==================== block 1
--- src/rtl/alu_op_sequencer.sv ---
// Issue/collect sequencer for the 32-bit combinational ALU: decodes one request,
// drives registered ALU operands, captures the result and returns a response.
module alu_op_sequencer (
   input  logic        clk,
   input  logic        rst,
   input  logic        req_valid,
   output logic        req_ready,
   input  logic [5:0]  req_opcode,
   input  logic [5:0]  req_funct,
   input  logic [31:0] req_rs,
   input  logic [31:0] req_rt,
   input  logic [15:0] req_imm,
   output logic [31:0] alu_a,
   output logic [31:0] alu_b,
   output logic [3:0]  alu_ctrl,
   input  logic [31:0] alu_result,
   input  logic        alu_zero,
   output logic        resp_valid,
   input  logic        resp_ready,
   output logic [31:0] resp_result,
   output logic        resp_zero,
   output logic        resp_branch_taken,
   output logic        resp_illegal
);

   typedef enum logic [1:0] {IDLE, DRIVE, CAPTURE, RESP} state_t;

   localparam logic [3:0] CTRL_AND = 4'b0000;
   localparam logic [3:0] CTRL_OR  = 4'b0001;
   localparam logic [3:0] CTRL_ADD = 4'b0010;
   localparam logic [3:0] CTRL_SUB = 4'b0100;
   localparam logic [3:0] CTRL_SLT = 4'b1000;

   state_t      state;
   logic        is_beq, is_bne;

   logic        dec_legal;
   logic [3:0]  dec_ctrl;
   logic [31:0] dec_b;
   logic        dec_beq, dec_bne;
   logic [31:0] imm_sext, imm_zext;

   assign imm_sext = {{16{req_imm[15]}}, req_imm};
   assign imm_zext = {16'h0000, req_imm};

   // NOTE: every signal gets a default before the case so no path leaves it unassigned (no latch).
   always_comb begin
      dec_legal = 1'b1;
      dec_ctrl  = CTRL_AND;
      dec_b     = req_rt;
      dec_beq   = 1'b0;
      dec_bne   = 1'b0;
      case (req_opcode)
         6'b000000: begin
            case (req_funct)
               6'b100100: dec_ctrl = CTRL_AND;
               6'b100101: dec_ctrl = CTRL_OR;
               6'b100000: dec_ctrl = CTRL_ADD;
               6'b100010: dec_ctrl = CTRL_SUB;
               6'b101010: dec_ctrl = CTRL_SLT;
               default:   dec_legal = 1'b0;
            endcase
         end
         6'b001000: begin dec_ctrl = CTRL_ADD; dec_b = imm_sext; end
         6'b001010: begin dec_ctrl = CTRL_SLT; dec_b = imm_sext; end
         6'b001100: begin dec_ctrl = CTRL_AND; dec_b = imm_zext; end
         6'b001101: begin dec_ctrl = CTRL_OR;  dec_b = imm_zext; end
         6'b100011,
         6'b101011: begin dec_ctrl = CTRL_ADD; dec_b = imm_sext; end
         6'b000100: begin dec_ctrl = CTRL_SUB; dec_beq = 1'b1; end
         6'b000101: begin dec_ctrl = CTRL_SUB; dec_bne = 1'b1; end
         default:   dec_legal = 1'b0;
      endcase
   end

   // NOTE: sequential state uses non-blocking assignments so all registers update together on the edge.
   always_ff @(posedge clk) begin
      if (rst) begin
         state             <= IDLE;
         req_ready         <= 1'b1;
         resp_valid        <= 1'b0;
         resp_result       <= '0;
         resp_zero         <= 1'b0;
         resp_branch_taken <= 1'b0;
         resp_illegal      <= 1'b0;
         alu_a             <= '0;
         alu_b             <= '0;
         alu_ctrl          <= CTRL_AND;
         is_beq            <= 1'b0;
         is_bne            <= 1'b0;
      end else begin
         case (state)
            IDLE: begin
               if (req_valid) begin
                  req_ready <= 1'b0;
                  is_beq    <= dec_beq;
                  is_bne    <= dec_bne;
                  if (dec_legal) begin
                     alu_a    <= req_rs;
                     alu_b    <= dec_b;
                     alu_ctrl <= dec_ctrl;
                     state    <= DRIVE;
                  end else begin
                     // Illegal ops skip the ALU entirely and leave its inputs untouched.
                     resp_result       <= '0;
                     resp_zero         <= 1'b0;
                     resp_branch_taken <= 1'b0;
                     resp_illegal      <= 1'b1;
                     resp_valid        <= 1'b1;
                     state             <= RESP;
                  end
               end
            end
            DRIVE: state <= CAPTURE;
            CAPTURE: begin
               resp_result       <= alu_result;
               resp_zero         <= alu_zero;
               resp_branch_taken <= (is_beq & alu_zero) | (is_bne & ~alu_zero);
               resp_illegal      <= 1'b0;
               resp_valid        <= 1'b1;
               state             <= RESP;
            end
            RESP: begin
               if (resp_ready) begin
                  resp_valid <= 1'b0;
                  req_ready  <= 1'b1;
                  state      <= IDLE;
               end
            end
            default: state <= IDLE;
         endcase
      end
   end

endmodule

--- config.mk ---
export PLATFORM = sky130hd
export DESIGN_NAME = alu_op_sequencer
export DESIGN_NICKNAME = d
export VERILOG_FILES = /design/src/rtl/alu_op_sequencer.sv
export SDC_FILE = /design/constraint.sdc
export NUM_CORES = 1
export LEC_CHECK = 0
export CAP_MARGIN = 30
export CORE_ASPECT_RATIO = 1.1
export CORE_MARGIN = 2
export CORE_UTILIZATION = 40
export CTS_CLUSTER_DIAMETER = 40
export CTS_CLUSTER_SIZE = 10
export DETAILED_ROUTE_END_ITERATION = 8
export PLACE_DENSITY_LB_ADDON = 0.2
export SETUP_SLACK_MARGIN = 0.2
export SLEW_MARGIN = 20
export SYNTH_ARGS = -nofsm -noshare
export SYNTH_HDL_FRONTEND = slang
export SYNTH_SLANG_ARGS = --single-unit
--- constraint.sdc ---
create_clock -name clk -period 2.27 [get_ports clk]
set_input_delay 0.3405 -clock clk [delete_from_list [all_inputs] [get_ports clk]]
set_output_delay 0.3405 -clock clk [all_outputs]
set_load 0.05 [all_outputs]
==================== block 2
==> src/rtl/deser_pkg.sv <==
// Shared types and constants for the serial receiver family.
// The collector state type is reused by any receiver that gathers bits into words.
package deser_pkg;

   typedef enum logic {IDLE, SHIFT} state_t;

   localparam int DESER_W = 8;

endpackage

==> src/rtl/deser_outbuf.sv <==
// One-entry holding register with a valid/ready output port.
// A load that arrives while a word is still held (and not being taken) is dropped and flagged.
module deser_outbuf
   import deser_pkg::*;
#(
   parameter int W = DESER_W
) (
   input  logic         clk,
   input  logic         rst,
   input  logic         load,
   input  logic [W-1:0] load_data,
   input  logic         out_ready,
   output logic         out_valid,
   output logic [W-1:0] out_data,
   output logic         overrun
);

   // Handshake: a word transfers on any rising edge where out_valid && out_ready.
   // out_data is held stable while out_valid && !out_ready, and a new word may be
   // loaded in the same cycle the old one transfers, so no bubble is inserted.
   always_ff @(posedge clk or posedge rst) begin
      if (rst) begin
         out_valid <= 1'b0;
         out_data  <= '0;
         overrun   <= 1'b0;
      end else begin
         overrun <= 1'b0;
         if (load) begin
            if (!out_valid || out_ready) begin
               out_data  <= load_data;
               out_valid <= 1'b1;
            end else begin
               overrun <= 1'b1;
            end
         end else if (out_ready) begin
            out_valid <= 1'b0;
         end
      end
   end

endmodule

==> src/rtl/deser8.sv <==
// Serial-to-parallel receiver: gathers N bits LSB first after a start marker and
// hands complete words to a one-entry valid/ready output buffer.
module deser8
   import deser_pkg::*;
#(
   parameter int N  = DESER_W,
   parameter int IW = $clog2(N)
) (
   input  logic         clk,
   input  logic         rst,
   input  logic         start,
   input  logic         in_valid,
   input  logic         in_bit,
   input  logic         out_ready,
   output logic         out_valid,
   output logic [N-1:0] out_data,
   output logic         overrun,
   output logic         sync_err
);

   state_t        state, state_n;
   logic [IW-1:0] idx, idx_n;
   logic [N-2:0]  sreg, sreg_n;
   logic          sync_n;
   logic          load;
   logic [N-1:0]  load_data;

   always_ff @(posedge clk or posedge rst) begin
      if (rst) begin
         state    <= IDLE;
         idx      <= '0;
         sreg     <= '0;
         sync_err <= 1'b0;
      end else begin
         state    <= state_n;
         idx      <= idx_n;
         sreg     <= sreg_n;
         sync_err <= sync_n;
      end
   end

   always_comb begin
      state_n   = state;
      idx_n     = idx;
      sreg_n    = sreg;
      sync_n    = 1'b0;
      load      = 1'b0;
      load_data = {in_bit, sreg};
      unique case (state)
         IDLE: begin
            if (in_valid && start) begin
               sreg_n[0] = in_bit;
               idx_n     = IW'(1);
               state_n   = SHIFT;
            end
         end
         SHIFT: begin
            if (in_valid && start) begin
               // Resync: the partial word is abandoned and this bit becomes bit 0.
               sreg_n[0] = in_bit;
               idx_n     = IW'(1);
               sync_n    = 1'b1;
            end else if (in_valid && (idx == IW'(N-1))) begin
               load    = 1'b1;
               idx_n   = '0;
               state_n = IDLE;
            end else if (in_valid) begin
               for (int i = 0; i < N-1; i++) begin
                  if (idx == IW'(i)) sreg_n[i] = in_bit;
               end
               idx_n = idx + IW'(1);
            end
         end
         default: state_n = IDLE;
      endcase
   end

   deser_outbuf #(.W(N)) u_outbuf (
      .clk       (clk),
      .rst       (rst),
      .load      (load),
      .load_data (load_data),
      .out_ready (out_ready),
      .out_valid (out_valid),
      .out_data  (out_data),
      .overrun   (overrun)
   );

endmodule

==> config.mk <==
export PLATFORM = sky130hd
export DESIGN_NAME = deser8
export DESIGN_NICKNAME = d
export VERILOG_FILES = /design/src/rtl/deser_pkg.sv /design/src/rtl/deser_outbuf.sv /design/src/rtl/deser8.sv
export SDC_FILE = /design/constraint.sdc
export NUM_CORES = 1
export LEC_CHECK = 0
export ABC_CLOCK_PERIOD_IN_PS = 2300
export CAP_MARGIN = 20
export CORE_ASPECT_RATIO = 0.7
export CORE_MARGIN = 5
export CORE_UTILIZATION = 40
export CTS_CLUSTER_SIZE = 20
export DETAILED_ROUTE_END_ITERATION = 10
export HOLD_SLACK_MARGIN = 0.12
export SETUP_SLACK_MARGIN = 0.02
export SLEW_MARGIN = 20
export SYNTH_ARGS = -nofsm -noshare
export SYNTH_HDL_FRONTEND = slang
export SYNTH_SLANG_ARGS = --single-unit
==> constraint.sdc <==
create_clock -name clk -period 2.3 [get_ports clk]
set_input_delay 0.46 -clock clk [delete_from_list [all_inputs] [get_ports clk]]
set_output_delay 0.46 -clock clk [all_outputs]
set_load 0.005 [all_outputs]
==================== block 3
[src/rtl/control_pkg.sv]
// Shared encodings for the LEGv8 control sequencer: opcodes, ALU/SEU selects, FSM states.
package control_pkg;

  typedef enum logic [1:0] {
    EST_IDLE = 2'b00,
    EST_RUN  = 2'b01,
    EST_WAIT = 2'b10,
    EST_HALT = 2'b11
  } estado_t;

  typedef enum logic [2:0] {
    ALU_AND    = 3'b000,
    ALU_ORR    = 3'b001,
    ALU_ADD    = 3'b010,
    ALU_SUB    = 3'b011,
    ALU_PASS_B = 3'b100,
    ALU_ZERO   = 3'b101
  } alu_op_t;

  typedef enum logic [1:0] {
    SEU_ALU_IMM = 2'b00,
    SEU_DT      = 2'b01,
    SEU_CB      = 2'b10,
    SEU_B       = 2'b11
  } seu_t;

  typedef struct packed {
    logic       reg2loc;
    logic [1:0] seu;
    logic       alu_src;
    logic [2:0] alu_op;
    logic       mem_wr;
    logic       mem_to_reg;
    logic       reg_wr;
    logic       beq;
    logic       bne;
  } ctrl_word_t;

  localparam logic [10:0] OP_ADD  = 11'b10001011000;
  localparam logic [10:0] OP_SUB  = 11'b11001011000;
  localparam logic [10:0] OP_AND  = 11'b10001010000;
  localparam logic [10:0] OP_ORR  = 11'b10101010000;
  localparam logic [10:0] OP_ADDI = 11'b10010001000;
  localparam logic [10:0] OP_SUBI = 11'b11010001000;
  localparam logic [10:0] OP_LDUR = 11'b11111000010;
  localparam logic [10:0] OP_STUR = 11'b11111000000;
  localparam logic [10:0] OP_CBZ  = 11'b10110100000;
  localparam logic [10:0] OP_CBNZ = 11'b10110101000;
  localparam logic [10:0] OP_B    = 11'b00010100000;

  // Mask bits set to 1 are compared; 0 marks a don't-care field.
  localparam logic [10:0] MASK_FULL = 11'b11111111111;
  localparam logic [10:0] MASK_IMM  = 11'b11111111110;
  localparam logic [10:0] MASK_CB   = 11'b11111111000;
  localparam logic [10:0] MASK_B    = 11'b11111100000;

  function automatic logic op_match(input logic [10:0] op, input logic [10:0] pat,
                                    input logic [10:0] mask);
    return (op & mask) == (pat & mask);
  endfunction

endpackage

[src/rtl/decodificador_opcode.sv]
// Pure combinational LEGv8 opcode decoder: opcode -> control word plus legal flag.
module decodificador_opcode
  import control_pkg::*;
(
  input  logic [10:0] opcode,
  output ctrl_word_t  ctrl,
  output logic        legal
);

  always_comb begin
    // NOTE: every output gets a default first so no path through the if-chain infers a latch.
    ctrl  = '0;
    legal = 1'b1;
    if (op_match(opcode, OP_ADD, MASK_FULL)) begin
      ctrl.alu_op = ALU_ADD;
      ctrl.reg_wr = 1'b1;
    end else if (op_match(opcode, OP_SUB, MASK_FULL)) begin
      ctrl.alu_op = ALU_SUB;
      ctrl.reg_wr = 1'b1;
    end else if (op_match(opcode, OP_AND, MASK_FULL)) begin
      ctrl.alu_op = ALU_AND;
      ctrl.reg_wr = 1'b1;
    end else if (op_match(opcode, OP_ORR, MASK_FULL)) begin
      ctrl.alu_op = ALU_ORR;
      ctrl.reg_wr = 1'b1;
    end else if (op_match(opcode, OP_ADDI, MASK_IMM) || op_match(opcode, OP_SUBI, MASK_IMM)) begin
      ctrl.seu     = SEU_ALU_IMM;
      ctrl.alu_src = 1'b1;
      ctrl.alu_op  = opcode[9] ? ALU_SUB : ALU_ADD;
      ctrl.reg_wr  = 1'b1;
    end else if (op_match(opcode, OP_LDUR, MASK_FULL)) begin
      ctrl.seu        = SEU_DT;
      ctrl.alu_src    = 1'b1;
      ctrl.alu_op     = ALU_ADD;
      ctrl.mem_to_reg = 1'b1;
      ctrl.reg_wr     = 1'b1;
    end else if (op_match(opcode, OP_STUR, MASK_FULL)) begin
      ctrl.reg2loc = 1'b1;
      ctrl.seu     = SEU_DT;
      ctrl.alu_src = 1'b1;
      ctrl.alu_op  = ALU_ADD;
      ctrl.mem_wr  = 1'b1;
    end else if (op_match(opcode, OP_CBZ, MASK_CB) || op_match(opcode, OP_CBNZ, MASK_CB)) begin
      ctrl.reg2loc = 1'b1;
      ctrl.seu     = SEU_CB;
      ctrl.alu_op  = ALU_PASS_B;
      ctrl.beq     = ~opcode[3];
      ctrl.bne     = opcode[3];
    end else if (op_match(opcode, OP_B, MASK_B)) begin
      ctrl.seu    = SEU_B;
      ctrl.alu_op = ALU_ZERO;
      ctrl.beq    = 1'b1;
    end else begin
      legal = 1'b0;
    end
  end

endmodule

[src/rtl/secuenciador_control.sv]
// LEGv8 run sequencer: run/step/halt FSM, LDUR wait, strobe gating and retired-instruction count.
module secuenciador_control
  import control_pkg::*;
#(
  parameter int LOAD_WAIT = 1,
  parameter int CNT_W     = 32
) (
  input  logic             clk,
  input  logic             rst,
  input  logic             run,
  input  logic             step,
  input  logic             halt_req,
  input  logic [10:0]      opcode,
  output logic             pc_en,
  output logic             reg2loc,
  output logic [1:0]       seu,
  output logic             aluSrc,
  output logic [2:0]       aluOp,
  output logic             memWr,
  output logic             memToReg,
  output logic             regWr,
  output logic             beq,
  output logic             bne,
  output logic [1:0]       estado,
  output logic             illegal,
  output logic [CNT_W-1:0] instr_count
);

  localparam int WAIT_W   = (LOAD_WAIT > 1) ? $clog2(LOAD_WAIT + 1) : 1;
  localparam bit HAS_WAIT = (LOAD_WAIT > 0);

  estado_t           est_q, est_d;
  logic [WAIT_W-1:0] wait_q, wait_d;
  logic              ret_idle_q, ret_idle_d;
  logic              illegal_q, illegal_d;
  logic              step_q;
  logic [CNT_W-1:0]  count_q;
  ctrl_word_t        dec;
  logic              legal;
  logic              step_edge;
  logic              slot;

  decodificador_opcode u_dec (
    .opcode (opcode),
    .ctrl   (dec),
    .legal  (legal)
  );

  assign step_edge = step & ~step_q;
  assign slot      = ((est_q == EST_RUN) && run) || ((est_q == EST_IDLE) && step_edge);

  assign reg2loc  = dec.reg2loc;
  assign seu      = dec.seu;
  assign aluSrc   = dec.alu_src;
  assign aluOp    = dec.alu_op;
  assign memToReg = dec.mem_to_reg;

  always_comb begin
    est_d      = est_q;
    wait_d     = wait_q;
    ret_idle_d = ret_idle_q;
    illegal_d  = illegal_q;
    pc_en      = 1'b0;
    regWr      = 1'b0;
    memWr      = 1'b0;
    beq        = 1'b0;
    bne        = 1'b0;
    if (rst || est_q == EST_HALT) begin
      // Nothing executes while in reset or once halted.
    end else if (halt_req) begin
      est_d = EST_HALT;
    end else if (est_q == EST_WAIT) begin
      if (wait_q == WAIT_W'(1)) begin
        pc_en = 1'b1;
        regWr = 1'b1;
        est_d = ret_idle_q ? EST_IDLE : EST_RUN;
      end else begin
        wait_d = wait_q - WAIT_W'(1);
      end
    end else if (slot && !legal) begin
      est_d     = EST_HALT;
      illegal_d = 1'b1;
    end else if (slot && HAS_WAIT && dec.mem_to_reg) begin
      // LDUR holds PC and writeback until the memory has had its extra cycles.
      est_d      = EST_WAIT;
      wait_d     = WAIT_W'(LOAD_WAIT);
      ret_idle_d = (est_q == EST_IDLE);
    end else if (slot) begin
      pc_en = 1'b1;
      regWr = dec.reg_wr;
      memWr = dec.mem_wr;
      beq   = dec.beq;
      bne   = dec.bne;
    end else if (est_q == EST_IDLE && run) begin
      est_d = EST_RUN;
    end else if (est_q == EST_RUN && !run) begin
      est_d = EST_IDLE;
    end
  end

  always_ff @(posedge clk) begin
    // NOTE: state registers use non-blocking assignments so every flop samples pre-edge values.
    if (rst) begin
      est_q      <= EST_IDLE;
      wait_q     <= '0;
      ret_idle_q <= 1'b0;
      illegal_q  <= 1'b0;
      step_q     <= 1'b0;
      count_q    <= '0;
    end else begin
      est_q      <= est_d;
      wait_q     <= wait_d;
      ret_idle_q <= ret_idle_d;
      illegal_q  <= illegal_d;
      step_q     <= step;
      if (pc_en) count_q <= count_q + CNT_W'(1);
    end
  end

  assign estado      = est_q;
  assign illegal     = illegal_q;
  assign instr_count = count_q;

endmodule

[config.mk]
export PLATFORM = sky130hd
export DESIGN_NAME = secuenciador_control
export DESIGN_NICKNAME = d
export VERILOG_FILES = /design/src/rtl/control_pkg.sv /design/src/rtl/decodificador_opcode.sv /design/src/rtl/secuenciador_control.sv
export SDC_FILE = /design/constraint.sdc
export NUM_CORES = 1
export LEC_CHECK = 0
export ABC_AREA = 1
export ABC_CLOCK_PERIOD_IN_PS = 2590
export CAP_MARGIN = 5
export CELL_PAD_IN_SITES_DETAIL_PLACEMENT = 1
export CELL_PAD_IN_SITES_GLOBAL_PLACEMENT = 2
export CORE_MARGIN = 2
export CORE_UTILIZATION = 25
export CTS_BUF_LIST = sky130_fd_sc_hd__clkbuf_2
export CTS_CLUSTER_SIZE = 24
export DETAILED_ROUTE_END_ITERATION = 6
export GPL_ROUTABILITY_DRIVEN = 0
export PLACE_DENSITY_LB_ADDON = 0.1
export SLEW_MARGIN = 20
export SYNTH_ARGS = -nofsm -noshare
export SYNTH_HDL_FRONTEND = slang
export SYNTH_SLANG_ARGS = --single-unit
[constraint.sdc]
create_clock -name clk -period 2.59 [get_ports clk]
set_input_delay 0.518 -clock clk [delete_from_list [all_inputs] [get_ports clk]]
set_output_delay 0.518 -clock clk [all_outputs]
set_load 0.01 [all_outputs]
==================== block 4
--- src/rtl/cache_pkg.sv ---
// Shared widths, defaults and helpers for the cache tag lookup path.
// Optional feature macro used elsewhere: TAG_MATCH_MULTI_HIT_EN.
package cache_pkg;

  localparam int TAG_W = 8;
  localparam int WAYS  = 4;

  // Ceiling log2, usable in constant expressions.
  function automatic int clog2(input int v);
    int r;
    r = 0;
    for (int i = 0; i < 31; i++) begin
      if ((1 << i) < v) r = i + 1;
    end
    return r;
  endfunction

  localparam int WAY_IDX_W = clog2(WAYS);

  typedef logic [TAG_W-1:0]     tag_t;
  typedef logic [WAY_IDX_W-1:0] way_idx_t;
  typedef logic [WAYS-1:0]      match_vec_t;

endpackage

--- src/rtl/way_tag_compare.sv ---
// One way of the tag comparator: stored tag equals lookup tag,
// gated by the way's valid bit. Purely combinational.
module way_tag_compare #(
  parameter int TAG_W = 8
) (
  input  logic             valid_i,
  input  logic [TAG_W-1:0] stored_tag_i,
  input  logic [TAG_W-1:0] lookup_tag_i,
  output logic             match_o
);

  assign match_o = valid_i &&
                   (stored_tag_i == lookup_tag_i);

endmodule

--- src/rtl/tag_match_unit.sv ---
// Two-stage N-way tag comparator with valid/ready on both sides.
// Define TAG_MATCH_MULTI_HIT_EN to add the out_multi_hit flag.
module tag_match_unit #(
  parameter  int TAG_W     = cache_pkg::TAG_W,
  parameter  int WAYS      = cache_pkg::WAYS,
  localparam int WAY_IDX_W = cache_pkg::clog2(WAYS)
) (
  input  logic                  clk,
  input  logic                  rst,
  input  logic                  in_valid,
  output logic                  in_ready,
  input  logic [TAG_W-1:0]      in_tag,
  input  logic [WAYS*TAG_W-1:0] in_way_tags,
  input  logic [WAYS-1:0]       in_way_valid,
  output logic                  out_valid,
  input  logic                  out_ready,
  output logic                  out_hit,
  output logic [WAYS-1:0]       out_hit_onehot,
  output logic [WAY_IDX_W-1:0]  out_hit_way
`ifdef TAG_MATCH_MULTI_HIT_EN
  ,
  output logic                  out_multi_hit
`endif
);

  logic                 s1_valid_q;
  logic [WAYS-1:0]      match_d;
  logic [WAYS-1:0]      match_q;
  logic                 s1_adv;
  logic                 s2_adv;
  logic                 out_valid_q;
  logic                 hit_q;
  logic [WAYS-1:0]      onehot_q;
  logic [WAY_IDX_W-1:0] way_q;
  logic [WAYS-1:0]      sel_oh_d;
  logic [WAY_IDX_W-1:0] sel_idx_d;

  for (genvar g = 0; g < WAYS; g++) begin : g_way
    way_tag_compare #(
      .TAG_W(TAG_W)
    ) u_cmp (
      .valid_i     (in_way_valid[g]),
      .stored_tag_i(in_way_tags[g*TAG_W +: TAG_W]),
      .lookup_tag_i(in_tag),
      .match_o     (match_d[g])
    );
  end

  // A stage advances when its successor is empty or draining.
  assign s2_adv   = !out_valid_q || out_ready;
  assign s1_adv   = !s1_valid_q || s2_adv;
  assign in_ready = s1_adv && !rst;

  // Priority encoder: scan downwards so the lowest index wins.
  always_comb begin
    sel_oh_d  = '0;
    sel_idx_d = '0;
    for (int i = WAYS - 1; i >= 0; i--) begin
      if (match_q[i]) begin
        sel_oh_d    = '0;
        sel_oh_d[i] = 1'b1;
        sel_idx_d   = WAY_IDX_W'(i);
      end
    end
  end

  // Stage 1 occupancy; reset drops any in-flight lookup.
  always_ff @(posedge clk) begin
    if (rst) begin
      s1_valid_q <= 1'b0;
    end else if (s1_adv) begin
      s1_valid_q <= in_valid;
    end
  end

  // Stage 1 match vector, loaded only on an accepted lookup.
  always_ff @(posedge clk) begin
    if (in_valid && in_ready) begin
      match_q <= match_d;
    end
  end

  // Stage 2 result registers; held while the consumer stalls.
  always_ff @(posedge clk) begin
    if (rst) begin
      out_valid_q <= 1'b0;
      hit_q       <= 1'b0;
      onehot_q    <= '0;
      way_q       <= '0;
    end else if (s2_adv) begin
      out_valid_q <= s1_valid_q;
      if (s1_valid_q) begin
        hit_q    <= |match_q;
        onehot_q <= sel_oh_d;
        way_q    <= sel_idx_d;
      end
    end
  end

`ifdef TAG_MATCH_MULTI_HIT_EN
  logic multi_d;
  logic multi_q;

  // Clearing the lowest set bit leaves something iff 2+ matched.
  assign multi_d = |(match_q & (match_q - WAYS'(1)));

  // Multi-hit flag travels alongside the stage 2 result.
  always_ff @(posedge clk) begin
    if (rst) begin
      multi_q <= 1'b0;
    end else if (s2_adv && s1_valid_q) begin
      multi_q <= multi_d;
    end
  end

  assign out_multi_hit = multi_q;
`endif

  assign out_valid      = out_valid_q;
  assign out_hit        = hit_q;
  assign out_hit_onehot = onehot_q;
  assign out_hit_way    = way_q;

endmodule

--- config.mk ---
export PLATFORM = sky130hd
export DESIGN_NAME = tag_match_unit
export DESIGN_NICKNAME = d
export VERILOG_FILES = /design/src/rtl/cache_pkg.sv /design/src/rtl/way_tag_compare.sv /design/src/rtl/tag_match_unit.sv
export SDC_FILE = /design/constraint.sdc
export NUM_CORES = 1
export LEC_CHECK = 0
export CORE_MARGIN = 4
export CORE_UTILIZATION = 41
export DETAILED_ROUTE_END_ITERATION = 6
export GPL_TIMING_DRIVEN = 1
export PLACE_DENSITY = 0.86
export SETUP_SLACK_MARGIN = 0.15
export SYNTH_ARGS = -nofsm -noshare
export SYNTH_HDL_FRONTEND = slang
export SYNTH_SLANG_ARGS = --single-unit
--- constraint.sdc ---
create_clock -name clk -period 2.9 [get_ports clk]
set_clock_uncertainty 0.15 [all_clocks]
set_input_delay 0.87 -clock clk [delete_from_list [all_inputs] [get_ports clk]]
set_output_delay 0.87 -clock clk [all_outputs]
set_load 0.005 [all_outputs]
Figure 1. Clock wiring as the flow saved it (block 3).
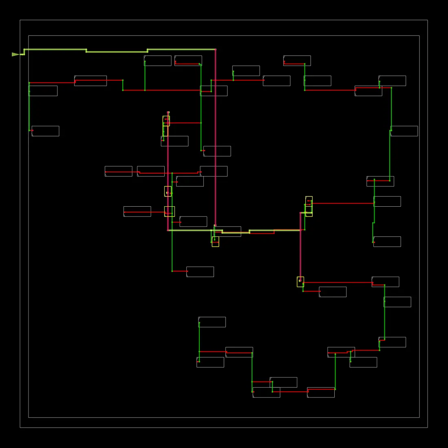
CLK BUF: 5
Clk Latency, worst-skew pair: 0.43 ns

==> results_dict.tcl, block 3 <==
# flow metrics
set metrics [dict create \
    status "completed" \
    largest_reg_flops 32 \
    cts_buffer_depth 2 \
    clock_cell_area_share_pct 1.039 \
    use_met2_pct 32.73 \
    wl_mm 10.03 \
    crit_end "reg2loc" \
    yosys.area.top_type "dfxtp_1" \
    fillCellCount 1431 \
    post_cts_resized 55 \
    drt.antenna.violating_nets 0 \
    async_flop_share_pct 0 \
    regArea_um2 765.7 \
    use_met3_pct 2.587 \
    hold_path.class "in -> reg" \
    syn_inst 448 \
    dp_hpwl_mm 7.756 \
    wl_met2_mm 5.179 \
    mux_share_pct 0 \
    whs_ns 0.3207 \
    pwr_density_cell_nw_per_um2 310.8 \
    finalSetupViolCount 0 \
    layout.cells.non_filler 693 \
]
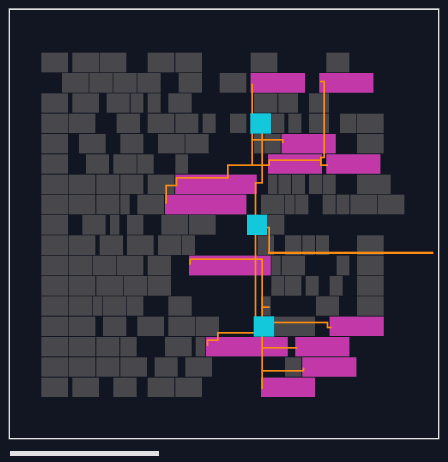
Figure 2: block 4, clock distribution.
The bar under the picture is 20 µm long.
- orange: clock wires (length 170 µm)
- magenta: flip-flops (count 13)
- cyan: clock-net drivers (count 3)
- routed clock nets: 4

Figure 3. Cell classes on the final placement (block 4).
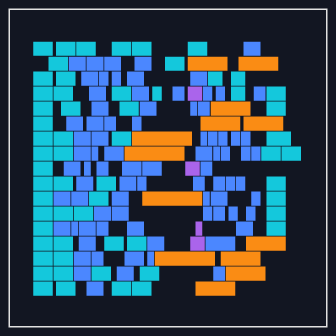
- purple: clock drivers and dummy loads (cells 4; share of their area 1.8%)
- blue: remaining logic cells (cells 81; share of their area 39%)
- cyan: remaining buffers and delay cells (cells 59; share of their area 39%)
- orange: registers (cells 13; share of their area 20%)
Seq/total area: 19.74%
design area: 1521 µm²
placeable core area: 2255 µm²
final core utilization: 67.48%

==> results_dict.tcl, block 4 <==
# flow metrics
set metrics [dict create \
    status "completed" \
    worstHoldEndpoint "out_hit_way[0]" \
    swShare_pct 24.99 \
    reg2reg_to "match_q[2]" \
    worstSkewPairLatency_ns 0.27 \
    n_antenna_cell 0 \
    ys_sh_aoi_pct 12.03 \
    p_clk_share_pct 23.5 \
    hold_path_depth 2 \
    cp-end-kind "primary output" \
    ys_area_um2 998.5 \
    min-delay-start "out_hit_way[0]" \
    ys_cells 106 \
    ys_ff 13 \
    dp.cells 180 \
    num_vias 891 \
    finalSetupViolCount 0 \
    tap_cells 28 \
    cts_made_buffers 3 \
    whs_ns 0.3338 \
    fin_ws_ns 0.3316 \
    leakagePower_nw 0.4942 \
    met3_length_um 285 \
    drt-pass1-iter-count 4 \
    grt_pass1_wl_mm 3.560 \
]
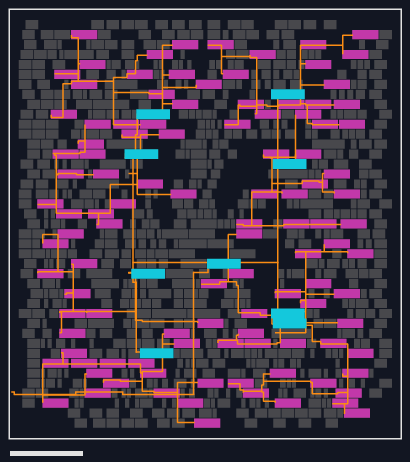
Figure 4: block 1, clock distribution.
The bar under the picture is 20 µm long.
- cyan: clock-net drivers (count 9)
- magenta: flip-flops (count 109)
- orange: clock wires (length 1260 µm)
- routed clock nets: 10
clk pwr: 1.68 mW
clock network fraction of design power: 27.3%
Clk Latency, worst-skew pair: 0.34 ns

Figure 5. Metal 4 (block 1).
Cells faint in the background.
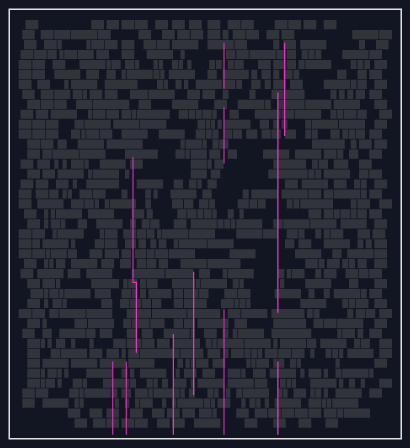
- main direction: vertical
- nets with wire on the layer: 10
- longest straight run: 59.8 µm
- share of all routed wire: 2.2%
- wire length on this layer: 320 µm

==> results_dict.tcl, block 1 <==
# flow metrics
set metrics [dict create \
    status "completed" \
    avgSynthCellArea_um2 8.501 \
    ys_seq_share_pct 47.10 \
    nNetsFinal 920 \
    drt-met1-wl_mm 5.936 \
    drt.antenna.violating_nets 0 \
    lay_top_cells "clkdlybuf4s50_1, dfxtp_1, nand2_1" \
    row_count 41 \
    use_met3_pct 6.202 \
    leakagePower_nw 2.849 \
    mux_share_pct 3.943 \
    ys_area_um2 4633 \
    top_cell_area_share_pct 47.10 \
    clock_cell_area_share_pct 3.974 \
    fin_ws_ns 0.1974 \
]
Figure 6. Clock distribution (block 2).
The bar under the picture is 20 µm long.
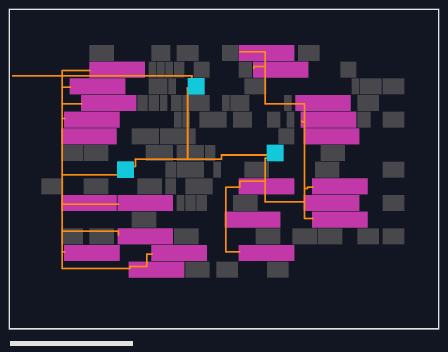
- orange: clock wires (length 240 µm)
- cyan: clock-net drivers (count 3)
- magenta: flip-flops (count 22)
- routed clock nets: 4

==> results_dict.tcl, block 2 <==
# flow metrics
set metrics [dict create \
    top_cell "dfrtp_1" \
    vdd_drop_max_mv 0.2744 \
    antenna_found_initial 0 \
    crit_end "sreg[4]" \
    portBuffers 16 \
    power.share.sequential_pct 60.4 \
    status "completed" \
    wl_met2_um 680 \
    async_flop_share_pct 100.0 \
    grt_overflow 0 \
    setup_tns_ns 0 \
    lay_top_cells "dfrtp_1, clkdlybuf4s50_1, mux2_2" \
    ys_ff 22 \
    max_freq_mhz 529.0 \
    cts_buffer_depth 2 \
    hold_viol_final 0 \
    buffers 19 \
    cts_root_buf "clkbuf_4" \
    seqAreaFraction_pct 44.90 \
    r2r-start "idx[0]" \
    dp.cells 129 \
    maxCapViolations 0 \
    hold_path.class "in -> async" \
    finalSetupViolCount 0 \
    yosysUniqueCellTypes 20 \
    avgSynthCellArea_um2 12.69 \
    fin_area_um2 1226 \
    p_int_mw 0.6154 \
    simple_gate_share_pct 11.49 \
    whs_ns 0.4854 \
]

==================== block 5
Figure 7. Clock distribution (block 5).
The bar under the picture is 20 µm long.
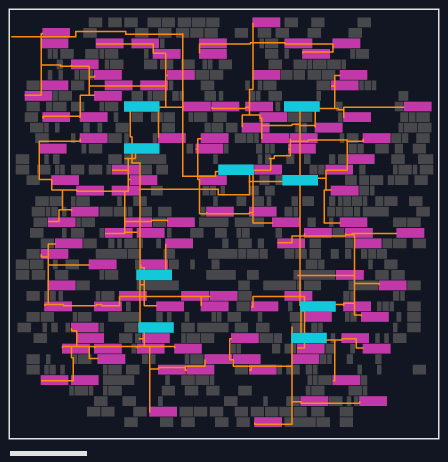

--- config.mk ---
export PLATFORM = sky130hd
export DESIGN_NAME = uart_cmd_dispatch
export DESIGN_NICKNAME = d
export VERILOG_FILES = /design/src/rtl/uart_cmd_dispatch.sv
export SDC_FILE = /design/constraint.sdc
export NUM_CORES = 1
export LEC_CHECK = 0
export CELL_PAD_IN_SITES_DETAIL_PLACEMENT = 0
export CELL_PAD_IN_SITES_GLOBAL_PLACEMENT = 1
export CORE_UTILIZATION = 40
export DETAILED_ROUTE_END_ITERATION = 7
export PLACE_DENSITY_LB_ADDON = 0.12
export SLEW_MARGIN = 20
export SYNTH_ARGS = -nofsm -noshare
export SYNTH_HDL_FRONTEND = slang
export SYNTH_SLANG_ARGS = --single-unit
--- constraint.sdc ---
create_clock -name clk -period 4.39 [get_ports clk]
set_clock_uncertainty 0.2 [all_clocks]
set_input_delay 0.6585 -clock clk [delete_from_list [all_inputs] [get_ports clk]]
set_output_delay 0.6585 -clock clk [all_outputs]
set_load 0.01 [all_outputs]
--- src/rtl/uart_cmd_dispatch.sv ---
// rtl/uart_cmd_dispatch.sv - 24-bit UART command dispatcher with config registers
// and a UART transmitter shared with a one-byte telemetry requester.
module uart_cmd_dispatch #(
    parameter int          NUM_REGS = 4,
    parameter logic [7:0]  ACK_BYTE = 8'hA5,
    parameter logic [7:0]  NAK_BYTE = 8'hEE
) (
    input  logic                    clk,
    input  logic                    rst,
    input  logic                    cmd_rdy,
    input  logic [23:0]             cmd,
    output logic                    clr_cmd_rdy,
    output logic                    trmt,
    output logic [7:0]              tx_data,
    input  logic                    tx_done,
    input  logic                    tel_req,
    input  logic [7:0]              tel_data,
    output logic                    tel_ack,
    output logic [16*NUM_REGS-1:0]  cfg,
    output logic                    go
);

    typedef enum logic [2:0] {IDLE, DECODE, SEND1, WAIT1, SEND2, WAIT2} state_t;

    localparam logic [4:0] NREG = 5'(NUM_REGS);

    state_t                 state, state_n;
    logic                   cmd_first;
    logic [23:0]            cmd_q;
    logic [7:0]             byte2;
    logic                   two_byte;
    logic                   first_wait;
    logic [16*NUM_REGS-1:0] cfg_q;
    logic                   go_q;
    logic [7:0]             tx_data_q;
    logic                   grant_cmd, grant_tel;

    logic [3:0]  opcode, addr;
    logic [15:0] data, rd_val;
    logic        addr_ok, is_wr, is_rd, is_go;
    logic [7:0]  resp1;

    assign opcode  = cmd_q[23:20];
    assign addr    = cmd_q[19:16];
    assign data    = cmd_q[15:0];
    assign addr_ok = {1'b0, addr} < NREG;
    assign is_wr   = addr_ok && (opcode == 4'h1);
    assign is_rd   = addr_ok && (opcode == 4'h2);
    assign is_go   = addr_ok && (opcode == 4'h3);

    always_comb begin
        rd_val = '0;
        for (int i = 0; i < NUM_REGS; i++) begin
            if (addr == 4'(i)) rd_val = cfg_q[16*i +: 16];
        end
    end

    assign resp1 = is_rd ? rd_val[15:8] : ((is_wr || is_go) ? ACK_BYTE : NAK_BYTE);

    always_comb begin
        state_n     = state;
        clr_cmd_rdy = 1'b0;
        tel_ack     = 1'b0;
        trmt        = 1'b0;
        grant_cmd   = 1'b0;
        grant_tel   = 1'b0;
        case (state)
            IDLE: begin
                // Pointer only matters when both requesters are waiting.
                if (cmd_rdy && (cmd_first || !tel_req)) begin
                    grant_cmd   = 1'b1;
                    clr_cmd_rdy = 1'b1;
                    state_n     = DECODE;
                end else if (tel_req) begin
                    grant_tel = 1'b1;
                    tel_ack   = 1'b1;
                    state_n   = SEND1;
                end
            end
            DECODE: state_n = SEND1;
            SEND1: begin
                trmt    = 1'b1;
                state_n = WAIT1;
            end
            WAIT1: begin
                if (!first_wait && tx_done) state_n = two_byte ? SEND2 : IDLE;
            end
            SEND2: begin
                trmt    = 1'b1;
                state_n = WAIT2;
            end
            WAIT2: begin
                if (!first_wait && tx_done) state_n = IDLE;
            end
            default: state_n = IDLE;
        endcase
    end

    always_ff @(posedge clk) begin
        if (rst) begin
            state      <= IDLE;
            cmd_first  <= 1'b1;
            cmd_q      <= '0;
            byte2      <= '0;
            two_byte   <= 1'b0;
            first_wait <= 1'b0;
            cfg_q      <= '0;
            go_q       <= 1'b0;
            tx_data_q  <= '0;
        end else begin
            state      <= state_n;
            // tx_done may still be high from the previous byte right after trmt.
            first_wait <= trmt;
            go_q       <= (state == DECODE) && is_go;
            if (grant_cmd) begin
                cmd_q     <= cmd;
                cmd_first <= 1'b0;
            end
            if (grant_tel) begin
                tx_data_q <= tel_data;
                two_byte  <= 1'b0;
                cmd_first <= 1'b1;
            end
            if (state == DECODE) begin
                tx_data_q <= resp1;
                byte2     <= rd_val[7:0];
                two_byte  <= is_rd;
                for (int i = 0; i < NUM_REGS; i++) begin
                    if (is_wr && addr == 4'(i)) cfg_q[16*i +: 16] <= data;
                end
            end
            if (state == WAIT1 && state_n == SEND2) tx_data_q <= byte2;
        end
    end

    assign tx_data = tx_data_q;
    assign cfg     = cfg_q;
    assign go      = go_q;

endmodule

==================== block 6
File: src/rtl/fpu_pkg.sv
// Shared constants for the FPU divide sequencer: datapath function codes and FSM state encoding.
package fpu_pkg;

  localparam logic [2:0] FN_HOLD    = 3'd0;
  localparam logic [2:0] FN_LOAD    = 3'd1;
  localparam logic [2:0] FN_SHL     = 3'd2;
  localparam logic [2:0] FN_ADD_SHL = 3'd3;
  localparam logic [2:0] FN_SUB_SHL = 3'd4;
  localparam logic [2:0] FN_CLR     = 3'd5;
  localparam logic [2:0] FN_ADD     = 3'd6;

  typedef enum logic [2:0] {
    ST_IDLE  = 3'd0,
    ST_LOAD  = 3'd1,
    ST_ITER  = 3'd2,
    ST_FIXUP = 3'd3,
    ST_DONE  = 3'd4
  } state_t;

endpackage

File: src/rtl/fpu_divseq_cnt.sv
// Remaining-iteration down-counter for the divide sequencer.
// Priority: clear (abort) over freeze (stall) over load over decrement.
module fpu_divseq_cnt (
  input  logic       clk,
  input  logic       reset_l,
  input  logic       clr,
  input  logic       hold,
  input  logic       load,
  input  logic       dec,
  input  logic [5:0] load_val,
  output logic [5:0] cnt
);

  always_ff @(posedge clk or negedge reset_l) begin
    if (!reset_l) begin
      cnt <= 6'd0;
    end else if (clr) begin
      cnt <= 6'd0;
    end else if (!hold) begin
      if (load) begin
        cnt <= load_val;
      end else if (dec) begin
        cnt <= cnt - 6'd1;
      end
    end
  end

endmodule

File: src/rtl/fpu_divseq.sv
// Non-restoring mantissa divide sequencer: drives datapath function codes through LOAD/ITER/FIXUP.
// Optional early termination on a zero partial remainder is enabled by defining FPU_DIV_EARLY_TERM_EN.
module fpu_divseq
  import fpu_pkg::*;
#(
  parameter int SGL_ITER = 26,
  parameter int DBL_ITER = 55
) (
  input  logic       clk,
  input  logic       reset_l,
  input  logic       start,
  input  logic       dbl,
  input  logic       abort,
  input  logic       fpuhold,
  input  logic       a2,
  input  logic       manzero,
  output logic [2:0] a0func,
  output logic [2:0] a1func,
  output logic [2:0] a2func,
  output logic       busy,
  output logic       done,
  output logic [5:0] iter_cnt,
  output logic       exact,
  output logic [2:0] state_dbg
);

  localparam logic [5:0] SGL_LOAD = 6'(SGL_ITER - 1);
  localparam logic [5:0] DBL_LOAD = 6'(DBL_ITER - 1);

  state_t state, nxt;
  logic   dbl_q, done_q, busy_q, exact_q;
  logic   early_term;

`ifdef FPU_DIV_EARLY_TERM_EN
  assign early_term = manzero & ~a2;
`else
  logic unused_manzero;
  assign early_term     = 1'b0;
  assign unused_manzero = manzero;
`endif

  // Handshake: start is a one-cycle request honoured only in IDLE; done is a one-cycle
  // completion pulse, withheld while fpuhold is high and delivered on the first unstalled DONE cycle.
  always_ff @(posedge clk or negedge reset_l) begin
    if (!reset_l) state <= ST_IDLE;
    else          state <= nxt;
  end

  always_comb begin
    nxt = state;
    if (abort) begin
      nxt = ST_IDLE;
    end else if (!fpuhold) begin
      case (state)
        ST_IDLE:  if (start) nxt = ST_LOAD;
        ST_LOAD:  nxt = ST_ITER;
        ST_ITER: begin
          if (early_term)           nxt = ST_DONE;
          else if (iter_cnt == 6'd0) nxt = ST_FIXUP;
        end
        ST_FIXUP: nxt = ST_DONE;
        ST_DONE:  nxt = ST_IDLE;
        default:  nxt = ST_IDLE;
      endcase
    end
  end

  always_comb begin
    a0func = FN_HOLD;
    a1func = FN_HOLD;
    a2func = FN_HOLD;
    if (!fpuhold) begin
      case (state)
        ST_LOAD: begin
          a0func = FN_LOAD;
          a1func = FN_LOAD;
          a2func = FN_CLR;
        end
        ST_ITER: begin
          a0func = a2 ? FN_ADD_SHL : FN_SUB_SHL;
          a1func = a0func;
          a2func = a0func;
        end
        ST_FIXUP: begin
          // negative final remainder needs one restoring add
          a0func = a2 ? FN_ADD : FN_HOLD;
          a1func = a0func;
          a2func = a0func;
        end
        default: ;
      endcase
    end
  end

  always_ff @(posedge clk or negedge reset_l) begin
    if (!reset_l) begin
      dbl_q   <= 1'b0;
      done_q  <= 1'b0;
      busy_q  <= 1'b0;
      exact_q <= 1'b0;
    end else begin
      done_q <= (nxt == ST_DONE);
      busy_q <= (nxt != ST_IDLE);
      if (state == ST_IDLE && nxt == ST_LOAD) dbl_q <= dbl;
      if (!fpuhold && !abort) begin
        if (state == ST_LOAD)                   exact_q <= 1'b0;
        else if (state == ST_ITER && early_term) exact_q <= 1'b1;
      end
    end
  end

  fpu_divseq_cnt u_cnt (
    .clk      (clk),
    .reset_l  (reset_l),
    .clr      (abort),
    .hold     (fpuhold),
    .load     (state == ST_LOAD),
    .dec      (state == ST_ITER && iter_cnt != 6'd0),
    .load_val (dbl_q ? DBL_LOAD : SGL_LOAD),
    .cnt      (iter_cnt)
  );

  assign done      = done_q & ~fpuhold;
  assign busy      = busy_q;
  assign exact     = exact_q;
  assign state_dbg = state;

endmodule

File: config.mk
export PLATFORM = sky130hd
export DESIGN_NAME = fpu_divseq
export DESIGN_NICKNAME = d
export VERILOG_FILES = /design/src/rtl/fpu_pkg.sv /design/src/rtl/fpu_divseq_cnt.sv /design/src/rtl/fpu_divseq.sv
export SDC_FILE = /design/constraint.sdc
export NUM_CORES = 1
export LEC_CHECK = 0
export ABC_AREA = 0
export CAP_MARGIN = 15
export CORE_MARGIN = 2
export CORE_UTILIZATION = 44
export DETAILED_ROUTE_END_ITERATION = 7
export PLACE_DENSITY = 0.77
export REMOVE_ABC_BUFFERS = 1
export SETUP_SLACK_MARGIN = 0.02
export SLEW_MARGIN = 20
export SYNTH_ARGS = -nofsm -noshare
export SYNTH_HDL_FRONTEND = slang
export SYNTH_SLANG_ARGS = --single-unit
File: constraint.sdc
create_clock -name clk -period 1.89 [get_ports clk]
set_input_delay 0.378 -clock clk [delete_from_list [all_inputs] [get_ports clk]]
set_output_delay 0.378 -clock clk [all_outputs]
set_load 0.05 [all_outputs]
==================== block 7
<file path="src/rtl/alut_mem_arb13_pkg.sv">
// Shared constants and types for the ALUT memory arbiter: memory geometry,
// owner encoding and the default starvation / lock-timeout limits.
package alut_pkg13;

  localparam int ALUT_AW = 8;
  localparam int ALUT_DW = 83;

  localparam logic [7:0] STARVE_LIM_DEF = 8'd16;
  localparam logic [8:0] LOCK_MAX_DEF   = 9'd300;

  // Owner encoding doubles as the FSM state and the arb_owner output; OWN_NONE is IDLE.
  typedef enum logic [1:0] {
    OWN_NONE = 2'd0,
    OWN_ADD  = 2'd1,
    OWN_AGE  = 2'd2,
    OWN_APB  = 2'd3
  } owner_e;

endpackage

</file>
<file path="src/rtl/alut_mem_arb13_if.sv">
// Requester and memory-macro signals of the ALUT arbiter. The arbiter takes the
// slave view; requesters plus the memory macro take the master view.
interface alut_mem_arb13_if;

  logic                          req_add, req_age, req_apb;
  logic                          lock_add, lock_age, lock_apb;
  logic [alut_pkg13::ALUT_AW-1:0] addr_add, addr_age, addr_apb;
  logic                          we_add, we_age, we_apb;
  logic [alut_pkg13::ALUT_DW-1:0] wdata_add, wdata_age, wdata_apb;
  logic                          gnt_add, gnt_age, gnt_apb;
  logic                          rd_vld_add, rd_vld_age, rd_vld_apb;
  logic                          mem_cs, mem_we;
  logic [alut_pkg13::ALUT_AW-1:0] mem_addr;
  logic [alut_pkg13::ALUT_DW-1:0] mem_wdata, mem_rdata, rdata;
  logic [1:0]                    arb_owner;

  modport slave (
    input  req_add, req_age, req_apb, lock_add, lock_age, lock_apb,
           addr_add, addr_age, addr_apb, we_add, we_age, we_apb,
           wdata_add, wdata_age, wdata_apb, mem_rdata,
    output gnt_add, gnt_age, gnt_apb, rd_vld_add, rd_vld_age, rd_vld_apb,
           mem_cs, mem_we, mem_addr, mem_wdata, rdata, arb_owner
  );

  modport master (
    output req_add, req_age, req_apb, lock_add, lock_age, lock_apb,
           addr_add, addr_age, addr_apb, we_add, we_age, we_apb,
           wdata_add, wdata_age, wdata_apb, mem_rdata,
    input  gnt_add, gnt_age, gnt_apb, rd_vld_add, rd_vld_age, rd_vld_apb,
           mem_cs, mem_we, mem_addr, mem_wdata, rdata, arb_owner
  );

endinterface

</file>
<file path="src/rtl/alut_mem_arb13_wait_cnt.sv">
// Saturating wait counter for one requester; promote_o stays high once the
// requester has waited LIM cycles, until it is finally granted.
module alut_wait_cnt13 #(
  parameter logic [7:0] LIM = alut_pkg13::STARVE_LIM_DEF
) (
  input  logic pclk13,
  input  logic n_p_reset13,
  input  logic req_i,
  input  logic gnt_i,
  output logic promote_o
);

  logic [7:0] cnt_q, cnt_d;

  // NOTE: combinational blocks assign every output a default first so no latch is inferred.
  always_comb begin
    cnt_d = cnt_q;
    if (gnt_i)
      cnt_d = '0;
    else if (req_i && (cnt_q != LIM))
      cnt_d = cnt_q + 8'd1;
  end

  // NOTE: state registers use non-blocking assignments so all flops update together.
  always_ff @(posedge pclk13 or negedge n_p_reset13) begin
    if (!n_p_reset13)
      cnt_q <= '0;
    else
      cnt_q <= cnt_d;
  end

  assign promote_o = (cnt_q == LIM);

endmodule

</file>
<file path="src/rtl/alut_mem_arb13.sv">
// Fixed-priority arbiter and sequencer for the single-port 256x83 ALUT memory,
// with owner locking, lock timeout and starvation promotion for AGE/APB.
module alut_mem_arb13 #(
  parameter logic [7:0] STARVE_LIM = alut_pkg13::STARVE_LIM_DEF,
  parameter logic [8:0] LOCK_MAX   = alut_pkg13::LOCK_MAX_DEF
) (
  input logic             pclk13,
  input logic             n_p_reset13,
  alut_mem_arb13_if.slave bus
);
  import alut_pkg13::*;

  owner_e     state_q, state_d;
  owner_e     winner;
  logic [8:0] lock_cnt_q, lock_cnt_d;
  logic       gnt_add, gnt_age, gnt_apb;
  logic       promote_age, promote_apb;
  logic       owner_lock, others_pend, lock_hold;
  logic       rd_vld_add_q, rd_vld_age_q, rd_vld_apb_q;

  assign gnt_add = (state_q == OWN_ADD) && bus.req_add;
  assign gnt_age = (state_q == OWN_AGE) && bus.req_age;
  assign gnt_apb = (state_q == OWN_APB) && bus.req_apb;

  assign bus.gnt_add = gnt_add;
  assign bus.gnt_age = gnt_age;
  assign bus.gnt_apb = gnt_apb;
  assign bus.mem_cs  = gnt_add | gnt_age | gnt_apb;

  // Grants are one-hot, so the AND-OR mux drives all-zero strobes when idle.
  assign bus.mem_we    = (gnt_add & bus.we_add) | (gnt_age & bus.we_age) | (gnt_apb & bus.we_apb);
  assign bus.mem_addr  = ({ALUT_AW{gnt_add}} & bus.addr_add)
                       | ({ALUT_AW{gnt_age}} & bus.addr_age)
                       | ({ALUT_AW{gnt_apb}} & bus.addr_apb);
  assign bus.mem_wdata = ({ALUT_DW{gnt_add}} & bus.wdata_add)
                       | ({ALUT_DW{gnt_age}} & bus.wdata_age)
                       | ({ALUT_DW{gnt_apb}} & bus.wdata_apb);

  assign bus.rdata     = bus.mem_rdata;
  assign bus.arb_owner = state_q;

  alut_wait_cnt13 #(.LIM(STARVE_LIM)) u_wait_age (
    .pclk13      (pclk13),
    .n_p_reset13 (n_p_reset13),
    .req_i       (bus.req_age),
    .gnt_i       (gnt_age),
    .promote_o   (promote_age)
  );

  alut_wait_cnt13 #(.LIM(STARVE_LIM)) u_wait_apb (
    .pclk13      (pclk13),
    .n_p_reset13 (n_p_reset13),
    .req_i       (bus.req_apb),
    .gnt_i       (gnt_apb),
    .promote_o   (promote_apb)
  );

  always_comb begin
    owner_lock  = 1'b0;
    others_pend = 1'b0;
    winner      = OWN_NONE;
    case (state_q)
      OWN_NONE: owner_lock = 1'b0;
      OWN_ADD: begin
        owner_lock  = bus.lock_add;
        others_pend = bus.req_age | bus.req_apb;
      end
      OWN_AGE: begin
        owner_lock  = bus.lock_age;
        others_pend = bus.req_add | bus.req_apb;
      end
      OWN_APB: begin
        owner_lock  = bus.lock_apb;
        others_pend = bus.req_add | bus.req_age;
      end
    endcase

    if (promote_age && bus.req_age)      winner = OWN_AGE;
    else if (promote_apb && bus.req_apb) winner = OWN_APB;
    else if (bus.req_add)                winner = OWN_ADD;
    else if (bus.req_age)                winner = OWN_AGE;
    else if (bus.req_apb)                winner = OWN_APB;

    // A lock is honoured unless it has run LOCK_MAX cycles while someone else waits.
    lock_hold = owner_lock && !((lock_cnt_q == LOCK_MAX) && others_pend);
    state_d   = lock_hold ? state_q : winner;

    lock_cnt_d = '0;
    if (owner_lock && (state_d == state_q))
      lock_cnt_d = (lock_cnt_q == LOCK_MAX) ? lock_cnt_q : lock_cnt_q + 9'd1;
  end

  always_ff @(posedge pclk13 or negedge n_p_reset13) begin
    if (!n_p_reset13) begin
      state_q      <= OWN_NONE;
      lock_cnt_q   <= '0;
      rd_vld_add_q <= 1'b0;
      rd_vld_age_q <= 1'b0;
      rd_vld_apb_q <= 1'b0;
    end else begin
      state_q      <= state_d;
      lock_cnt_q   <= lock_cnt_d;
      rd_vld_add_q <= gnt_add & ~bus.mem_we;
      rd_vld_age_q <= gnt_age & ~bus.mem_we;
      rd_vld_apb_q <= gnt_apb & ~bus.mem_we;
    end
  end

  assign bus.rd_vld_add = rd_vld_add_q;
  assign bus.rd_vld_age = rd_vld_age_q;
  assign bus.rd_vld_apb = rd_vld_apb_q;

endmodule
</file>
<file path="src/flat_wrapper.sv">
// flat-port wrapper written by rule: the top's interface ports become plain ports
module alut_mem_arb13_flat import alut_pkg13::*;
#(
  parameter logic [7:0] STARVE_LIM = alut_pkg13::STARVE_LIM_DEF,
  parameter logic [8:0] LOCK_MAX   = alut_pkg13::LOCK_MAX_DEF
)
  (pclk13, n_p_reset13, bus_req_add, bus_req_age, bus_req_apb, bus_lock_add, bus_lock_age, bus_lock_apb, bus_addr_add, bus_addr_age, bus_addr_apb, bus_we_add, bus_we_age, bus_we_apb, bus_wdata_add, bus_wdata_age, bus_wdata_apb, bus_mem_rdata, bus_gnt_add, bus_gnt_age, bus_gnt_apb, bus_rd_vld_add, bus_rd_vld_age, bus_rd_vld_apb, bus_mem_cs, bus_mem_we, bus_mem_addr, bus_mem_wdata, bus_rdata, bus_arb_owner);
  alut_mem_arb13_if bus_i ();
  input logic pclk13;
  input logic n_p_reset13;
  input wire logic [$bits(bus_i.req_add)-1:0] bus_req_add;
  input wire logic [$bits(bus_i.req_age)-1:0] bus_req_age;
  input wire logic [$bits(bus_i.req_apb)-1:0] bus_req_apb;
  input wire logic [$bits(bus_i.lock_add)-1:0] bus_lock_add;
  input wire logic [$bits(bus_i.lock_age)-1:0] bus_lock_age;
  input wire logic [$bits(bus_i.lock_apb)-1:0] bus_lock_apb;
  input wire logic [$bits(bus_i.addr_add)-1:0] bus_addr_add;
  input wire logic [$bits(bus_i.addr_age)-1:0] bus_addr_age;
  input wire logic [$bits(bus_i.addr_apb)-1:0] bus_addr_apb;
  input wire logic [$bits(bus_i.we_add)-1:0] bus_we_add;
  input wire logic [$bits(bus_i.we_age)-1:0] bus_we_age;
  input wire logic [$bits(bus_i.we_apb)-1:0] bus_we_apb;
  input wire logic [$bits(bus_i.wdata_add)-1:0] bus_wdata_add;
  input wire logic [$bits(bus_i.wdata_age)-1:0] bus_wdata_age;
  input wire logic [$bits(bus_i.wdata_apb)-1:0] bus_wdata_apb;
  input wire logic [$bits(bus_i.mem_rdata)-1:0] bus_mem_rdata;
  output wire logic [$bits(bus_i.gnt_add)-1:0] bus_gnt_add;
  output wire logic [$bits(bus_i.gnt_age)-1:0] bus_gnt_age;
  output wire logic [$bits(bus_i.gnt_apb)-1:0] bus_gnt_apb;
  output wire logic [$bits(bus_i.rd_vld_add)-1:0] bus_rd_vld_add;
  output wire logic [$bits(bus_i.rd_vld_age)-1:0] bus_rd_vld_age;
  output wire logic [$bits(bus_i.rd_vld_apb)-1:0] bus_rd_vld_apb;
  output wire logic [$bits(bus_i.mem_cs)-1:0] bus_mem_cs;
  output wire logic [$bits(bus_i.mem_we)-1:0] bus_mem_we;
  output wire logic [$bits(bus_i.mem_addr)-1:0] bus_mem_addr;
  output wire logic [$bits(bus_i.mem_wdata)-1:0] bus_mem_wdata;
  output wire logic [$bits(bus_i.rdata)-1:0] bus_rdata;
  output wire logic [$bits(bus_i.arb_owner)-1:0] bus_arb_owner;
  assign bus_i.req_add = bus_req_add;
  assign bus_i.req_age = bus_req_age;
  assign bus_i.req_apb = bus_req_apb;
  assign bus_i.lock_add = bus_lock_add;
  assign bus_i.lock_age = bus_lock_age;
  assign bus_i.lock_apb = bus_lock_apb;
  assign bus_i.addr_add = bus_addr_add;
  assign bus_i.addr_age = bus_addr_age;
  assign bus_i.addr_apb = bus_addr_apb;
  assign bus_i.we_add = bus_we_add;
  assign bus_i.we_age = bus_we_age;
  assign bus_i.we_apb = bus_we_apb;
  assign bus_i.wdata_add = bus_wdata_add;
  assign bus_i.wdata_age = bus_wdata_age;
  assign bus_i.wdata_apb = bus_wdata_apb;
  assign bus_i.mem_rdata = bus_mem_rdata;
  assign bus_gnt_add = bus_i.gnt_add;
  assign bus_gnt_age = bus_i.gnt_age;
  assign bus_gnt_apb = bus_i.gnt_apb;
  assign bus_rd_vld_add = bus_i.rd_vld_add;
  assign bus_rd_vld_age = bus_i.rd_vld_age;
  assign bus_rd_vld_apb = bus_i.rd_vld_apb;
  assign bus_mem_cs = bus_i.mem_cs;
  assign bus_mem_we = bus_i.mem_we;
  assign bus_mem_addr = bus_i.mem_addr;
  assign bus_mem_wdata = bus_i.mem_wdata;
  assign bus_rdata = bus_i.rdata;
  assign bus_arb_owner = bus_i.arb_owner;
  alut_mem_arb13 #(.STARVE_LIM(STARVE_LIM), .LOCK_MAX(LOCK_MAX)) u_core (.pclk13(pclk13), .n_p_reset13(n_p_reset13), .bus(bus_i));
endmodule
</file>
<file path="config.mk">
export PLATFORM = sky130hd
export DESIGN_NAME = alut_mem_arb13_flat
export DESIGN_NICKNAME = d
export VERILOG_FILES = /design/src/rtl/alut_mem_arb13_pkg.sv /design/src/rtl/alut_mem_arb13_if.sv /design/src/rtl/alut_mem_arb13_wait_cnt.sv /design/src/rtl/alut_mem_arb13.sv /design/src/flat_wrapper.sv
export SDC_FILE = /design/constraint.sdc
export NUM_CORES = 1
export LEC_CHECK = 0
export ABC_AREA = 0
export ABC_CLOCK_PERIOD_IN_PS = 2840
export CORE_AREA = 2 2 215 217
export CTS_BUF_LIST = sky130_fd_sc_hd__clkbuf_2
export CTS_CLUSTER_SIZE = 12
export DETAILED_ROUTE_END_ITERATION = 10
export DIE_AREA = 0 0 217 219
export GPL_TIMING_DRIVEN = 0
export PLACE_DENSITY = 0.44
export SLEW_MARGIN = 20
export SYNTH_ARGS = -nofsm -noshare
export SYNTH_HDL_FRONTEND = slang
export SYNTH_SLANG_ARGS = --single-unit
</file>
<file path="constraint.sdc">
create_clock -name pclk13 -period 2.84 [get_ports pclk13]
set_input_delay 0.568 -clock pclk13 [delete_from_list [all_inputs] [get_ports pclk13]]
set_output_delay 0.568 -clock pclk13 [all_outputs]
set_load 0.03 [all_outputs]
</file>
==================== block 8
<file path="config.mk">
export PLATFORM = sky130hd
export DESIGN_NAME = mirfak_csr_arbiter
export DESIGN_NICKNAME = d
export VERILOG_FILES = /design/src/rtl/mirfak_csr_arbiter.sv
export SDC_FILE = /design/constraint.sdc
export NUM_CORES = 1
export LEC_CHECK = 0
export ABC_AREA = 1
export CAP_MARGIN = 15
export CORE_ASPECT_RATIO = 1.4
export CORE_UTILIZATION = 35
export CTS_CLUSTER_DIAMETER = 100
export DETAILED_ROUTE_END_ITERATION = 16
export GPL_TIMING_DRIVEN = 0
export PLACE_DENSITY = 0.74
export SLEW_MARGIN = 10
export SYNTH_ARGS = -nofsm -noshare
export SYNTH_HDL_FRONTEND = slang
export SYNTH_SLANG_ARGS = --single-unit
</file>
<file path="constraint.sdc">
create_clock -name clk_i -period 2.5 [get_ports clk_i]
set_input_delay 0.5 -clock clk_i [delete_from_list [all_inputs] [get_ports clk_i]]
set_output_delay 0.5 -clock clk_i [all_outputs]
set_load 0.01 [all_outputs]
</file>
<file path="src/rtl/mirfak_csr_arbiter.sv">
// Arbitrates the core's single CSR access port between the WB pipeline (port 0) and debug/host (port 1).
// Define MIRFAK_CSR_ARB_RR_EN for round-robin arbitration; otherwise fixed priority with a starvation guard.
module mirfak_csr_arbiter #(
   parameter int unsigned MAX_WAIT = 4
) (
   input  logic        clk_i,
   input  logic        rst_i,
   input  logic        p0_valid_i,
   input  logic [11:0] p0_addr_i,
   input  logic [1:0]  p0_cmd_i,
   input  logic        p0_rs1_zero_i,
   input  logic [31:0] p0_wdata_i,
   output logic        p0_ready_o,
   output logic        p0_rvalid_o,
   input  logic        p1_valid_i,
   input  logic [11:0] p1_addr_i,
   input  logic [1:0]  p1_cmd_i,
   input  logic        p1_rs1_zero_i,
   input  logic [31:0] p1_wdata_i,
   output logic        p1_ready_o,
   output logic        p1_rvalid_o,
   output logic [31:0] rsp_rdata_o,
   output logic        rsp_err_o,
   output logic [11:0] csr_addr_o,
   output logic [1:0]  csr_cmd_o,
   output logic        csr_rs1_zero_o,
   output logic [31:0] csr_wdata_o,
   input  logic [31:0] csr_rdata_i,
   input  logic        csr_exception_i,
   input  logic        wb_exception_i,
   input  logic        wb_xret_i
);
   // state | meaning
   // IDLE  | no request held; grant a valid port and latch its request
   // ISSUE | drive the latched access unless a trap entry or xRET retires
   // RESP  | one-cycle rvalid to the granted port
   typedef enum logic [1:0] {
      ST_IDLE  = 2'd0,
      ST_ISSUE = 2'd1,
      ST_RESP  = 2'd2
   } state_t;

   state_t      state;
   logic        gnt_port_q;
   logic [11:0] addr_q;
   logic [1:0]  cmd_q;
   logic        rs1_zero_q;
   logic [31:0] wdata_q;
   logic        any_valid;
   logic        tie;
   logic        win_port;
   logic        grant;
   logic        stall;
   logic        issue;
`ifdef MIRFAK_CSR_ARB_RR_EN
   logic        rr_ptr;
`else
   logic [3:0]  wait_cnt;
`endif

   assign any_valid = p0_valid_i | p1_valid_i;
   assign tie       = p0_valid_i & p1_valid_i;
`ifdef MIRFAK_CSR_ARB_RR_EN
   assign win_port  = tie ? rr_ptr : p1_valid_i;
`else
   assign win_port  = tie ? (wait_cnt >= 4'(MAX_WAIT)) : p1_valid_i;
`endif

   // ready is decoded in IDLE so the access lands one cycle after acceptance
   assign grant      = rst_i & (state == ST_IDLE) & any_valid;
   assign p0_ready_o = grant & ~win_port;
   assign p1_ready_o = grant & win_port;

   assign stall          = wb_exception_i | wb_xret_i;
   assign issue          = rst_i & (state == ST_ISSUE) & ~stall;
   assign csr_cmd_o      = issue ? cmd_q : 2'b00;
   assign csr_addr_o     = addr_q;
   assign csr_rs1_zero_o = rs1_zero_q;
   assign csr_wdata_o    = wdata_q;

   always_ff @(posedge clk_i) begin
      if (!rst_i) begin
         state       <= ST_IDLE;
         gnt_port_q  <= 1'b0;
         addr_q      <= '0;
         cmd_q       <= '0;
         rs1_zero_q  <= 1'b0;
         wdata_q     <= '0;
         p0_rvalid_o <= 1'b0;
         p1_rvalid_o <= 1'b0;
         rsp_rdata_o <= '0;
         rsp_err_o   <= 1'b0;
`ifdef MIRFAK_CSR_ARB_RR_EN
         rr_ptr      <= 1'b0;
`else
         wait_cnt    <= '0;
`endif
      end else begin
         p0_rvalid_o <= 1'b0;
         p1_rvalid_o <= 1'b0;
         case (state)
            ST_IDLE: begin
               if (any_valid) begin
                  gnt_port_q <= win_port;
                  addr_q     <= win_port ? p1_addr_i     : p0_addr_i;
                  cmd_q      <= win_port ? p1_cmd_i      : p0_cmd_i;
                  rs1_zero_q <= win_port ? p1_rs1_zero_i : p0_rs1_zero_i;
                  wdata_q    <= win_port ? p1_wdata_i    : p0_wdata_i;
`ifdef MIRFAK_CSR_ARB_RR_EN
                  rr_ptr     <= ~win_port;
`else
                  if (win_port)
                     wait_cnt <= '0;
                  else if (p1_valid_i && (wait_cnt != 4'hF))
                     wait_cnt <= wait_cnt + 4'd1;
`endif
                  state      <= ST_ISSUE;
               end
            end
            ST_ISSUE: begin
               if (!stall) begin
                  rsp_rdata_o <= csr_rdata_i;
                  rsp_err_o   <= csr_exception_i;
                  p0_rvalid_o <= ~gnt_port_q;
                  p1_rvalid_o <= gnt_port_q;
                  state       <= ST_RESP;
               end
            end
            ST_RESP: state <= ST_IDLE;
            default: state <= ST_IDLE;
         endcase
      end
   end

endmodule

</file>

==> screenshots <==
Cell classes on the final placement.
picture 1
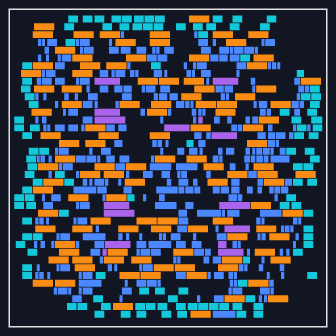
picture 2
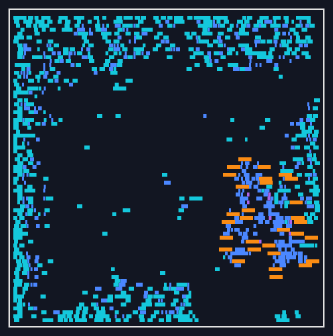
picture 3
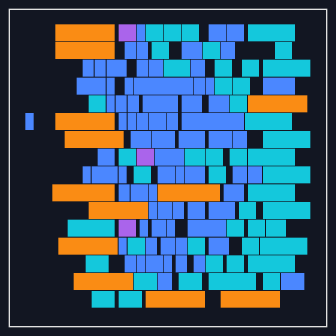
picture 4
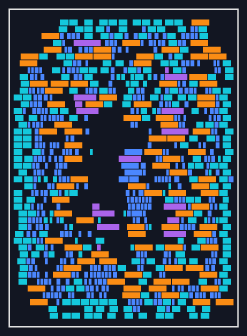
For block 7, see picture 2.
For block 5, see picture 1.
For block 8, see picture 4.
For block 6, see picture 3.
- fewest sequential cells: picture 3
- highest utilization: picture 3

Key to picture 1:
- purple: clock drivers and dummy loads (cells 15; share of their area 5.6%)
- orange: registers (cells 111; share of their area 37%)
- blue: remaining logic cells (cells 342; share of their area 38%)
- cyan: remaining buffers and delay cells (cells 116; share of their area 19%)

Figure 8. Sequential cells grouped by signal name (block 6).
Other sequential cells in the stronger grey, the rest of the logic in the fainter grey.
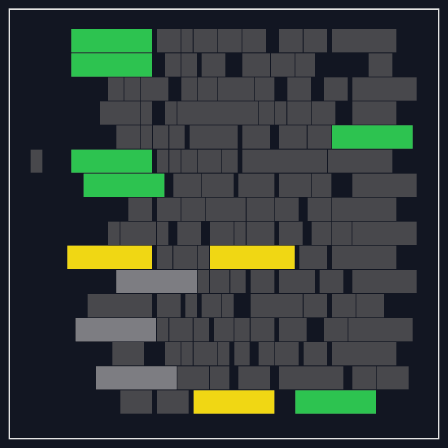
- green: u_cnt.cnt (sequential cells 6)
- yellow: state_dbg (sequential cells 3)
- not coloured: 3
Seq/total area: 21.57%
final core utilization: 73.82%
register area: 302.8 µm²
sequential power: 0.303 mW

Figure 9. Wiring heat map (block 6).
The die is cut into 10 by 10 equal tiles; dark blue is low, red is high, scaled to the fullest tile. Values are wire area over tile area, all layers added.
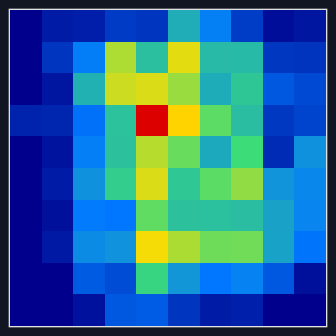
- emptiest ninth of the die: bottom left
- nearly empty tiles: 13%
- mean over tiles: 0.18
- densest ninth of the die: middle

==> results_dict.tcl, block 6 <==
# flow metrics
set metrics [dict create \
    n_antenna_cell 0 \
    finalSetupViolCount 5 \
    relSlewSlack_pct 62.41 \
    simple_gate_share_pct 25.29 \
    violations "negative setup slack" \
    path_cells "and2b_1 > a21oi_2 > nor3_2 > buf_4 > buf_12" \
    r2r_cells 7 \
    status "finished with violations" \
    fin_ws_ns -0.02205 \
    area_leaders "dfrtp_1, a21oi_1, buf_4" \
    synth-adder-area-share_pct 2.890 \
    syn_inst 97 \
    rsz0062_at_grt "yes" \
    hold_viol_final 0 \
    warning_count 28 \
    worst_pin_slew_ns 0.5621 \
    crit_start "state_dbg[0]" \
    mux_share_pct 2.457 \
    top_cell_area_share_pct 34.68 \
]
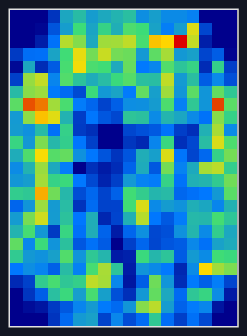
Figure 10: block 8, wiring heat map.
The die is cut into 18 by 25 equal tiles; dark blue is low, red is high, scaled to the fullest tile. Values are wire area over tile area, all layers added.
- nearly empty tiles: 6.9%
- tiles over half the peak: 21%
- mean over tiles: 0.17
- fullest tile: 0.50
- emptiest ninth of the die: middle

==> results_dict.tcl, block 8 <==
# flow metrics
set metrics [dict create \
    pre_cts_ws_ns -0.4561 \
    power.total_mw 4.045 \
    r2r_cells 7 \
    avgViaCountPerCell 4.702 \
    status "completed" \
    top_cell "nor2_1" \
    row_count 44 \
    met3_length_um 733 \
    simple_gate_share_pct 32.98 \
    layout.cells.non_filler 913 \
    seq_cells 89 \
    cp-end-kind "primary output" \
    start_kind "input port" \
    grt_pass1_wl_mm 19.13 \
    ys_area_um2 3844 \
    ys_sh_aoi_pct 11.46 \
    tap_cells 138 \
    cts_tree "built" \
    fp_nets 679 \
    maxCapViolations 0 \
    grt_usage_pct 20.71 \
]
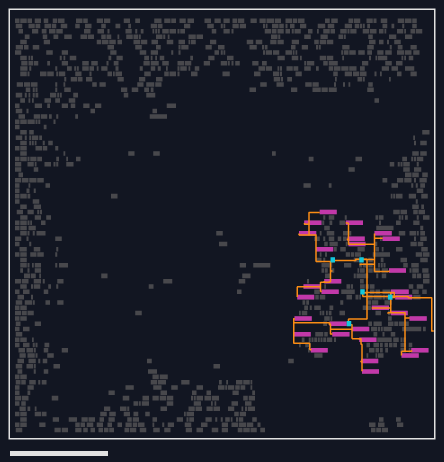
Figure 11: block 7, clock distribution.
The bar under the picture is 50 µm long.
- cyan: clock-net drivers (count 5)
- orange: clock wires (length 454 µm)
- magenta: flip-flops (count 30)
- routed clock nets: 6
Clk Latency, worst-skew pair: 0.37 ns
clk pwr: 0.212 mW
clock network fraction of design power: 3.9%

==> results_dict.tcl, block 7 <==
# flow metrics
set metrics [dict create \
    status "completed" \
    grt_overflow 0 \
    fin_ws_ns 0.07421 \
    seq_cells 30 \
    start_kind "input port" \
    yosys_warnings 0 \
    yosysUniqueCellTypes 46 \
    avgSynthCellArea_um2 6.764 \
    hold_path.class "in -> async" \
    r2r-start "u_core.u_wait_apb.cnt_q[1]" \
    postCtsSetupRepairBufs 0 \
    seqAreaFraction_pct 7.821 \
    grt-busiest-layer "met2" \
    hold_viol_final 0 \
    fp_util_pct 8.536 \
    wl_per_cell_um 18.40 \
    io_pins 551 \
    cts_buffer_depth 2 \
]
Figure 12. Clock wiring as the flow saved it (block 5).
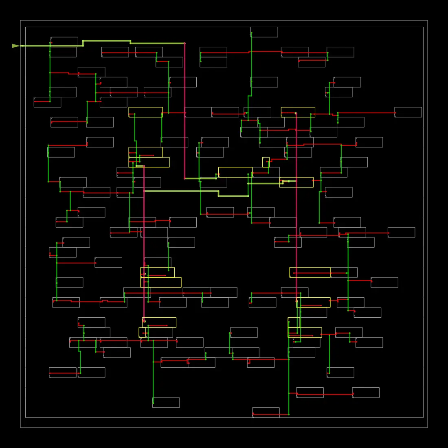
CTS Sinks: 111
registers: 111

Notes on Figure 7 above:
- cyan: clock-net drivers (count 9)
- orange: clock wires (length 1250 µm)
- magenta: flip-flops (count 111)
- flops lie: spread over the die
- routed clock nets: 10
clock network fraction of design power: 39.6%
clk pwr: 0.915 mW
Clk Latency, worst-skew pair: 0.34 ns

==> results_dict.tcl, block 5 <==
# flow metrics
set metrics [dict create \
    buf_share_pct 18.59 \
    fp_nets 525 \
    drv_slew 0 \
    postLayoutCoreUtil_pct 54.04 \
    power.group.top "registers" \
    crit_start "tel_req" \
    fp.dieW_um 110.6 \
    ys_ff 111 \
    clk_pin_slew_ns 0.07 \
    use_met3_pct 3.458 \
    power.share.sequential_pct 47.7 \
    vdd_drop_max_mv 0.2118 \
    fp_util_pct 41.16 \
    critical_path.top_delay_family "buffers and inverters" \
    min-delay-start "two_byte" \
    cts_buffer_depth 2 \
    p_int_mw 1.730 \
    period_minus_slack_ns 3.220 \
    fin_area_um2 6197 \
    avgSynthCellArea_um2 9.671 \
    area_delta_synth_final_pct 31.31 \
    die_y_um 110.6 \
    cts_root_buf "clkbuf_16" \
    mux_share_pct 18.50 \
    status "completed" \
    lay_top_cells "dfxtp_1, clkdlybuf4s50_1, nor2_1" \
]

==================== block 9
Figure 13. Cell classes on the final placement (block 9).
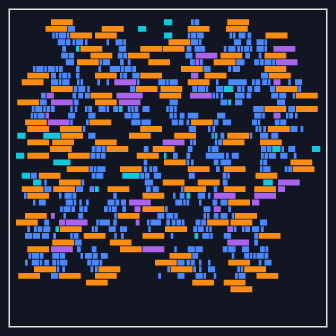

$ cat config.mk
export PLATFORM = sky130hd
export DESIGN_NAME = mode_controller
export DESIGN_NICKNAME = d
export VERILOG_FILES = /design/src/rtl/car_pkg.sv /design/src/rtl/debouncer.sv /design/src/rtl/mode_controller.sv
export SDC_FILE = /design/constraint.sdc
export NUM_CORES = 1
export LEC_CHECK = 0
export CAP_MARGIN = 20
export CORE_MARGIN = 2
export CORE_UTILIZATION = 35
export CTS_CLUSTER_DIAMETER = 80
export DETAILED_ROUTE_END_ITERATION = 10
export GPL_TIMING_DRIVEN = 0
export PLACE_DENSITY = 0.5
export SLEW_MARGIN = 20
export SYNTH_ARGS = -nofsm -noshare
export SYNTH_HDL_FRONTEND = slang
export SYNTH_SLANG_ARGS = --single-unit
$ cat constraint.sdc
create_clock -name clk -period 3.5 [get_ports clk]
set_input_delay 0.7 -clock clk [delete_from_list [all_inputs] [get_ports clk]]
set_output_delay 0.7 -clock clk [all_outputs]
set_load 0.02 [all_outputs]
$ cat src/rtl/car_pkg.sv
// Shared encodings for the car mode controller: mode values and FSM states.
package car_pkg;

  localparam logic [1:0] MODE_OFF    = 2'b00;
  localparam logic [1:0] MODE_MANUAL = 2'b01;
  localparam logic [1:0] MODE_SEMI   = 2'b10;
  localparam logic [1:0] MODE_AUTO   = 2'b11;

  typedef enum logic [1:0] {
    ST_OFF,
    ST_ARMING,
    ST_ON,
    ST_WAIT_RELEASE
  } state_t;

endpackage

$ cat src/rtl/debouncer.sv
// Two-flop synchronizer followed by a vector debouncer.
// The output follows the input only after DEBOUNCE_CYCLES identical samples.
module debouncer #(
  parameter int WIDTH           = 1,
  parameter int DEBOUNCE_CYCLES = 2_000_000
) (
  input  logic             clk,
  input  logic             rst,
  input  logic [WIDTH-1:0] i_din,
  output logic [WIDTH-1:0] o_dout
);

  localparam int CW = ($clog2(DEBOUNCE_CYCLES) < 1) ? 1 : $clog2(DEBOUNCE_CYCLES);
  localparam logic [CW-1:0] CNT_LAST = CW'(DEBOUNCE_CYCLES - 1);

  logic [WIDTH-1:0] r_sync1;
  logic [WIDTH-1:0] r_sync2;
  logic [WIDTH-1:0] r_prev;
  logic [WIDTH-1:0] r_out;
  logic [CW-1:0]    r_cnt;

  // r_cnt holds how many identical samples differing from r_out have been seen.
  always_ff @(posedge clk or posedge rst) begin
    if (rst) begin
      r_sync1 <= '0;
      r_sync2 <= '0;
      r_prev  <= '0;
      r_out   <= '0;
      r_cnt   <= '0;
    end else begin
      r_sync1 <= i_din;
      r_sync2 <= r_sync1;
      r_prev  <= r_sync2;
      if (r_sync2 == r_out) begin
        r_cnt <= '0;
      end else if (r_sync2 != r_prev) begin
        r_cnt <= CW'(1);
      end else if (r_cnt == CNT_LAST) begin
        r_out <= r_sync2;
        r_cnt <= '0;
      end else begin
        r_cnt <= r_cnt + 1'b1;
      end
    end
  end

  assign o_dout = r_out;

endmodule

$ cat src/rtl/mode_controller.sv
// Car power / drive-mode controller: debounced inputs, hold-to-power-on,
// press-to-power-off, and brake-qualified mode selection.
module mode_controller
  import car_pkg::*;
#(
  parameter int DEBOUNCE_CYCLES = 2_000_000,
  parameter int HOLD_CYCLES     = 100_000_000
) (
  input  logic       clk,
  input  logic       rst,
  input  logic       power,
  input  logic [1:0] mode_selection,
  input  logic       brake,
  output logic [1:0] mode,
  output logic       powered,
  output logic       mode_changed
);

  localparam int HW = ($clog2(HOLD_CYCLES) < 1) ? 1 : $clog2(HOLD_CYCLES);
  localparam logic [HW-1:0] HOLD_LAST = HW'(HOLD_CYCLES - 1);

  logic       w_pwr;
  logic [1:0] w_sel;
  logic       w_brake;
  logic       w_pwr_rise;
  logic       w_mode_req;

  state_t        r_state;
  logic [HW-1:0] r_hold_cnt;
  logic [1:0]    r_mode;
  logic          r_powered;
  logic          r_mode_changed;
  logic          r_pwr_prev;
  logic          r_off_pend;

  debouncer #(.WIDTH(1), .DEBOUNCE_CYCLES(DEBOUNCE_CYCLES)) u_db_power (
    .clk(clk), .rst(rst), .i_din(power), .o_dout(w_pwr)
  );

  debouncer #(.WIDTH(2), .DEBOUNCE_CYCLES(DEBOUNCE_CYCLES)) u_db_sel (
    .clk(clk), .rst(rst), .i_din(mode_selection), .o_dout(w_sel)
  );

  debouncer #(.WIDTH(1), .DEBOUNCE_CYCLES(DEBOUNCE_CYCLES)) u_db_brake (
    .clk(clk), .rst(rst), .i_din(brake), .o_dout(w_brake)
  );

  assign w_pwr_rise = w_pwr & ~r_pwr_prev;
  assign w_mode_req = w_brake && (w_sel != MODE_OFF) && (w_sel != r_mode);

  // A change right after another mode_changed pulse is deferred one cycle so
  // the pulse is never two cycles wide; a pending power-off is remembered.
  always_ff @(posedge clk or posedge rst) begin
    if (rst) begin
      r_state        <= ST_OFF;
      r_hold_cnt     <= '0;
      r_mode         <= MODE_OFF;
      r_powered      <= 1'b0;
      r_mode_changed <= 1'b0;
      r_pwr_prev     <= 1'b0;
      r_off_pend     <= 1'b0;
    end else begin
      r_pwr_prev     <= w_pwr;
      r_mode_changed <= 1'b0;
      case (r_state)
        ST_OFF: begin
          r_hold_cnt <= '0;
          r_off_pend <= 1'b0;
          if (w_pwr) r_state <= ST_ARMING;
        end
        ST_ARMING: begin
          if (!w_pwr) begin
            r_state    <= ST_OFF;
            r_hold_cnt <= '0;
          end else if (r_hold_cnt == HOLD_LAST) begin
            r_state        <= ST_WAIT_RELEASE;
            r_hold_cnt     <= '0;
            r_powered      <= 1'b1;
            r_mode         <= (w_sel != MODE_OFF) ? w_sel : MODE_MANUAL;
            r_mode_changed <= 1'b1;
          end else begin
            r_hold_cnt <= r_hold_cnt + 1'b1;
          end
        end
        ST_ON, ST_WAIT_RELEASE: begin
          if ((r_state == ST_ON) && (w_pwr_rise || r_off_pend)) begin
            if (r_mode_changed) begin
              r_off_pend <= 1'b1;
            end else begin
              r_state        <= ST_OFF;
              r_mode         <= MODE_OFF;
              r_powered      <= 1'b0;
              r_mode_changed <= 1'b1;
              r_off_pend     <= 1'b0;
            end
          end else begin
            if ((r_state == ST_WAIT_RELEASE) && !w_pwr) r_state <= ST_ON;
            if (w_mode_req && !r_mode_changed) begin
              r_mode         <= w_sel;
              r_mode_changed <= 1'b1;
            end
          end
        end
        default: r_state <= ST_OFF;
      endcase
    end
  end

  assign mode         = r_mode;
  assign powered      = r_powered;
  assign mode_changed = r_mode_changed;

endmodule
==================== block 10
[config.mk]
export PLATFORM = sky130hd
export DESIGN_NAME = branch_predictor_btb_flat
export DESIGN_NICKNAME = d
export VERILOG_FILES = /design/src/rtl/branch_predictor_btb_if.sv /design/src/rtl/branch_predictor_btb.sv /design/src/flat_wrapper.sv
export SDC_FILE = /design/constraint.sdc
export NUM_CORES = 2
export LEC_CHECK = 0
export ABC_CLOCK_PERIOD_IN_PS = 9000
export CORE_MARGIN = 3
export CORE_UTILIZATION = 40
export CTS_BUF_LIST = sky130_fd_sc_hd__clkbuf_8
export CTS_CLUSTER_DIAMETER = 150
export DETAILED_ROUTE_END_ITERATION = 8
export PLACE_DENSITY_LB_ADDON = 0.25
export SETUP_SLACK_MARGIN = 0.05
export SYNTH_ARGS = -nofsm -noshare
export SYNTH_HDL_FRONTEND = slang
export SYNTH_SLANG_ARGS = --single-unit
export TNS_END_PERCENT = 30
[constraint.sdc]
create_clock -name i_clk -period 9 [get_ports i_clk]
set_clock_uncertainty 0.1 [all_clocks]
set_input_delay 1.35 -clock i_clk [delete_from_list [all_inputs] [get_ports i_clk]]
set_output_delay 1.35 -clock i_clk [all_outputs]
set_load 0.005 [all_outputs]
[src/rtl/branch_predictor_btb_if.sv]
// Fetch-lookup, EX-resolve and event-strobe signals between the pipeline and the branch predictor.
// master = pipeline side (drives fetch/resolve inputs), slave = predictor.
interface branch_predictor_btb_if;
  logic [31:0] i_fetch_pc;
  logic        o_pred_taken;
  logic [31:0] o_pred_target;
  logic        i_ex_valid;
  logic        i_ex_is_br;
  logic [31:0] i_ex_pc;
  logic        i_ex_taken;
  logic [31:0] i_ex_target;
  logic        i_ex_pred_taken;
  logic [31:0] i_ex_pred_target;
  logic        o_flush;
  logic [31:0] o_redirect_pc;
  logic        o_is_br;
  logic        o_is_correct;

  modport master (
    output i_fetch_pc, i_ex_valid, i_ex_is_br, i_ex_pc, i_ex_taken, i_ex_target,
           i_ex_pred_taken, i_ex_pred_target,
    input  o_pred_taken, o_pred_target, o_flush, o_redirect_pc, o_is_br, o_is_correct
  );

  modport slave (
    input  i_fetch_pc, i_ex_valid, i_ex_is_br, i_ex_pc, i_ex_taken, i_ex_target,
           i_ex_pred_taken, i_ex_pred_target,
    output o_pred_taken, o_pred_target, o_flush, o_redirect_pc, o_is_br, o_is_correct
  );
endinterface

[src/rtl/branch_predictor_btb.sv]
// Direct-mapped BTB with 2-bit counters: combinational lookup and flush, table update and event strobes 1 cycle later.
// No backpressure: one lookup and one training update accepted every cycle.
module branch_predictor_btb #(
  parameter int INDEX_W = 4,
  parameter int TAG_W   = 30 - INDEX_W
) (
  input logic                  i_clk,
  input logic                  i_rst,
  branch_predictor_btb_if.slave bp
);

  localparam int ENTRIES = 1 << INDEX_W;

  typedef struct packed {
    logic             valid;
    logic [TAG_W-1:0] tag;
    logic [31:0]      target;
    logic [1:0]       ctr;
  } entry_t;

  entry_t btb_q [ENTRIES];
  logic   is_br_q;
  logic   is_correct_q;

  // Fetch-side lookup
  logic [INDEX_W-1:0] fetch_idx;
  logic [TAG_W-1:0]   fetch_tag;
  entry_t             fetch_ent;
  logic               fetch_hit;
  logic [31:0]        fetch_pc_inc;

  assign fetch_idx    = bp.i_fetch_pc[INDEX_W+1:2];
  assign fetch_tag    = bp.i_fetch_pc[31:INDEX_W+2];
  assign fetch_ent    = btb_q[fetch_idx];
  assign fetch_hit    = fetch_ent.valid && (fetch_ent.tag == fetch_tag);
  assign fetch_pc_inc = bp.i_fetch_pc + 32'd4;

  assign bp.o_pred_taken  = fetch_hit & fetch_ent.ctr[1];
  assign bp.o_pred_target = (fetch_hit & fetch_ent.ctr[1]) ? fetch_ent.target : fetch_pc_inc;

  // EX-side resolve
  logic [INDEX_W-1:0] ex_idx;
  logic [TAG_W-1:0]   ex_tag;
  entry_t             ex_ent;
  logic               ex_hit;
  logic [31:0]        ex_pc_inc;
  logic               br;
  logic               correct;
  logic               nonbr_alias;
  logic [1:0]         ctr_next;

  assign ex_idx    = bp.i_ex_pc[INDEX_W+1:2];
  assign ex_tag    = bp.i_ex_pc[31:INDEX_W+2];
  assign ex_ent    = btb_q[ex_idx];
  assign ex_hit    = ex_ent.valid && (ex_ent.tag == ex_tag);
  assign ex_pc_inc = bp.i_ex_pc + 32'd4;

  assign br          = bp.i_ex_valid & bp.i_ex_is_br;
  assign correct     = (bp.i_ex_pred_taken == bp.i_ex_taken) &
                       (~bp.i_ex_taken | (bp.i_ex_pred_target == bp.i_ex_target));
  // A non-branch that was predicted taken means the BTB entry aliased onto it.
  assign nonbr_alias = bp.i_ex_valid & ~bp.i_ex_is_br & bp.i_ex_pred_taken;

  assign bp.o_flush       = (br & ~correct) | nonbr_alias;
  assign bp.o_redirect_pc = (br & bp.i_ex_taken) ? bp.i_ex_target : ex_pc_inc;

  always_comb begin
    ctr_next = ex_ent.ctr;
    if (bp.i_ex_taken) begin
      if (ex_ent.ctr != 2'b11) ctr_next = ex_ent.ctr + 2'd1;
    end else begin
      if (ex_ent.ctr != 2'b00) ctr_next = ex_ent.ctr - 2'd1;
    end
  end

  always_ff @(posedge i_clk) begin
    if (i_rst) begin
      for (int i = 0; i < ENTRIES; i++) begin
        btb_q[i] <= '{valid: 1'b0, tag: '0, target: '0, ctr: 2'b01};
      end
      is_br_q      <= 1'b0;
      is_correct_q <= 1'b0;
    end else begin
      is_br_q      <= br;
      is_correct_q <= br & correct;
      if (br) begin
        if (ex_hit) begin
          btb_q[ex_idx].ctr <= ctr_next;
          if (bp.i_ex_taken) btb_q[ex_idx].target <= bp.i_ex_target;
        end else if (bp.i_ex_taken) begin
          btb_q[ex_idx] <= '{valid: 1'b1, tag: ex_tag, target: bp.i_ex_target, ctr: 2'b10};
        end
      end else if (nonbr_alias && ex_hit) begin
        btb_q[ex_idx].valid <= 1'b0;
      end
    end
  end

  assign bp.o_is_br      = is_br_q;
  assign bp.o_is_correct = is_correct_q;

endmodule

[src/flat_wrapper.sv]
// flat-port wrapper written by rule: the top's interface ports become plain ports
module branch_predictor_btb_flat 
#(
  parameter int INDEX_W = 4,
  parameter int TAG_W   = 30 - INDEX_W
)
  (i_clk, i_rst, bp_i_fetch_pc, bp_i_ex_valid, bp_i_ex_is_br, bp_i_ex_pc, bp_i_ex_taken, bp_i_ex_target, bp_i_ex_pred_taken, bp_i_ex_pred_target, bp_o_pred_taken, bp_o_pred_target, bp_o_flush, bp_o_redirect_pc, bp_o_is_br, bp_o_is_correct);
  branch_predictor_btb_if bp_i ();
  input logic i_clk;
  input logic i_rst;
  input wire logic [$bits(bp_i.i_fetch_pc)-1:0] bp_i_fetch_pc;
  input wire logic [$bits(bp_i.i_ex_valid)-1:0] bp_i_ex_valid;
  input wire logic [$bits(bp_i.i_ex_is_br)-1:0] bp_i_ex_is_br;
  input wire logic [$bits(bp_i.i_ex_pc)-1:0] bp_i_ex_pc;
  input wire logic [$bits(bp_i.i_ex_taken)-1:0] bp_i_ex_taken;
  input wire logic [$bits(bp_i.i_ex_target)-1:0] bp_i_ex_target;
  input wire logic [$bits(bp_i.i_ex_pred_taken)-1:0] bp_i_ex_pred_taken;
  input wire logic [$bits(bp_i.i_ex_pred_target)-1:0] bp_i_ex_pred_target;
  output wire logic [$bits(bp_i.o_pred_taken)-1:0] bp_o_pred_taken;
  output wire logic [$bits(bp_i.o_pred_target)-1:0] bp_o_pred_target;
  output wire logic [$bits(bp_i.o_flush)-1:0] bp_o_flush;
  output wire logic [$bits(bp_i.o_redirect_pc)-1:0] bp_o_redirect_pc;
  output wire logic [$bits(bp_i.o_is_br)-1:0] bp_o_is_br;
  output wire logic [$bits(bp_i.o_is_correct)-1:0] bp_o_is_correct;
  assign bp_i.i_fetch_pc = bp_i_fetch_pc;
  assign bp_i.i_ex_valid = bp_i_ex_valid;
  assign bp_i.i_ex_is_br = bp_i_ex_is_br;
  assign bp_i.i_ex_pc = bp_i_ex_pc;
  assign bp_i.i_ex_taken = bp_i_ex_taken;
  assign bp_i.i_ex_target = bp_i_ex_target;
  assign bp_i.i_ex_pred_taken = bp_i_ex_pred_taken;
  assign bp_i.i_ex_pred_target = bp_i_ex_pred_target;
  assign bp_o_pred_taken = bp_i.o_pred_taken;
  assign bp_o_pred_target = bp_i.o_pred_target;
  assign bp_o_flush = bp_i.o_flush;
  assign bp_o_redirect_pc = bp_i.o_redirect_pc;
  assign bp_o_is_br = bp_i.o_is_br;
  assign bp_o_is_correct = bp_i.o_is_correct;
  branch_predictor_btb #(.INDEX_W(INDEX_W), .TAG_W(TAG_W)) u_core (.i_clk(i_clk), .i_rst(i_rst), .bp(bp_i));
endmodule
Figure 14. Clock wiring as the flow saved it (block 10).
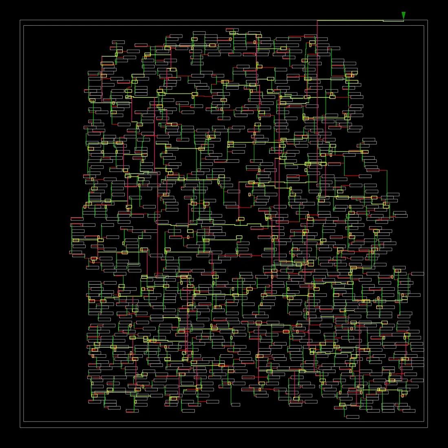
CLK BUF: 167
clk pwr: 3.77 mW
registers: 978
CTS buffer count: 166
CTS Sinks: 978

==> results_dict.tcl, block 10 <==
# flow metrics
set metrics [dict create \
    cts_buffer_depth 3 \
    start_kind "input port" \
    nNonClkInverters 14 \
    cts_root_buf "clkbuf_8" \
    cts.hold.buffers_added 0 \
    mux_share_pct 19.13 \
    dp.cells 5114 \
    yosysUniqueCellTypes 69 \
    worstHoldEndpoint "u_core.bp.o_is_correct" \
    vdd_drop_max_mv 0.1017 \
    grtUsageMet1_pct 37.44 \
    status "completed" \
    slowest_delay_ns 0.93 \
    lay_top_cells "edfxtp_1, and2_1, and3_1" \
    avgViaCountPerCell 6.257 \
    min-delay-start "bp_i_ex_pred_taken" \
    num_vias 33910 \
    r2r_cells 10 \
    drv_slew 0 \
    crit_start "bp_i_fetch_pc[2]" \
    setup_tns_ns 0 \
    r2r-start "u_core.btb_q[5][37]" \
    logic_family "multiplexers" \
    io_pins 202 \
    ff2ff_setup_slack_ns 3.89 \
    crit_end "bp_o_pred_target[1]" \
    drc 0 \
    power_sequential_mw 5.33 \
    die_y_um 363.9 \
]
Figure 15. Clock distribution (block 9).
The bar under the picture is 50 µm long.
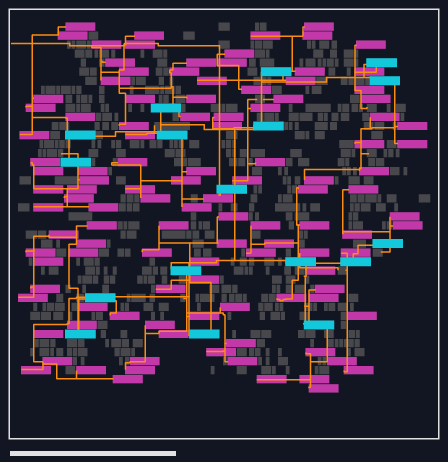
- orange: clock wires (length 1600 µm)
- magenta: flip-flops (count 114)
- cyan: clock-net drivers (count 17)
- flops lie: spread over the die
- routed clock nets: 18

## Picture notes: Figure 13
- orange: registers (cells 114; share of their area 46%)
- cyan: remaining buffers and delay cells (cells 23; share of their area 3.5%)
- blue: remaining logic cells (cells 420; share of their area 41%)
- purple: clock drivers and dummy loads (cells 32; share of their area 9.1%)
site row count: 45
design area: 6394 µm²
final core utilization: 42.06%
placeable core area: 15200 µm²

==> results_dict.tcl, block 9 <==
# flow metrics
set metrics [dict create \
    p_clk_share_pct 53.0 \
    top_cell_area_share_pct 52.39 \
    rsz0062_at_grt "no" \
    die_y_um 128.7 \
    fp_nets 555 \
    power.group.top "the clock network" \
    max_freq_mhz 412.9 \
    simple_gate_share_pct 26.24 \
    cts.hold.buffers_added 0 \
    hold_path.class "reg -> reg" \
    worstSkewPairLatency_ns 0.41 \
    critical_path.top_delay_family "simple AND/OR/NAND/NOR gates" \
    min-delay-start "u_db_sel.r_sync1[0]" \
    finalSetupViolCount 0 \
    place_congestion 0.7564 \
    drv_slew 0 \
    synth-xor-area-share_pct 13.67 \
    path_cells "nor4b_1 > nand4_1 > nor4_1 > or2_2 > buf_2 > buf_2 > nor2_1" \
    ys_seq_share_pct 52.39 \
    p_int_mw 2.339 \
    buf_share_pct 3.346 \
    lay_top_count "dfrtp_1" \
    status "completed" \
    lay_top_cells "dfrtp_1, nor2_1, xor2_1" \
    nNonClkInverters 19 \
    largest_reg_flops 27 \
    portBuffers 9 \
    ys_sh_aoi_pct 3.332 \
]

==================== block 11
Figure 16. Clock wiring as the flow saved it (block 11).
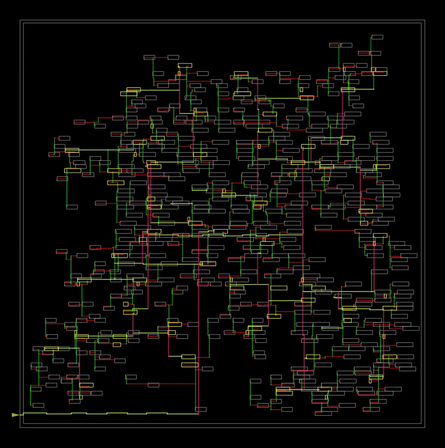

--- src/rtl/icache_pkg.sv ---
// Shared types and helpers for the N-way instruction-cache controller.
package icache_pkg;

  typedef enum logic [2:0] {
    ST_ACCESS,
    ST_WAIT_BUSY,
    ST_REQ,
    ST_REFILL,
    ST_FLUSH
  } state_e;

  localparam logic READ    = 1'b0;
  localparam logic WRITE   = 1'b1;
  localparam logic DISABLE = 1'b0;
  localparam logic ENABLE  = 1'b1;

  // Widest line the word selector handles (16 words).
  localparam int MAX_OFF_W  = 4;
  localparam int MAX_LINE_W = 32 << MAX_OFF_W;

  // The valid flag sits directly above the tag in each way's {valid,tag} field.
  function automatic int valid_pos(input int tag_w);
    return tag_w;
  endfunction

  function automatic logic [31:0] word_sel(input logic [MAX_LINE_W-1:0] line,
                                           input logic [MAX_OFF_W-1:0]  off);
    return line[{off, 5'd0} +: 32];
  endfunction

endpackage

--- src/rtl/icache_nway_ctrl_victim_sel.sv ---
// Replacement victim: lowest-numbered invalid way, else the set's round-robin pointer.
module icache_victim_sel #(
  parameter  int WAYS  = 2,
  localparam int PTR_W = $clog2(WAYS)
) (
  input  logic [WAYS-1:0]  valid_i,
  input  logic [PTR_W-1:0] ptr_i,
  output logic [WAYS-1:0]  victim_o,
  output logic             use_ptr_o
);

  always_comb begin
    victim_o  = '0;
    use_ptr_o = 1'b1;
    for (int w = WAYS - 1; w >= 0; w--) begin
      if (!valid_i[w]) begin
        victim_o  = WAYS'(1) << w;
        use_ptr_o = 1'b0;
      end
    end
    if (use_ptr_o) begin
      victim_o[ptr_i] = 1'b1;
    end
  end

endmodule

--- src/rtl/icache_nway_ctrl.sv ---
// N-way set-associative I-cache controller: zero-latency hits, latched-address L2 refill,
// per-set round-robin replacement and a whole-cache invalidate walk.
module icache_nway_ctrl
  import icache_pkg::*;
#(
  parameter  int ADDR_W  = 30,
  parameter  int WAYS    = 2,
  parameter  int INDEX_W = 8,
  parameter  int OFF_W   = 2,
  localparam int TAG_W   = ADDR_W - INDEX_W - OFF_W,
  localparam int LINE_W  = 32 << OFF_W,
  localparam int ENT_W   = TAG_W + 1
) (
  input  logic                    clk,
  input  logic                    rst,
  input  logic                    if_req,
  input  logic [ADDR_W-1:0]       if_addr,
  output logic [31:0]             cpu_data,
  output logic                    data_rdy,
  output logic                    miss_stall,
  input  logic                    flush,
  output logic                    flush_busy,
  output logic [INDEX_W-1:0]      index,
  input  logic [WAYS*ENT_W-1:0]   tag_rd,
  input  logic [WAYS*LINE_W-1:0]  data_rd,
  output logic [WAYS-1:0]         tag_we,
  output logic [WAYS-1:0]         data_we,
  output logic [ENT_W-1:0]        tag_wd,
  output logic [LINE_W-1:0]       data_wd,
  output logic                    l2_req,
  output logic [ADDR_W-OFF_W-1:0] l2_addr,
  input  logic                    l2_busy,
  input  logic                    l2_rdy,
  input  logic [LINE_W-1:0]       l2_data
);

  localparam int SETS  = 1 << INDEX_W;
  localparam int PTR_W = $clog2(WAYS);
  localparam int VLD   = valid_pos(TAG_W);

  state_e               state_q, state_d;
  logic [ADDR_W-1:0]    miss_addr_q;
  logic [LINE_W-1:0]    line_buf_q;
  logic                 flush_pend_q;
  logic                 l2_req_q;
  logic [INDEX_W-1:0]   flush_cnt_q;
  logic [PTR_W-1:0]     ptr_q [SETS];

  logic [TAG_W-1:0]     if_tag, miss_tag;
  logic [INDEX_W-1:0]   if_idx, miss_idx;
  logic [OFF_W-1:0]     if_off, miss_off;
  logic [WAYS-1:0]      valid_w, hit_w, victim;
  logic [PTR_W-1:0]     hit_idx;
  logic [LINE_W-1:0]    hit_line;
  logic                 hit, use_ptr;

  assign if_tag   = if_addr[ADDR_W-1 -: TAG_W];
  assign if_idx   = if_addr[OFF_W +: INDEX_W];
  assign if_off   = if_addr[OFF_W-1:0];
  assign miss_tag = miss_addr_q[ADDR_W-1 -: TAG_W];
  assign miss_idx = miss_addr_q[OFF_W +: INDEX_W];
  assign miss_off = miss_addr_q[OFF_W-1:0];

  // Multiple hit ways are illegal; descending scan lets the lowest way win.
  always_comb begin
    valid_w = '0;
    hit_w   = '0;
    hit_idx = '0;
    for (int w = WAYS - 1; w >= 0; w--) begin
      valid_w[w] = tag_rd[w*ENT_W + VLD];
      hit_w[w]   = valid_w[w] && (tag_rd[w*ENT_W +: TAG_W] == if_tag);
      if (hit_w[w]) begin
        hit_idx = PTR_W'(w);
      end
    end
  end

  assign hit      = |hit_w;
  assign hit_line = data_rd[hit_idx*LINE_W +: LINE_W];

  icache_victim_sel #(.WAYS(WAYS)) u_victim (
    .valid_i   (valid_w),
    .ptr_i     (ptr_q[miss_idx]),
    .victim_o  (victim),
    .use_ptr_o (use_ptr)
  );

  always_comb begin
    state_d    = state_q;
    index      = if_idx;
    tag_we     = {WAYS{READ}};
    data_we    = {WAYS{READ}};
    tag_wd     = '0;
    data_wd    = line_buf_q;
    data_rdy   = DISABLE;
    miss_stall = DISABLE;
    cpu_data   = '0;
    case (state_q)
      ST_ACCESS: begin
        if (flush_pend_q) begin
          miss_stall = if_req;
          state_d    = ST_FLUSH;
        end else if (if_req && hit) begin
          data_rdy = ENABLE;
          cpu_data = word_sel(MAX_LINE_W'(hit_line), MAX_OFF_W'(if_off));
        end else if (if_req) begin
          miss_stall = ENABLE;
          state_d    = l2_busy ? ST_WAIT_BUSY : ST_REQ;
        end
      end
      ST_WAIT_BUSY: begin
        miss_stall = ENABLE;
        if (!l2_busy) state_d = ST_REQ;
      end
      ST_REQ: begin
        miss_stall = ENABLE;
        if (l2_rdy) state_d = ST_REFILL;
      end
      ST_REFILL: begin
        index    = miss_idx;
        tag_we   = victim;
        data_we  = victim;
        tag_wd   = {1'b1, miss_tag};
        data_rdy = ENABLE;
        cpu_data = word_sel(MAX_LINE_W'(line_buf_q), MAX_OFF_W'(miss_off));
        state_d  = ST_ACCESS;
      end
      ST_FLUSH: begin
        index      = flush_cnt_q;
        tag_we     = {WAYS{WRITE}};
        miss_stall = if_req;
        if (flush_cnt_q == {INDEX_W{1'b1}}) state_d = ST_ACCESS;
      end
      default: state_d = ST_ACCESS;
    endcase
    // Nothing may be written or returned while reset is held.
    if (rst) begin
      tag_we     = '0;
      data_we    = '0;
      data_rdy   = DISABLE;
      miss_stall = DISABLE;
      cpu_data   = '0;
    end
  end

  assign flush_busy = !rst && (flush_pend_q || state_q == ST_FLUSH);
  assign l2_req     = l2_req_q;
  assign l2_addr    = miss_addr_q[ADDR_W-1:OFF_W];

  always_ff @(posedge clk) begin
    if (rst) begin
      state_q      <= ST_ACCESS;
      miss_addr_q  <= '0;
      line_buf_q   <= '0;
      flush_pend_q <= 1'b0;
      l2_req_q     <= 1'b0;
      flush_cnt_q  <= '0;
      for (int s = 0; s < SETS; s++) ptr_q[s] <= '0;
    end else begin
      state_q  <= state_d;
      l2_req_q <= (state_d == ST_REQ);
      if (state_q == ST_ACCESS && !flush_pend_q && if_req && !hit) begin
        miss_addr_q <= if_addr;
      end
      if (state_q == ST_REQ && l2_rdy) begin
        line_buf_q <= l2_data;
      end
      if (state_q == ST_ACCESS && flush_pend_q) begin
        flush_pend_q <= 1'b0;
      end else if (flush && state_q != ST_FLUSH) begin
        flush_pend_q <= 1'b1;
      end
      if (state_q == ST_FLUSH) begin
        flush_cnt_q        <= flush_cnt_q + 1'b1;
        ptr_q[flush_cnt_q] <= '0;
      end
      if (state_q == ST_REFILL && use_ptr) begin
        ptr_q[miss_idx] <= ptr_q[miss_idx] + 1'b1;
      end
    end
  end

endmodule

--- config.mk ---
export PLATFORM = sky130hd
export DESIGN_NAME = icache_nway_ctrl
export DESIGN_NICKNAME = d
export VERILOG_FILES = /design/src/rtl/icache_pkg.sv /design/src/rtl/icache_nway_ctrl_victim_sel.sv /design/src/rtl/icache_nway_ctrl.sv
export SDC_FILE = /design/constraint.sdc
export NUM_CORES = 1
export LEC_CHECK = 0
export CAP_MARGIN = 20
export CORE_AREA = 2 2 270 272
export CTS_CLUSTER_SIZE = 28
export DETAILED_ROUTE_END_ITERATION = 7
export DIE_AREA = 0 0 272 274
export PLACE_DENSITY_LB_ADDON = 0.15
export SYNTH_ARGS = -nofsm -noshare
export SYNTH_HDL_FRONTEND = slang
export SYNTH_SLANG_ARGS = --single-unit
--- constraint.sdc ---
create_clock -name clk -period 3.74 [get_ports clk]
set_input_delay 0.561 -clock clk [delete_from_list [all_inputs] [get_ports clk]]
set_output_delay 0.561 -clock clk [all_outputs]
set_load 0.02 [all_outputs]
==================== block 12
`src/rtl/sha256_msg_pad_pkg.sv`:
```
// Shared definitions for the SHA-256 message padder: FSM states and block geometry.
// Optional idle-timeout message termination is enabled by defining SHA_PAD_TIMEOUT_EN.
package sha256_msg_pad_pkg;

  typedef enum logic [1:0] {
    ST_FILL,
    ST_PAD,
    ST_LEN,
    ST_EMIT
  } pad_state_t;

  localparam int unsigned BLK_W     = 512;
  localparam int unsigned BLK_BYTES = BLK_W / 8;
  localparam logic [7:0]  PAD_BYTE  = 8'h80;
  localparam int unsigned LEN_POS   = 56;

endpackage

```
`src/rtl/sha256_pad_buf.sv`:
```
// 64-byte block buffer: single-byte write at index, 8-byte big-endian length write at
// LEN_POS, synchronous clear. Byte 0 is presented on flat[511:504].
import sha256_msg_pad_pkg::*;

module sha256_pad_buf (
  input  logic             clk,
  input  logic             rst_n,
  input  logic             clr,
  input  logic             wr_en,
  input  logic [5:0]       wr_idx,
  input  logic [7:0]       wr_byte,
  input  logic             len_en,
  input  logic [63:0]      len_val,
  output logic [BLK_W-1:0] flat
);

  logic [7:0] mem [BLK_BYTES];

  always_ff @(posedge clk or negedge rst_n) begin
    if (!rst_n) begin
      for (int unsigned i = 0; i < BLK_BYTES; i++) mem[i] <= '0;
    end else if (clr) begin
      for (int unsigned i = 0; i < BLK_BYTES; i++) mem[i] <= '0;
    end else begin
      if (wr_en) mem[wr_idx] <= wr_byte;
      if (len_en) begin
        for (int unsigned k = 0; k < 8; k++) mem[LEN_POS + k] <= len_val[63 - 8*k -: 8];
      end
    end
  end

  for (genvar g = 0; g < BLK_BYTES; g++) begin : g_flat
    assign flat[BLK_W - 1 - 8*g -: 8] = mem[g];
  end

endmodule

```
`src/rtl/sha256_msg_pad.sv`:
```
// Packs a byte stream into 512-bit SHA-256 blocks with 0x80 / zero / 64-bit length padding.
// Define SHA_PAD_TIMEOUT_EN to end a message implicitly after TIMEOUT_CYC idle cycles.
import sha256_msg_pad_pkg::*;

module sha256_msg_pad #(
  parameter int unsigned LEN_W       = 32,
  parameter int unsigned TIMEOUT_CYC = 80000
) (
  input  logic             CLK,
  input  logic             KEY,
  input  logic [7:0]       in_data,
  input  logic             in_valid,
  input  logic             in_end,
  output logic             in_ready,
  output logic [BLK_W-1:0] blk_data,
  output logic             blk_valid,
  input  logic             blk_ready,
  output logic             blk_first,
  output logic             blk_last,
  output logic             ovf
);

  pad_state_t       state, state_n;
  logic [6:0]       ptr, ptr_n;
  logic [LEN_W-1:0] cnt, cnt_n;
  logic             first_pend, first_n;
  logic             last_q, last_n;
  logic             end_pend, endp_n;
  logic             pad_done, padd_n;
  logic             ovf_q;

  logic             buf_clr, buf_wr, buf_len;
  logic [7:0]       buf_byte;
  logic [63:0]      len_val;
  logic             timeout_hit;
  logic             end_evt;

`ifdef SHA_PAD_TIMEOUT_EN
  localparam int unsigned TO_W = $clog2(TIMEOUT_CYC + 1);
  logic [TO_W-1:0] idle_cnt;

  always_ff @(posedge CLK or negedge KEY) begin
    if (!KEY) begin
      idle_cnt <= '0;
    end else if (state != ST_FILL || cnt == '0 || in_valid || timeout_hit) begin
      idle_cnt <= '0;
    end else begin
      idle_cnt <= idle_cnt + 1'b1;
    end
  end

  assign timeout_hit = (state == ST_FILL) && (cnt != '0) && (idle_cnt == TO_W'(TIMEOUT_CYC));
`else
  // Timeout logic absent; the parameter stays so overrides remain legal in this build.
  assign timeout_hit = (TIMEOUT_CYC == 0) && 1'b0;
`endif

  assign end_evt = in_end | timeout_hit;

  always_comb begin
    len_val = '0;
    len_val[LEN_W+2:0] = {cnt, 3'b000};
  end

  always_comb begin
    state_n  = state;
    ptr_n    = ptr;
    cnt_n    = cnt;
    first_n  = first_pend;
    last_n   = last_q;
    endp_n   = end_pend;
    padd_n   = pad_done;
    buf_clr  = 1'b0;
    buf_wr   = 1'b0;
    buf_len  = 1'b0;
    buf_byte = in_data;
    unique case (state)
      ST_FILL: begin
        if (in_valid) begin
          buf_wr = 1'b1;
          ptr_n  = ptr + 7'd1;
          cnt_n  = cnt + LEN_W'(1);
          if (ptr_n == 7'd64) begin
            state_n = ST_EMIT;
            last_n  = 1'b0;
            endp_n  = end_evt;
          end else if (end_evt) begin
            state_n = ST_PAD;
          end
        end else if (end_evt) begin
          state_n = ST_PAD;
        end
      end
      ST_PAD: begin
        buf_wr   = 1'b1;
        buf_byte = PAD_BYTE;
        ptr_n    = ptr + 7'd1;
        if (ptr_n <= 7'(LEN_POS)) begin
          state_n = ST_LEN;
        end else begin
          state_n = ST_EMIT;
          last_n  = 1'b0;
          padd_n  = 1'b1;
        end
      end
      ST_LEN: begin
        buf_len = 1'b1;
        state_n = ST_EMIT;
        last_n  = 1'b1;
      end
      ST_EMIT: begin
        if (blk_ready) begin
          buf_clr = 1'b1;
          ptr_n   = '0;
          first_n = 1'b0;
          // A data-full block may still owe a padding block (end_pend) or a length block (pad_done).
          if (last_q) begin
            state_n = ST_FILL;
            cnt_n   = '0;
            first_n = 1'b1;
            last_n  = 1'b0;
          end else if (end_pend) begin
            state_n = ST_PAD;
            endp_n  = 1'b0;
          end else if (pad_done) begin
            state_n = ST_LEN;
            padd_n  = 1'b0;
          end else begin
            state_n = ST_FILL;
          end
        end
      end
      default: state_n = ST_FILL;
    endcase
  end

  always_ff @(posedge CLK or negedge KEY) begin
    if (!KEY) begin
      state      <= ST_FILL;
      ptr        <= '0;
      cnt        <= '0;
      first_pend <= 1'b1;
      last_q     <= 1'b0;
      end_pend   <= 1'b0;
      pad_done   <= 1'b0;
      ovf_q      <= 1'b0;
    end else begin
      state      <= state_n;
      ptr        <= ptr_n;
      cnt        <= cnt_n;
      first_pend <= first_n;
      last_q     <= last_n;
      end_pend   <= endp_n;
      pad_done   <= padd_n;
      if (state != ST_FILL && (in_valid || in_end)) ovf_q <= 1'b1;
    end
  end

  sha256_pad_buf u_buf (
    .clk     (CLK),
    .rst_n   (KEY),
    .clr     (buf_clr),
    .wr_en   (buf_wr),
    .wr_idx  (ptr[5:0]),
    .wr_byte (buf_byte),
    .len_en  (buf_len),
    .len_val (len_val),
    .flat    (blk_data)
  );

  assign in_ready  = (state == ST_FILL);
  assign blk_valid = (state == ST_EMIT);
  assign blk_first = (state == ST_EMIT) && first_pend;
  assign blk_last  = (state == ST_EMIT) && last_q;
  assign ovf       = ovf_q;

endmodule

```
`config.mk`:
```
export PLATFORM = sky130hd
export DESIGN_NAME = sha256_msg_pad
export DESIGN_NICKNAME = d
export VERILOG_FILES = /design/src/rtl/sha256_msg_pad_pkg.sv /design/src/rtl/sha256_pad_buf.sv /design/src/rtl/sha256_msg_pad.sv
export SDC_FILE = /design/constraint.sdc
export NUM_CORES = 1
export LEC_CHECK = 0
export ABC_AREA = 1
export ABC_CLOCK_PERIOD_IN_PS = 3000
export CAP_MARGIN = 20
export CORE_MARGIN = 3
export CORE_UTILIZATION = 50
export CTS_CLUSTER_SIZE = 40
export DETAILED_ROUTE_END_ITERATION = 6
export MAX_ROUTING_LAYER = met4
export PLACE_DENSITY = 0.81
export SETUP_SLACK_MARGIN = 0.3
export SLEW_MARGIN = 10
export SYNTH_ARGS = -nofsm -noshare
export SYNTH_HDL_FRONTEND = slang
export SYNTH_HIERARCHICAL = 1
export SYNTH_SLANG_ARGS = --single-unit
export TNS_END_PERCENT = 100
```
`constraint.sdc`:
```
create_clock -name CLK -period 3 [get_ports CLK]
set_clock_uncertainty 0.1 [all_clocks]
set_input_delay 0.6 -clock CLK [delete_from_list [all_inputs] [get_ports CLK]]
set_output_delay 0.6 -clock CLK [all_outputs]
set_load 0.02 [all_outputs]
```
Figure 17. Wiring heat map (block 11).
The die is cut into 27 by 27 equal tiles; dark blue is low, red is high, scaled to the fullest tile. Values are wire area over tile area, all layers added.
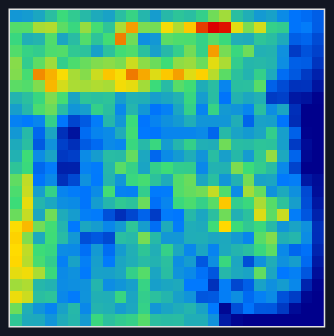
- tiles over half the peak: 22%
- mean over tiles: 0.27
- emptiest ninth of the die: bottom right
- nearly empty tiles: 3.6%
- fullest tile: 0.71

About Figure 16:
clk_skew: 0.02618 ns
CTS Sinks: 435
clk pwr: 5.35 mW
CTS buffer count: 52
CLK BUF: 76

==> results_dict.tcl, block 11 <==
# flow metrics
set metrics [dict create \
    grt_pass1_vias 22850 \
    comb_area_share_pct 35.04 \
    htreeDepth 2 \
    min-delay-start "rst" \
    power.total_mw 13.96 \
    ys.flop_type "edfxtp_1" \
    row_count 99 \
    p_comb_mw 3.12 \
    status "finished with violations" \
    drv_slew 33 \
    violations "max-slew violations, negative setup slack" \
    pre_cts_ws_ns -1.157 \
    path_cells "buf_12 > buf_16 > buf_4 > mux2i_1 > o32ai_2 > nor4_2 > or4_4 > o41ai_4 > buf_4 > buf_8 > o2bb2ai_4 > buf_6" \
    lay_top_cells "clkdlybuf4s50_1, nand2_1, o21bai_1" \
    finalSetupViolCount 36 \
    ys_seq_share_pct 46.18 \
    seq_cells 435 \
    fin_ws_ns -0.3572 \
    slowest_delay_ns 0.50 \
]
Figure 18. Cell classes on the final placement (block 12).
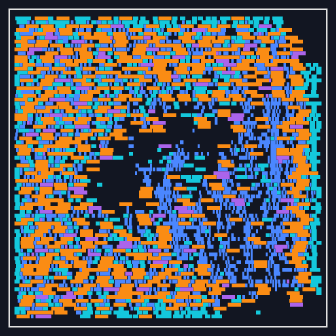
- blue: remaining logic cells (cells 1885; share of their area 29%)
- cyan: remaining buffers and delay cells (cells 618; share of their area 20%)
- purple: clock drivers and dummy loads (cells 102; share of their area 6.5%)
- orange: registers (cells 558; share of their area 45%)
design area: 31920 µm²
Seq/total area: 43.75%
placeable core area: 45770 µm²

==> results_dict.tcl, block 12 <==
# flow metrics
set metrics [dict create \
    status "completed" \
    vdd_drop_max_mv 0.6805 \
    fp.dieArea_um2 49360 \
    dp_hpwl_mm 57.39 \
    synth_area_um2 23360 \
    antenna_found_initial 0 \
    finalSetupViolCount 0 \
    row_count 78 \
    regArea_um2 13970 \
    ys_cells 2597 \
    drtIter0Drc 2355 \
    fin_ws_ns 0.3611 \
    ff2ff_setup_slack_ns 0.36 \
    grt-busiest-layer "met2" \
    r2r-start "state[0]" \
    critical_path.top_delay_family "simple AND/OR/NAND/NOR gates" \
    nNetsFinal 3133 \
    ys_sh_aoi_pct 10.72 \
    drt-met1-wl_mm 32.53 \
    p_comb_mw 6.57 \
    lay_top_cells "nand3_1, dfrtp_1, clkdlybuf4s50_1" \
]

==> gallery <==
Metal 4.
Cells faint in the background.
panel A
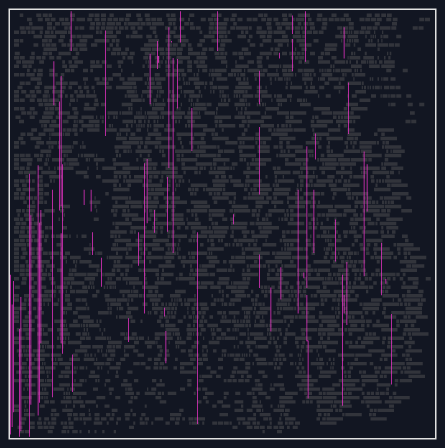
panel B
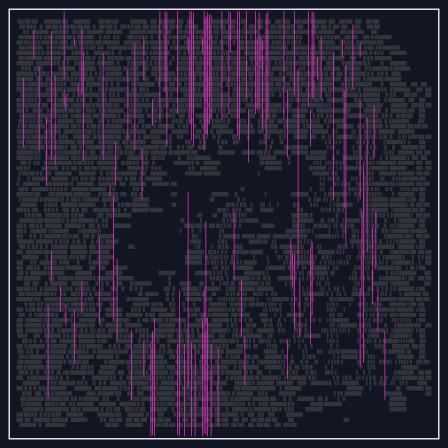
Block 11 is panel A.
Block 12 is panel B.


==================== block 13
$ cat src/rtl/ads8684_spi_ctrl.sv
// ADS8684 SPI frame controller: 32-sclk frames, result of frame N-1's channel returned in frame N.
// Optional continuous channel scan: define ADS8684_SPI_CTRL_AUTOSCAN_EN.
module ads8684_spi_ctrl #(
    parameter int CLK_DIV = 2,
    parameter int CS_GAP  = 4
) (
    input  logic        clk,
    input  logic        rst_n,
    input  logic        start,
    input  logic [1:0]  channel,
    input  logic        auto_en,
    output logic        ready,
    output logic [15:0] data,
    output logic [1:0]  data_ch,
    output logic        data_valid,
    output logic        csn,
    output logic        sclk,
    output logic        sdi,
    input  logic        sdo,
    output logic [2:0]  fsm_state
);

    // Handshake: a frame is accepted on any cycle with ready=1 and start=1 (or autoscan);
    // ready is high only in IDLE and a start seen while ready=0 is dropped, never queued.
    typedef enum logic [2:0] {IDLE, SETUP, SHIFT, HOLD, GAP} state_t;

    state_t      state;
    logic [7:0]  div_cnt;
    logic [5:0]  edge_cnt;
    logic [7:0]  gap_cnt;
    logic [31:0] tx_sr;
    logic [31:0] rx_sr;
    logic [1:0]  cur_ch;
    logic [1:0]  prev_ch;
    logic        prev_flag;
    logic        launch;
    logic [1:0]  launch_ch;
    logic [31:0] frame_word;

`ifdef ADS8684_SPI_CTRL_AUTOSCAN_EN
    logic        auto_q;
    logic [1:0]  scan_ch;
    logic        scan_rise;
    logic [1:0]  scan_sel;

    always_comb begin
        scan_rise = auto_en && !auto_q;
        scan_sel  = scan_rise ? 2'd0 : scan_ch;
        launch    = ready && (auto_en || start);
        launch_ch = auto_en ? scan_sel : channel;
    end

    always_ff @(posedge clk) begin
        if (!rst_n) begin
            auto_q  <= 1'b0;
            scan_ch <= 2'd0;
        end else begin
            auto_q <= auto_en;
            if (launch && auto_en)
                scan_ch <= scan_sel + 2'd1;
            else if (scan_rise)
                scan_ch <= 2'd0;
        end
    end

    logic unused_bits;
    assign unused_bits = ^{rx_sr[31:16], tx_sr[31]};
`else
    always_comb begin
        launch    = ready && start;
        launch_ch = channel;
    end

    logic unused_bits;
    assign unused_bits = ^{rx_sr[31:16], tx_sr[31], auto_en};
`endif

    assign frame_word = {4'hC, launch_ch, 26'd0};
    assign fsm_state  = state;

    always_ff @(posedge clk) begin
        if (!rst_n) begin
            state      <= IDLE;
            ready      <= 1'b0;
            csn        <= 1'b1;
            sclk       <= 1'b0;
            sdi        <= 1'b0;
            data       <= 16'h0000;
            data_ch    <= 2'd0;
            data_valid <= 1'b0;
            prev_flag  <= 1'b0;
            prev_ch    <= 2'd0;
            cur_ch     <= 2'd0;
            div_cnt    <= 8'd0;
            edge_cnt   <= 6'd0;
            gap_cnt    <= 8'd0;
            tx_sr      <= 32'd0;
            rx_sr      <= 32'd0;
        end else begin
            data_valid <= 1'b0;
            case (state)
                IDLE: begin
                    ready <= 1'b1;
                    if (launch) begin
                        state  <= SETUP;
                        ready  <= 1'b0;
                        csn    <= 1'b0;
                        cur_ch <= launch_ch;
                        tx_sr  <= frame_word;
                        sdi    <= frame_word[31];
                    end
                end
                SETUP: begin
                    state    <= SHIFT;
                    div_cnt  <= 8'd0;
                    edge_cnt <= 6'd0;
                end
                SHIFT: begin
                    // 64 toggles per frame; the last one is the falling edge that ends SHIFT
                    if (div_cnt == 8'(CLK_DIV - 1)) begin
                        div_cnt  <= 8'd0;
                        sclk     <= ~sclk;
                        edge_cnt <= edge_cnt + 6'd1;
                        if (!sclk) begin
                            rx_sr <= {rx_sr[30:0], sdo};
                        end else begin
                            tx_sr <= {tx_sr[30:0], 1'b0};
                            sdi   <= tx_sr[30];
                        end
                        if (edge_cnt == 6'd63)
                            state <= HOLD;
                    end else begin
                        div_cnt <= div_cnt + 8'd1;
                    end
                end
                HOLD: begin
                    state   <= GAP;
                    csn     <= 1'b1;
                    sdi     <= 1'b0;
                    gap_cnt <= 8'd0;
                    // this frame's shift register holds the conversion commanded one frame earlier
                    if (prev_flag) begin
                        data_valid <= 1'b1;
                        data       <= rx_sr[15:0];
                        data_ch    <= prev_ch;
                    end
                    prev_flag <= 1'b1;
                    prev_ch   <= cur_ch;
                end
                GAP: begin
                    if (gap_cnt == 8'(CS_GAP - 1)) begin
                        state <= IDLE;
                        ready <= 1'b1;
                    end else begin
                        gap_cnt <= gap_cnt + 8'd1;
                    end
                end
                default: begin
                    state <= IDLE;
                    ready <= 1'b0;
                    csn   <= 1'b1;
                    sclk  <= 1'b0;
                    sdi   <= 1'b0;
                end
            endcase
        end
    end

endmodule

$ cat config.mk
export PLATFORM = sky130hd
export DESIGN_NAME = ads8684_spi_ctrl
export DESIGN_NICKNAME = d
export VERILOG_FILES = /design/src/rtl/ads8684_spi_ctrl.sv
export SDC_FILE = /design/constraint.sdc
export NUM_CORES = 1
export LEC_CHECK = 0
export ABC_AREA = 1
export CAP_MARGIN = 20
export CORE_MARGIN = 2
export CORE_UTILIZATION = 50
export CTS_CLUSTER_DIAMETER = 60
export DETAILED_ROUTE_END_ITERATION = 8
export GPL_TIMING_DRIVEN = 0
export PLACE_DENSITY_LB_ADDON = 0.1
export SLEW_MARGIN = 20
export SYNTH_ARGS = -nofsm -noshare
export SYNTH_HDL_FRONTEND = slang
export SYNTH_SLANG_ARGS = --single-unit
$ cat constraint.sdc
create_clock -name clk -period 1.6 [get_ports clk]
set_input_delay 0.16 -clock clk [delete_from_list [all_inputs] [get_ports clk]]
set_output_delay 0.16 -clock clk [all_outputs]
set_load 0.02 [all_outputs]
Figure 19. Clock wiring as the flow saved it (block 13).
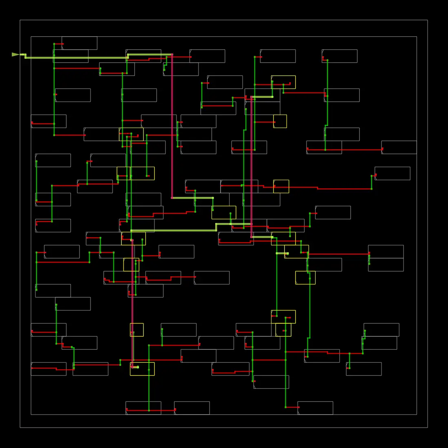
clk pwr: 1.37 mW
Clk Latency, worst-skew pair: 0.35 ns
CLK BUF: 9

Figure 20. Clock distribution (block 13).
The bar under the picture is 20 µm long.
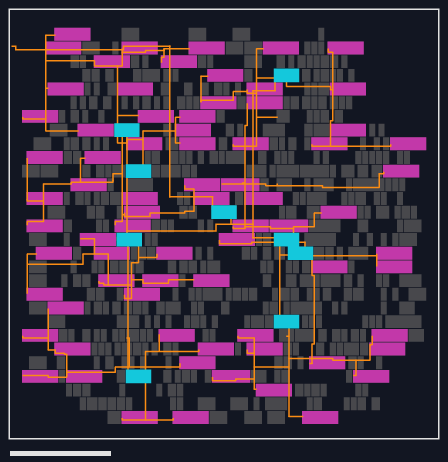
- magenta: flip-flops (count 74)
- cyan: clock-net drivers (count 9)
- orange: clock wires (length 944 µm)
- flops lie: spread over the die
clock network fraction of design power: 27.6%
clk_skew: 0.009206 ns

==> results_dict.tcl <==
# flow metrics
set metrics [dict create \
    cp.depth 8 \
    critical_path.max_fanout 10 \
    place_congestion 0.8293 \
    fp_nets 466 \
    pwr_density_cell_nw_per_um2 1258 \
    critical_path.top_delay_family "buffers and inverters" \
    reg_top3 "data x16, rx_sr x16" \
    cpMostUsedCell "inv_1" \
    synth_area_um2 3286 \
    r2r_cells 8 \
    status "completed" \
    seqAreaFraction_pct 37.62 \
    reg2reg_to "div_cnt[1]" \
    cts_buffer_depth 2 \
    antenna_found_initial 0 \
    synth-edff-count 0 \
    synth-xor-area-share_pct 0.5331 \
    area_delta_synth_final_pct 20.26 \
    avgSynthCellArea_um2 7.221 \
    ff2ff_setup_slack_ns 0.10 \
    post_cts_resized 4 \
    synth-adder-area-share_pct 1.523 \
    drtIter0Drc 150 \
]


==> screenshots <==
Sequential cells grouped by signal name.
Other sequential cells in the stronger grey, the rest of the logic in the fainter grey.
shot_01.png
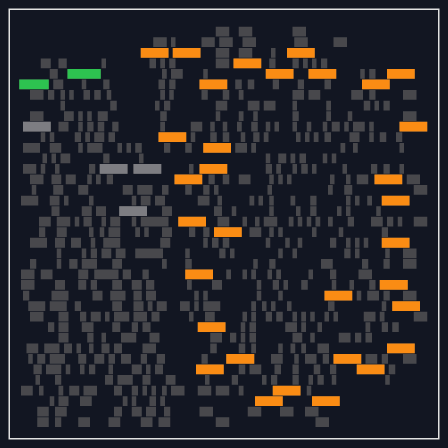
shot_02.png
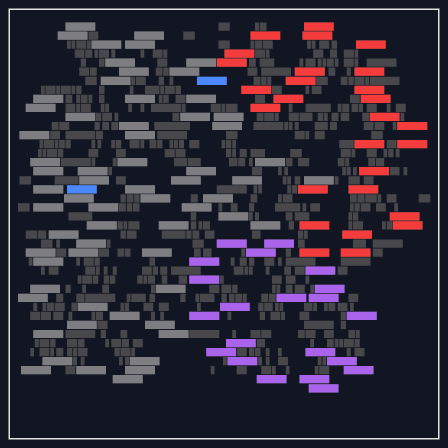
shot_03.png
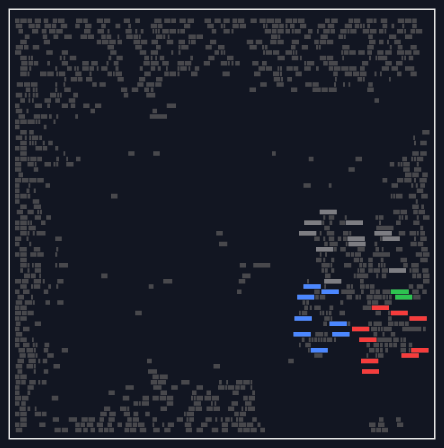
shot_04.png
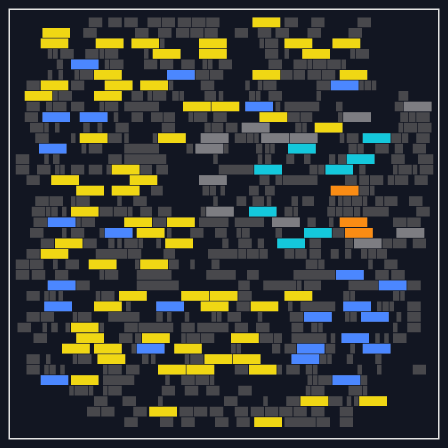
shot_05.png
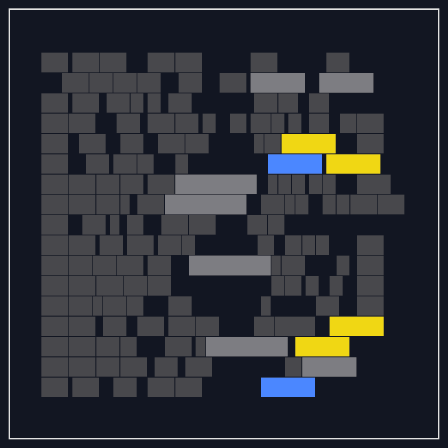
shot_06.png
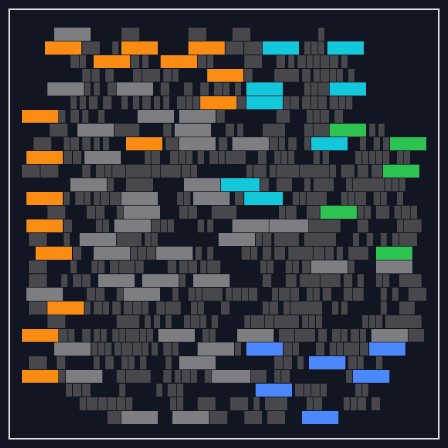
For block 13, see shot_06.png.
For block 3, see shot_01.png.
For block 5, see shot_04.png.
For block 9, see shot_02.png.
For block 4, see shot_05.png.
For block 7, see shot_03.png.


==> screenshots <==
Clock wiring as the flow saved it.
Plate I
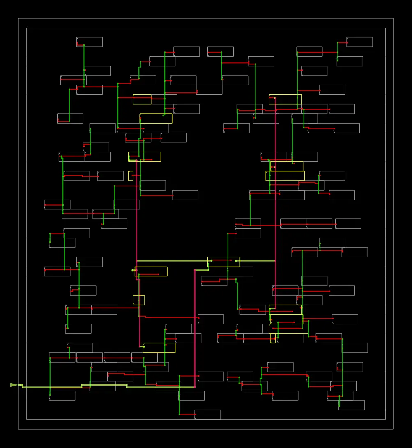
Plate II
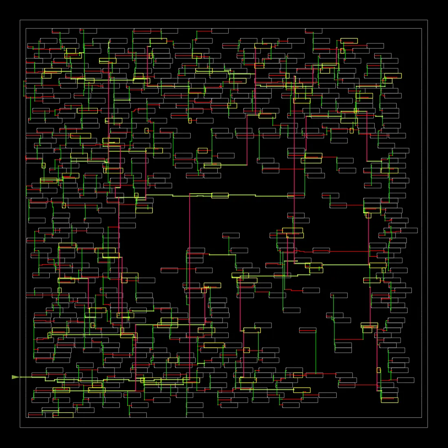
Plate III
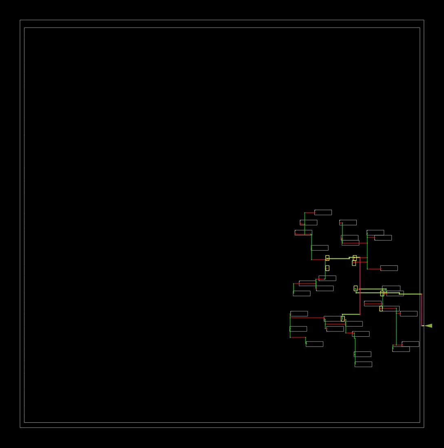
Plate IV
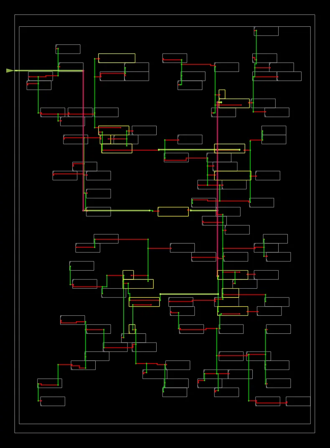
Plate V
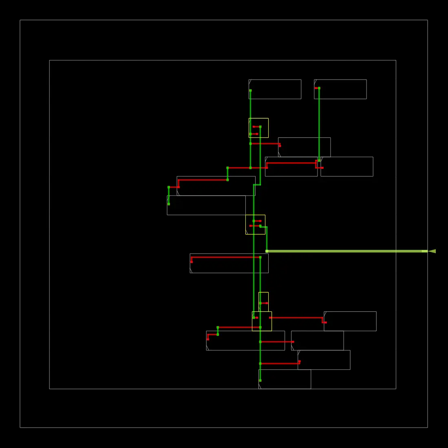
Plate VI
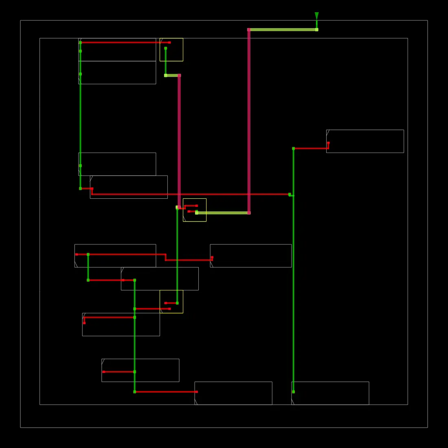
Plate IV: block 8
Plate VI: block 6
Plate I: block 1
Plate II: block 12
Plate III: block 7
Plate V: block 4
The one with the most clock buffers is Plate II.
The one with the most sequential cells is Plate II.

No activity file was given, so power comes from the tool's default toggle rates.
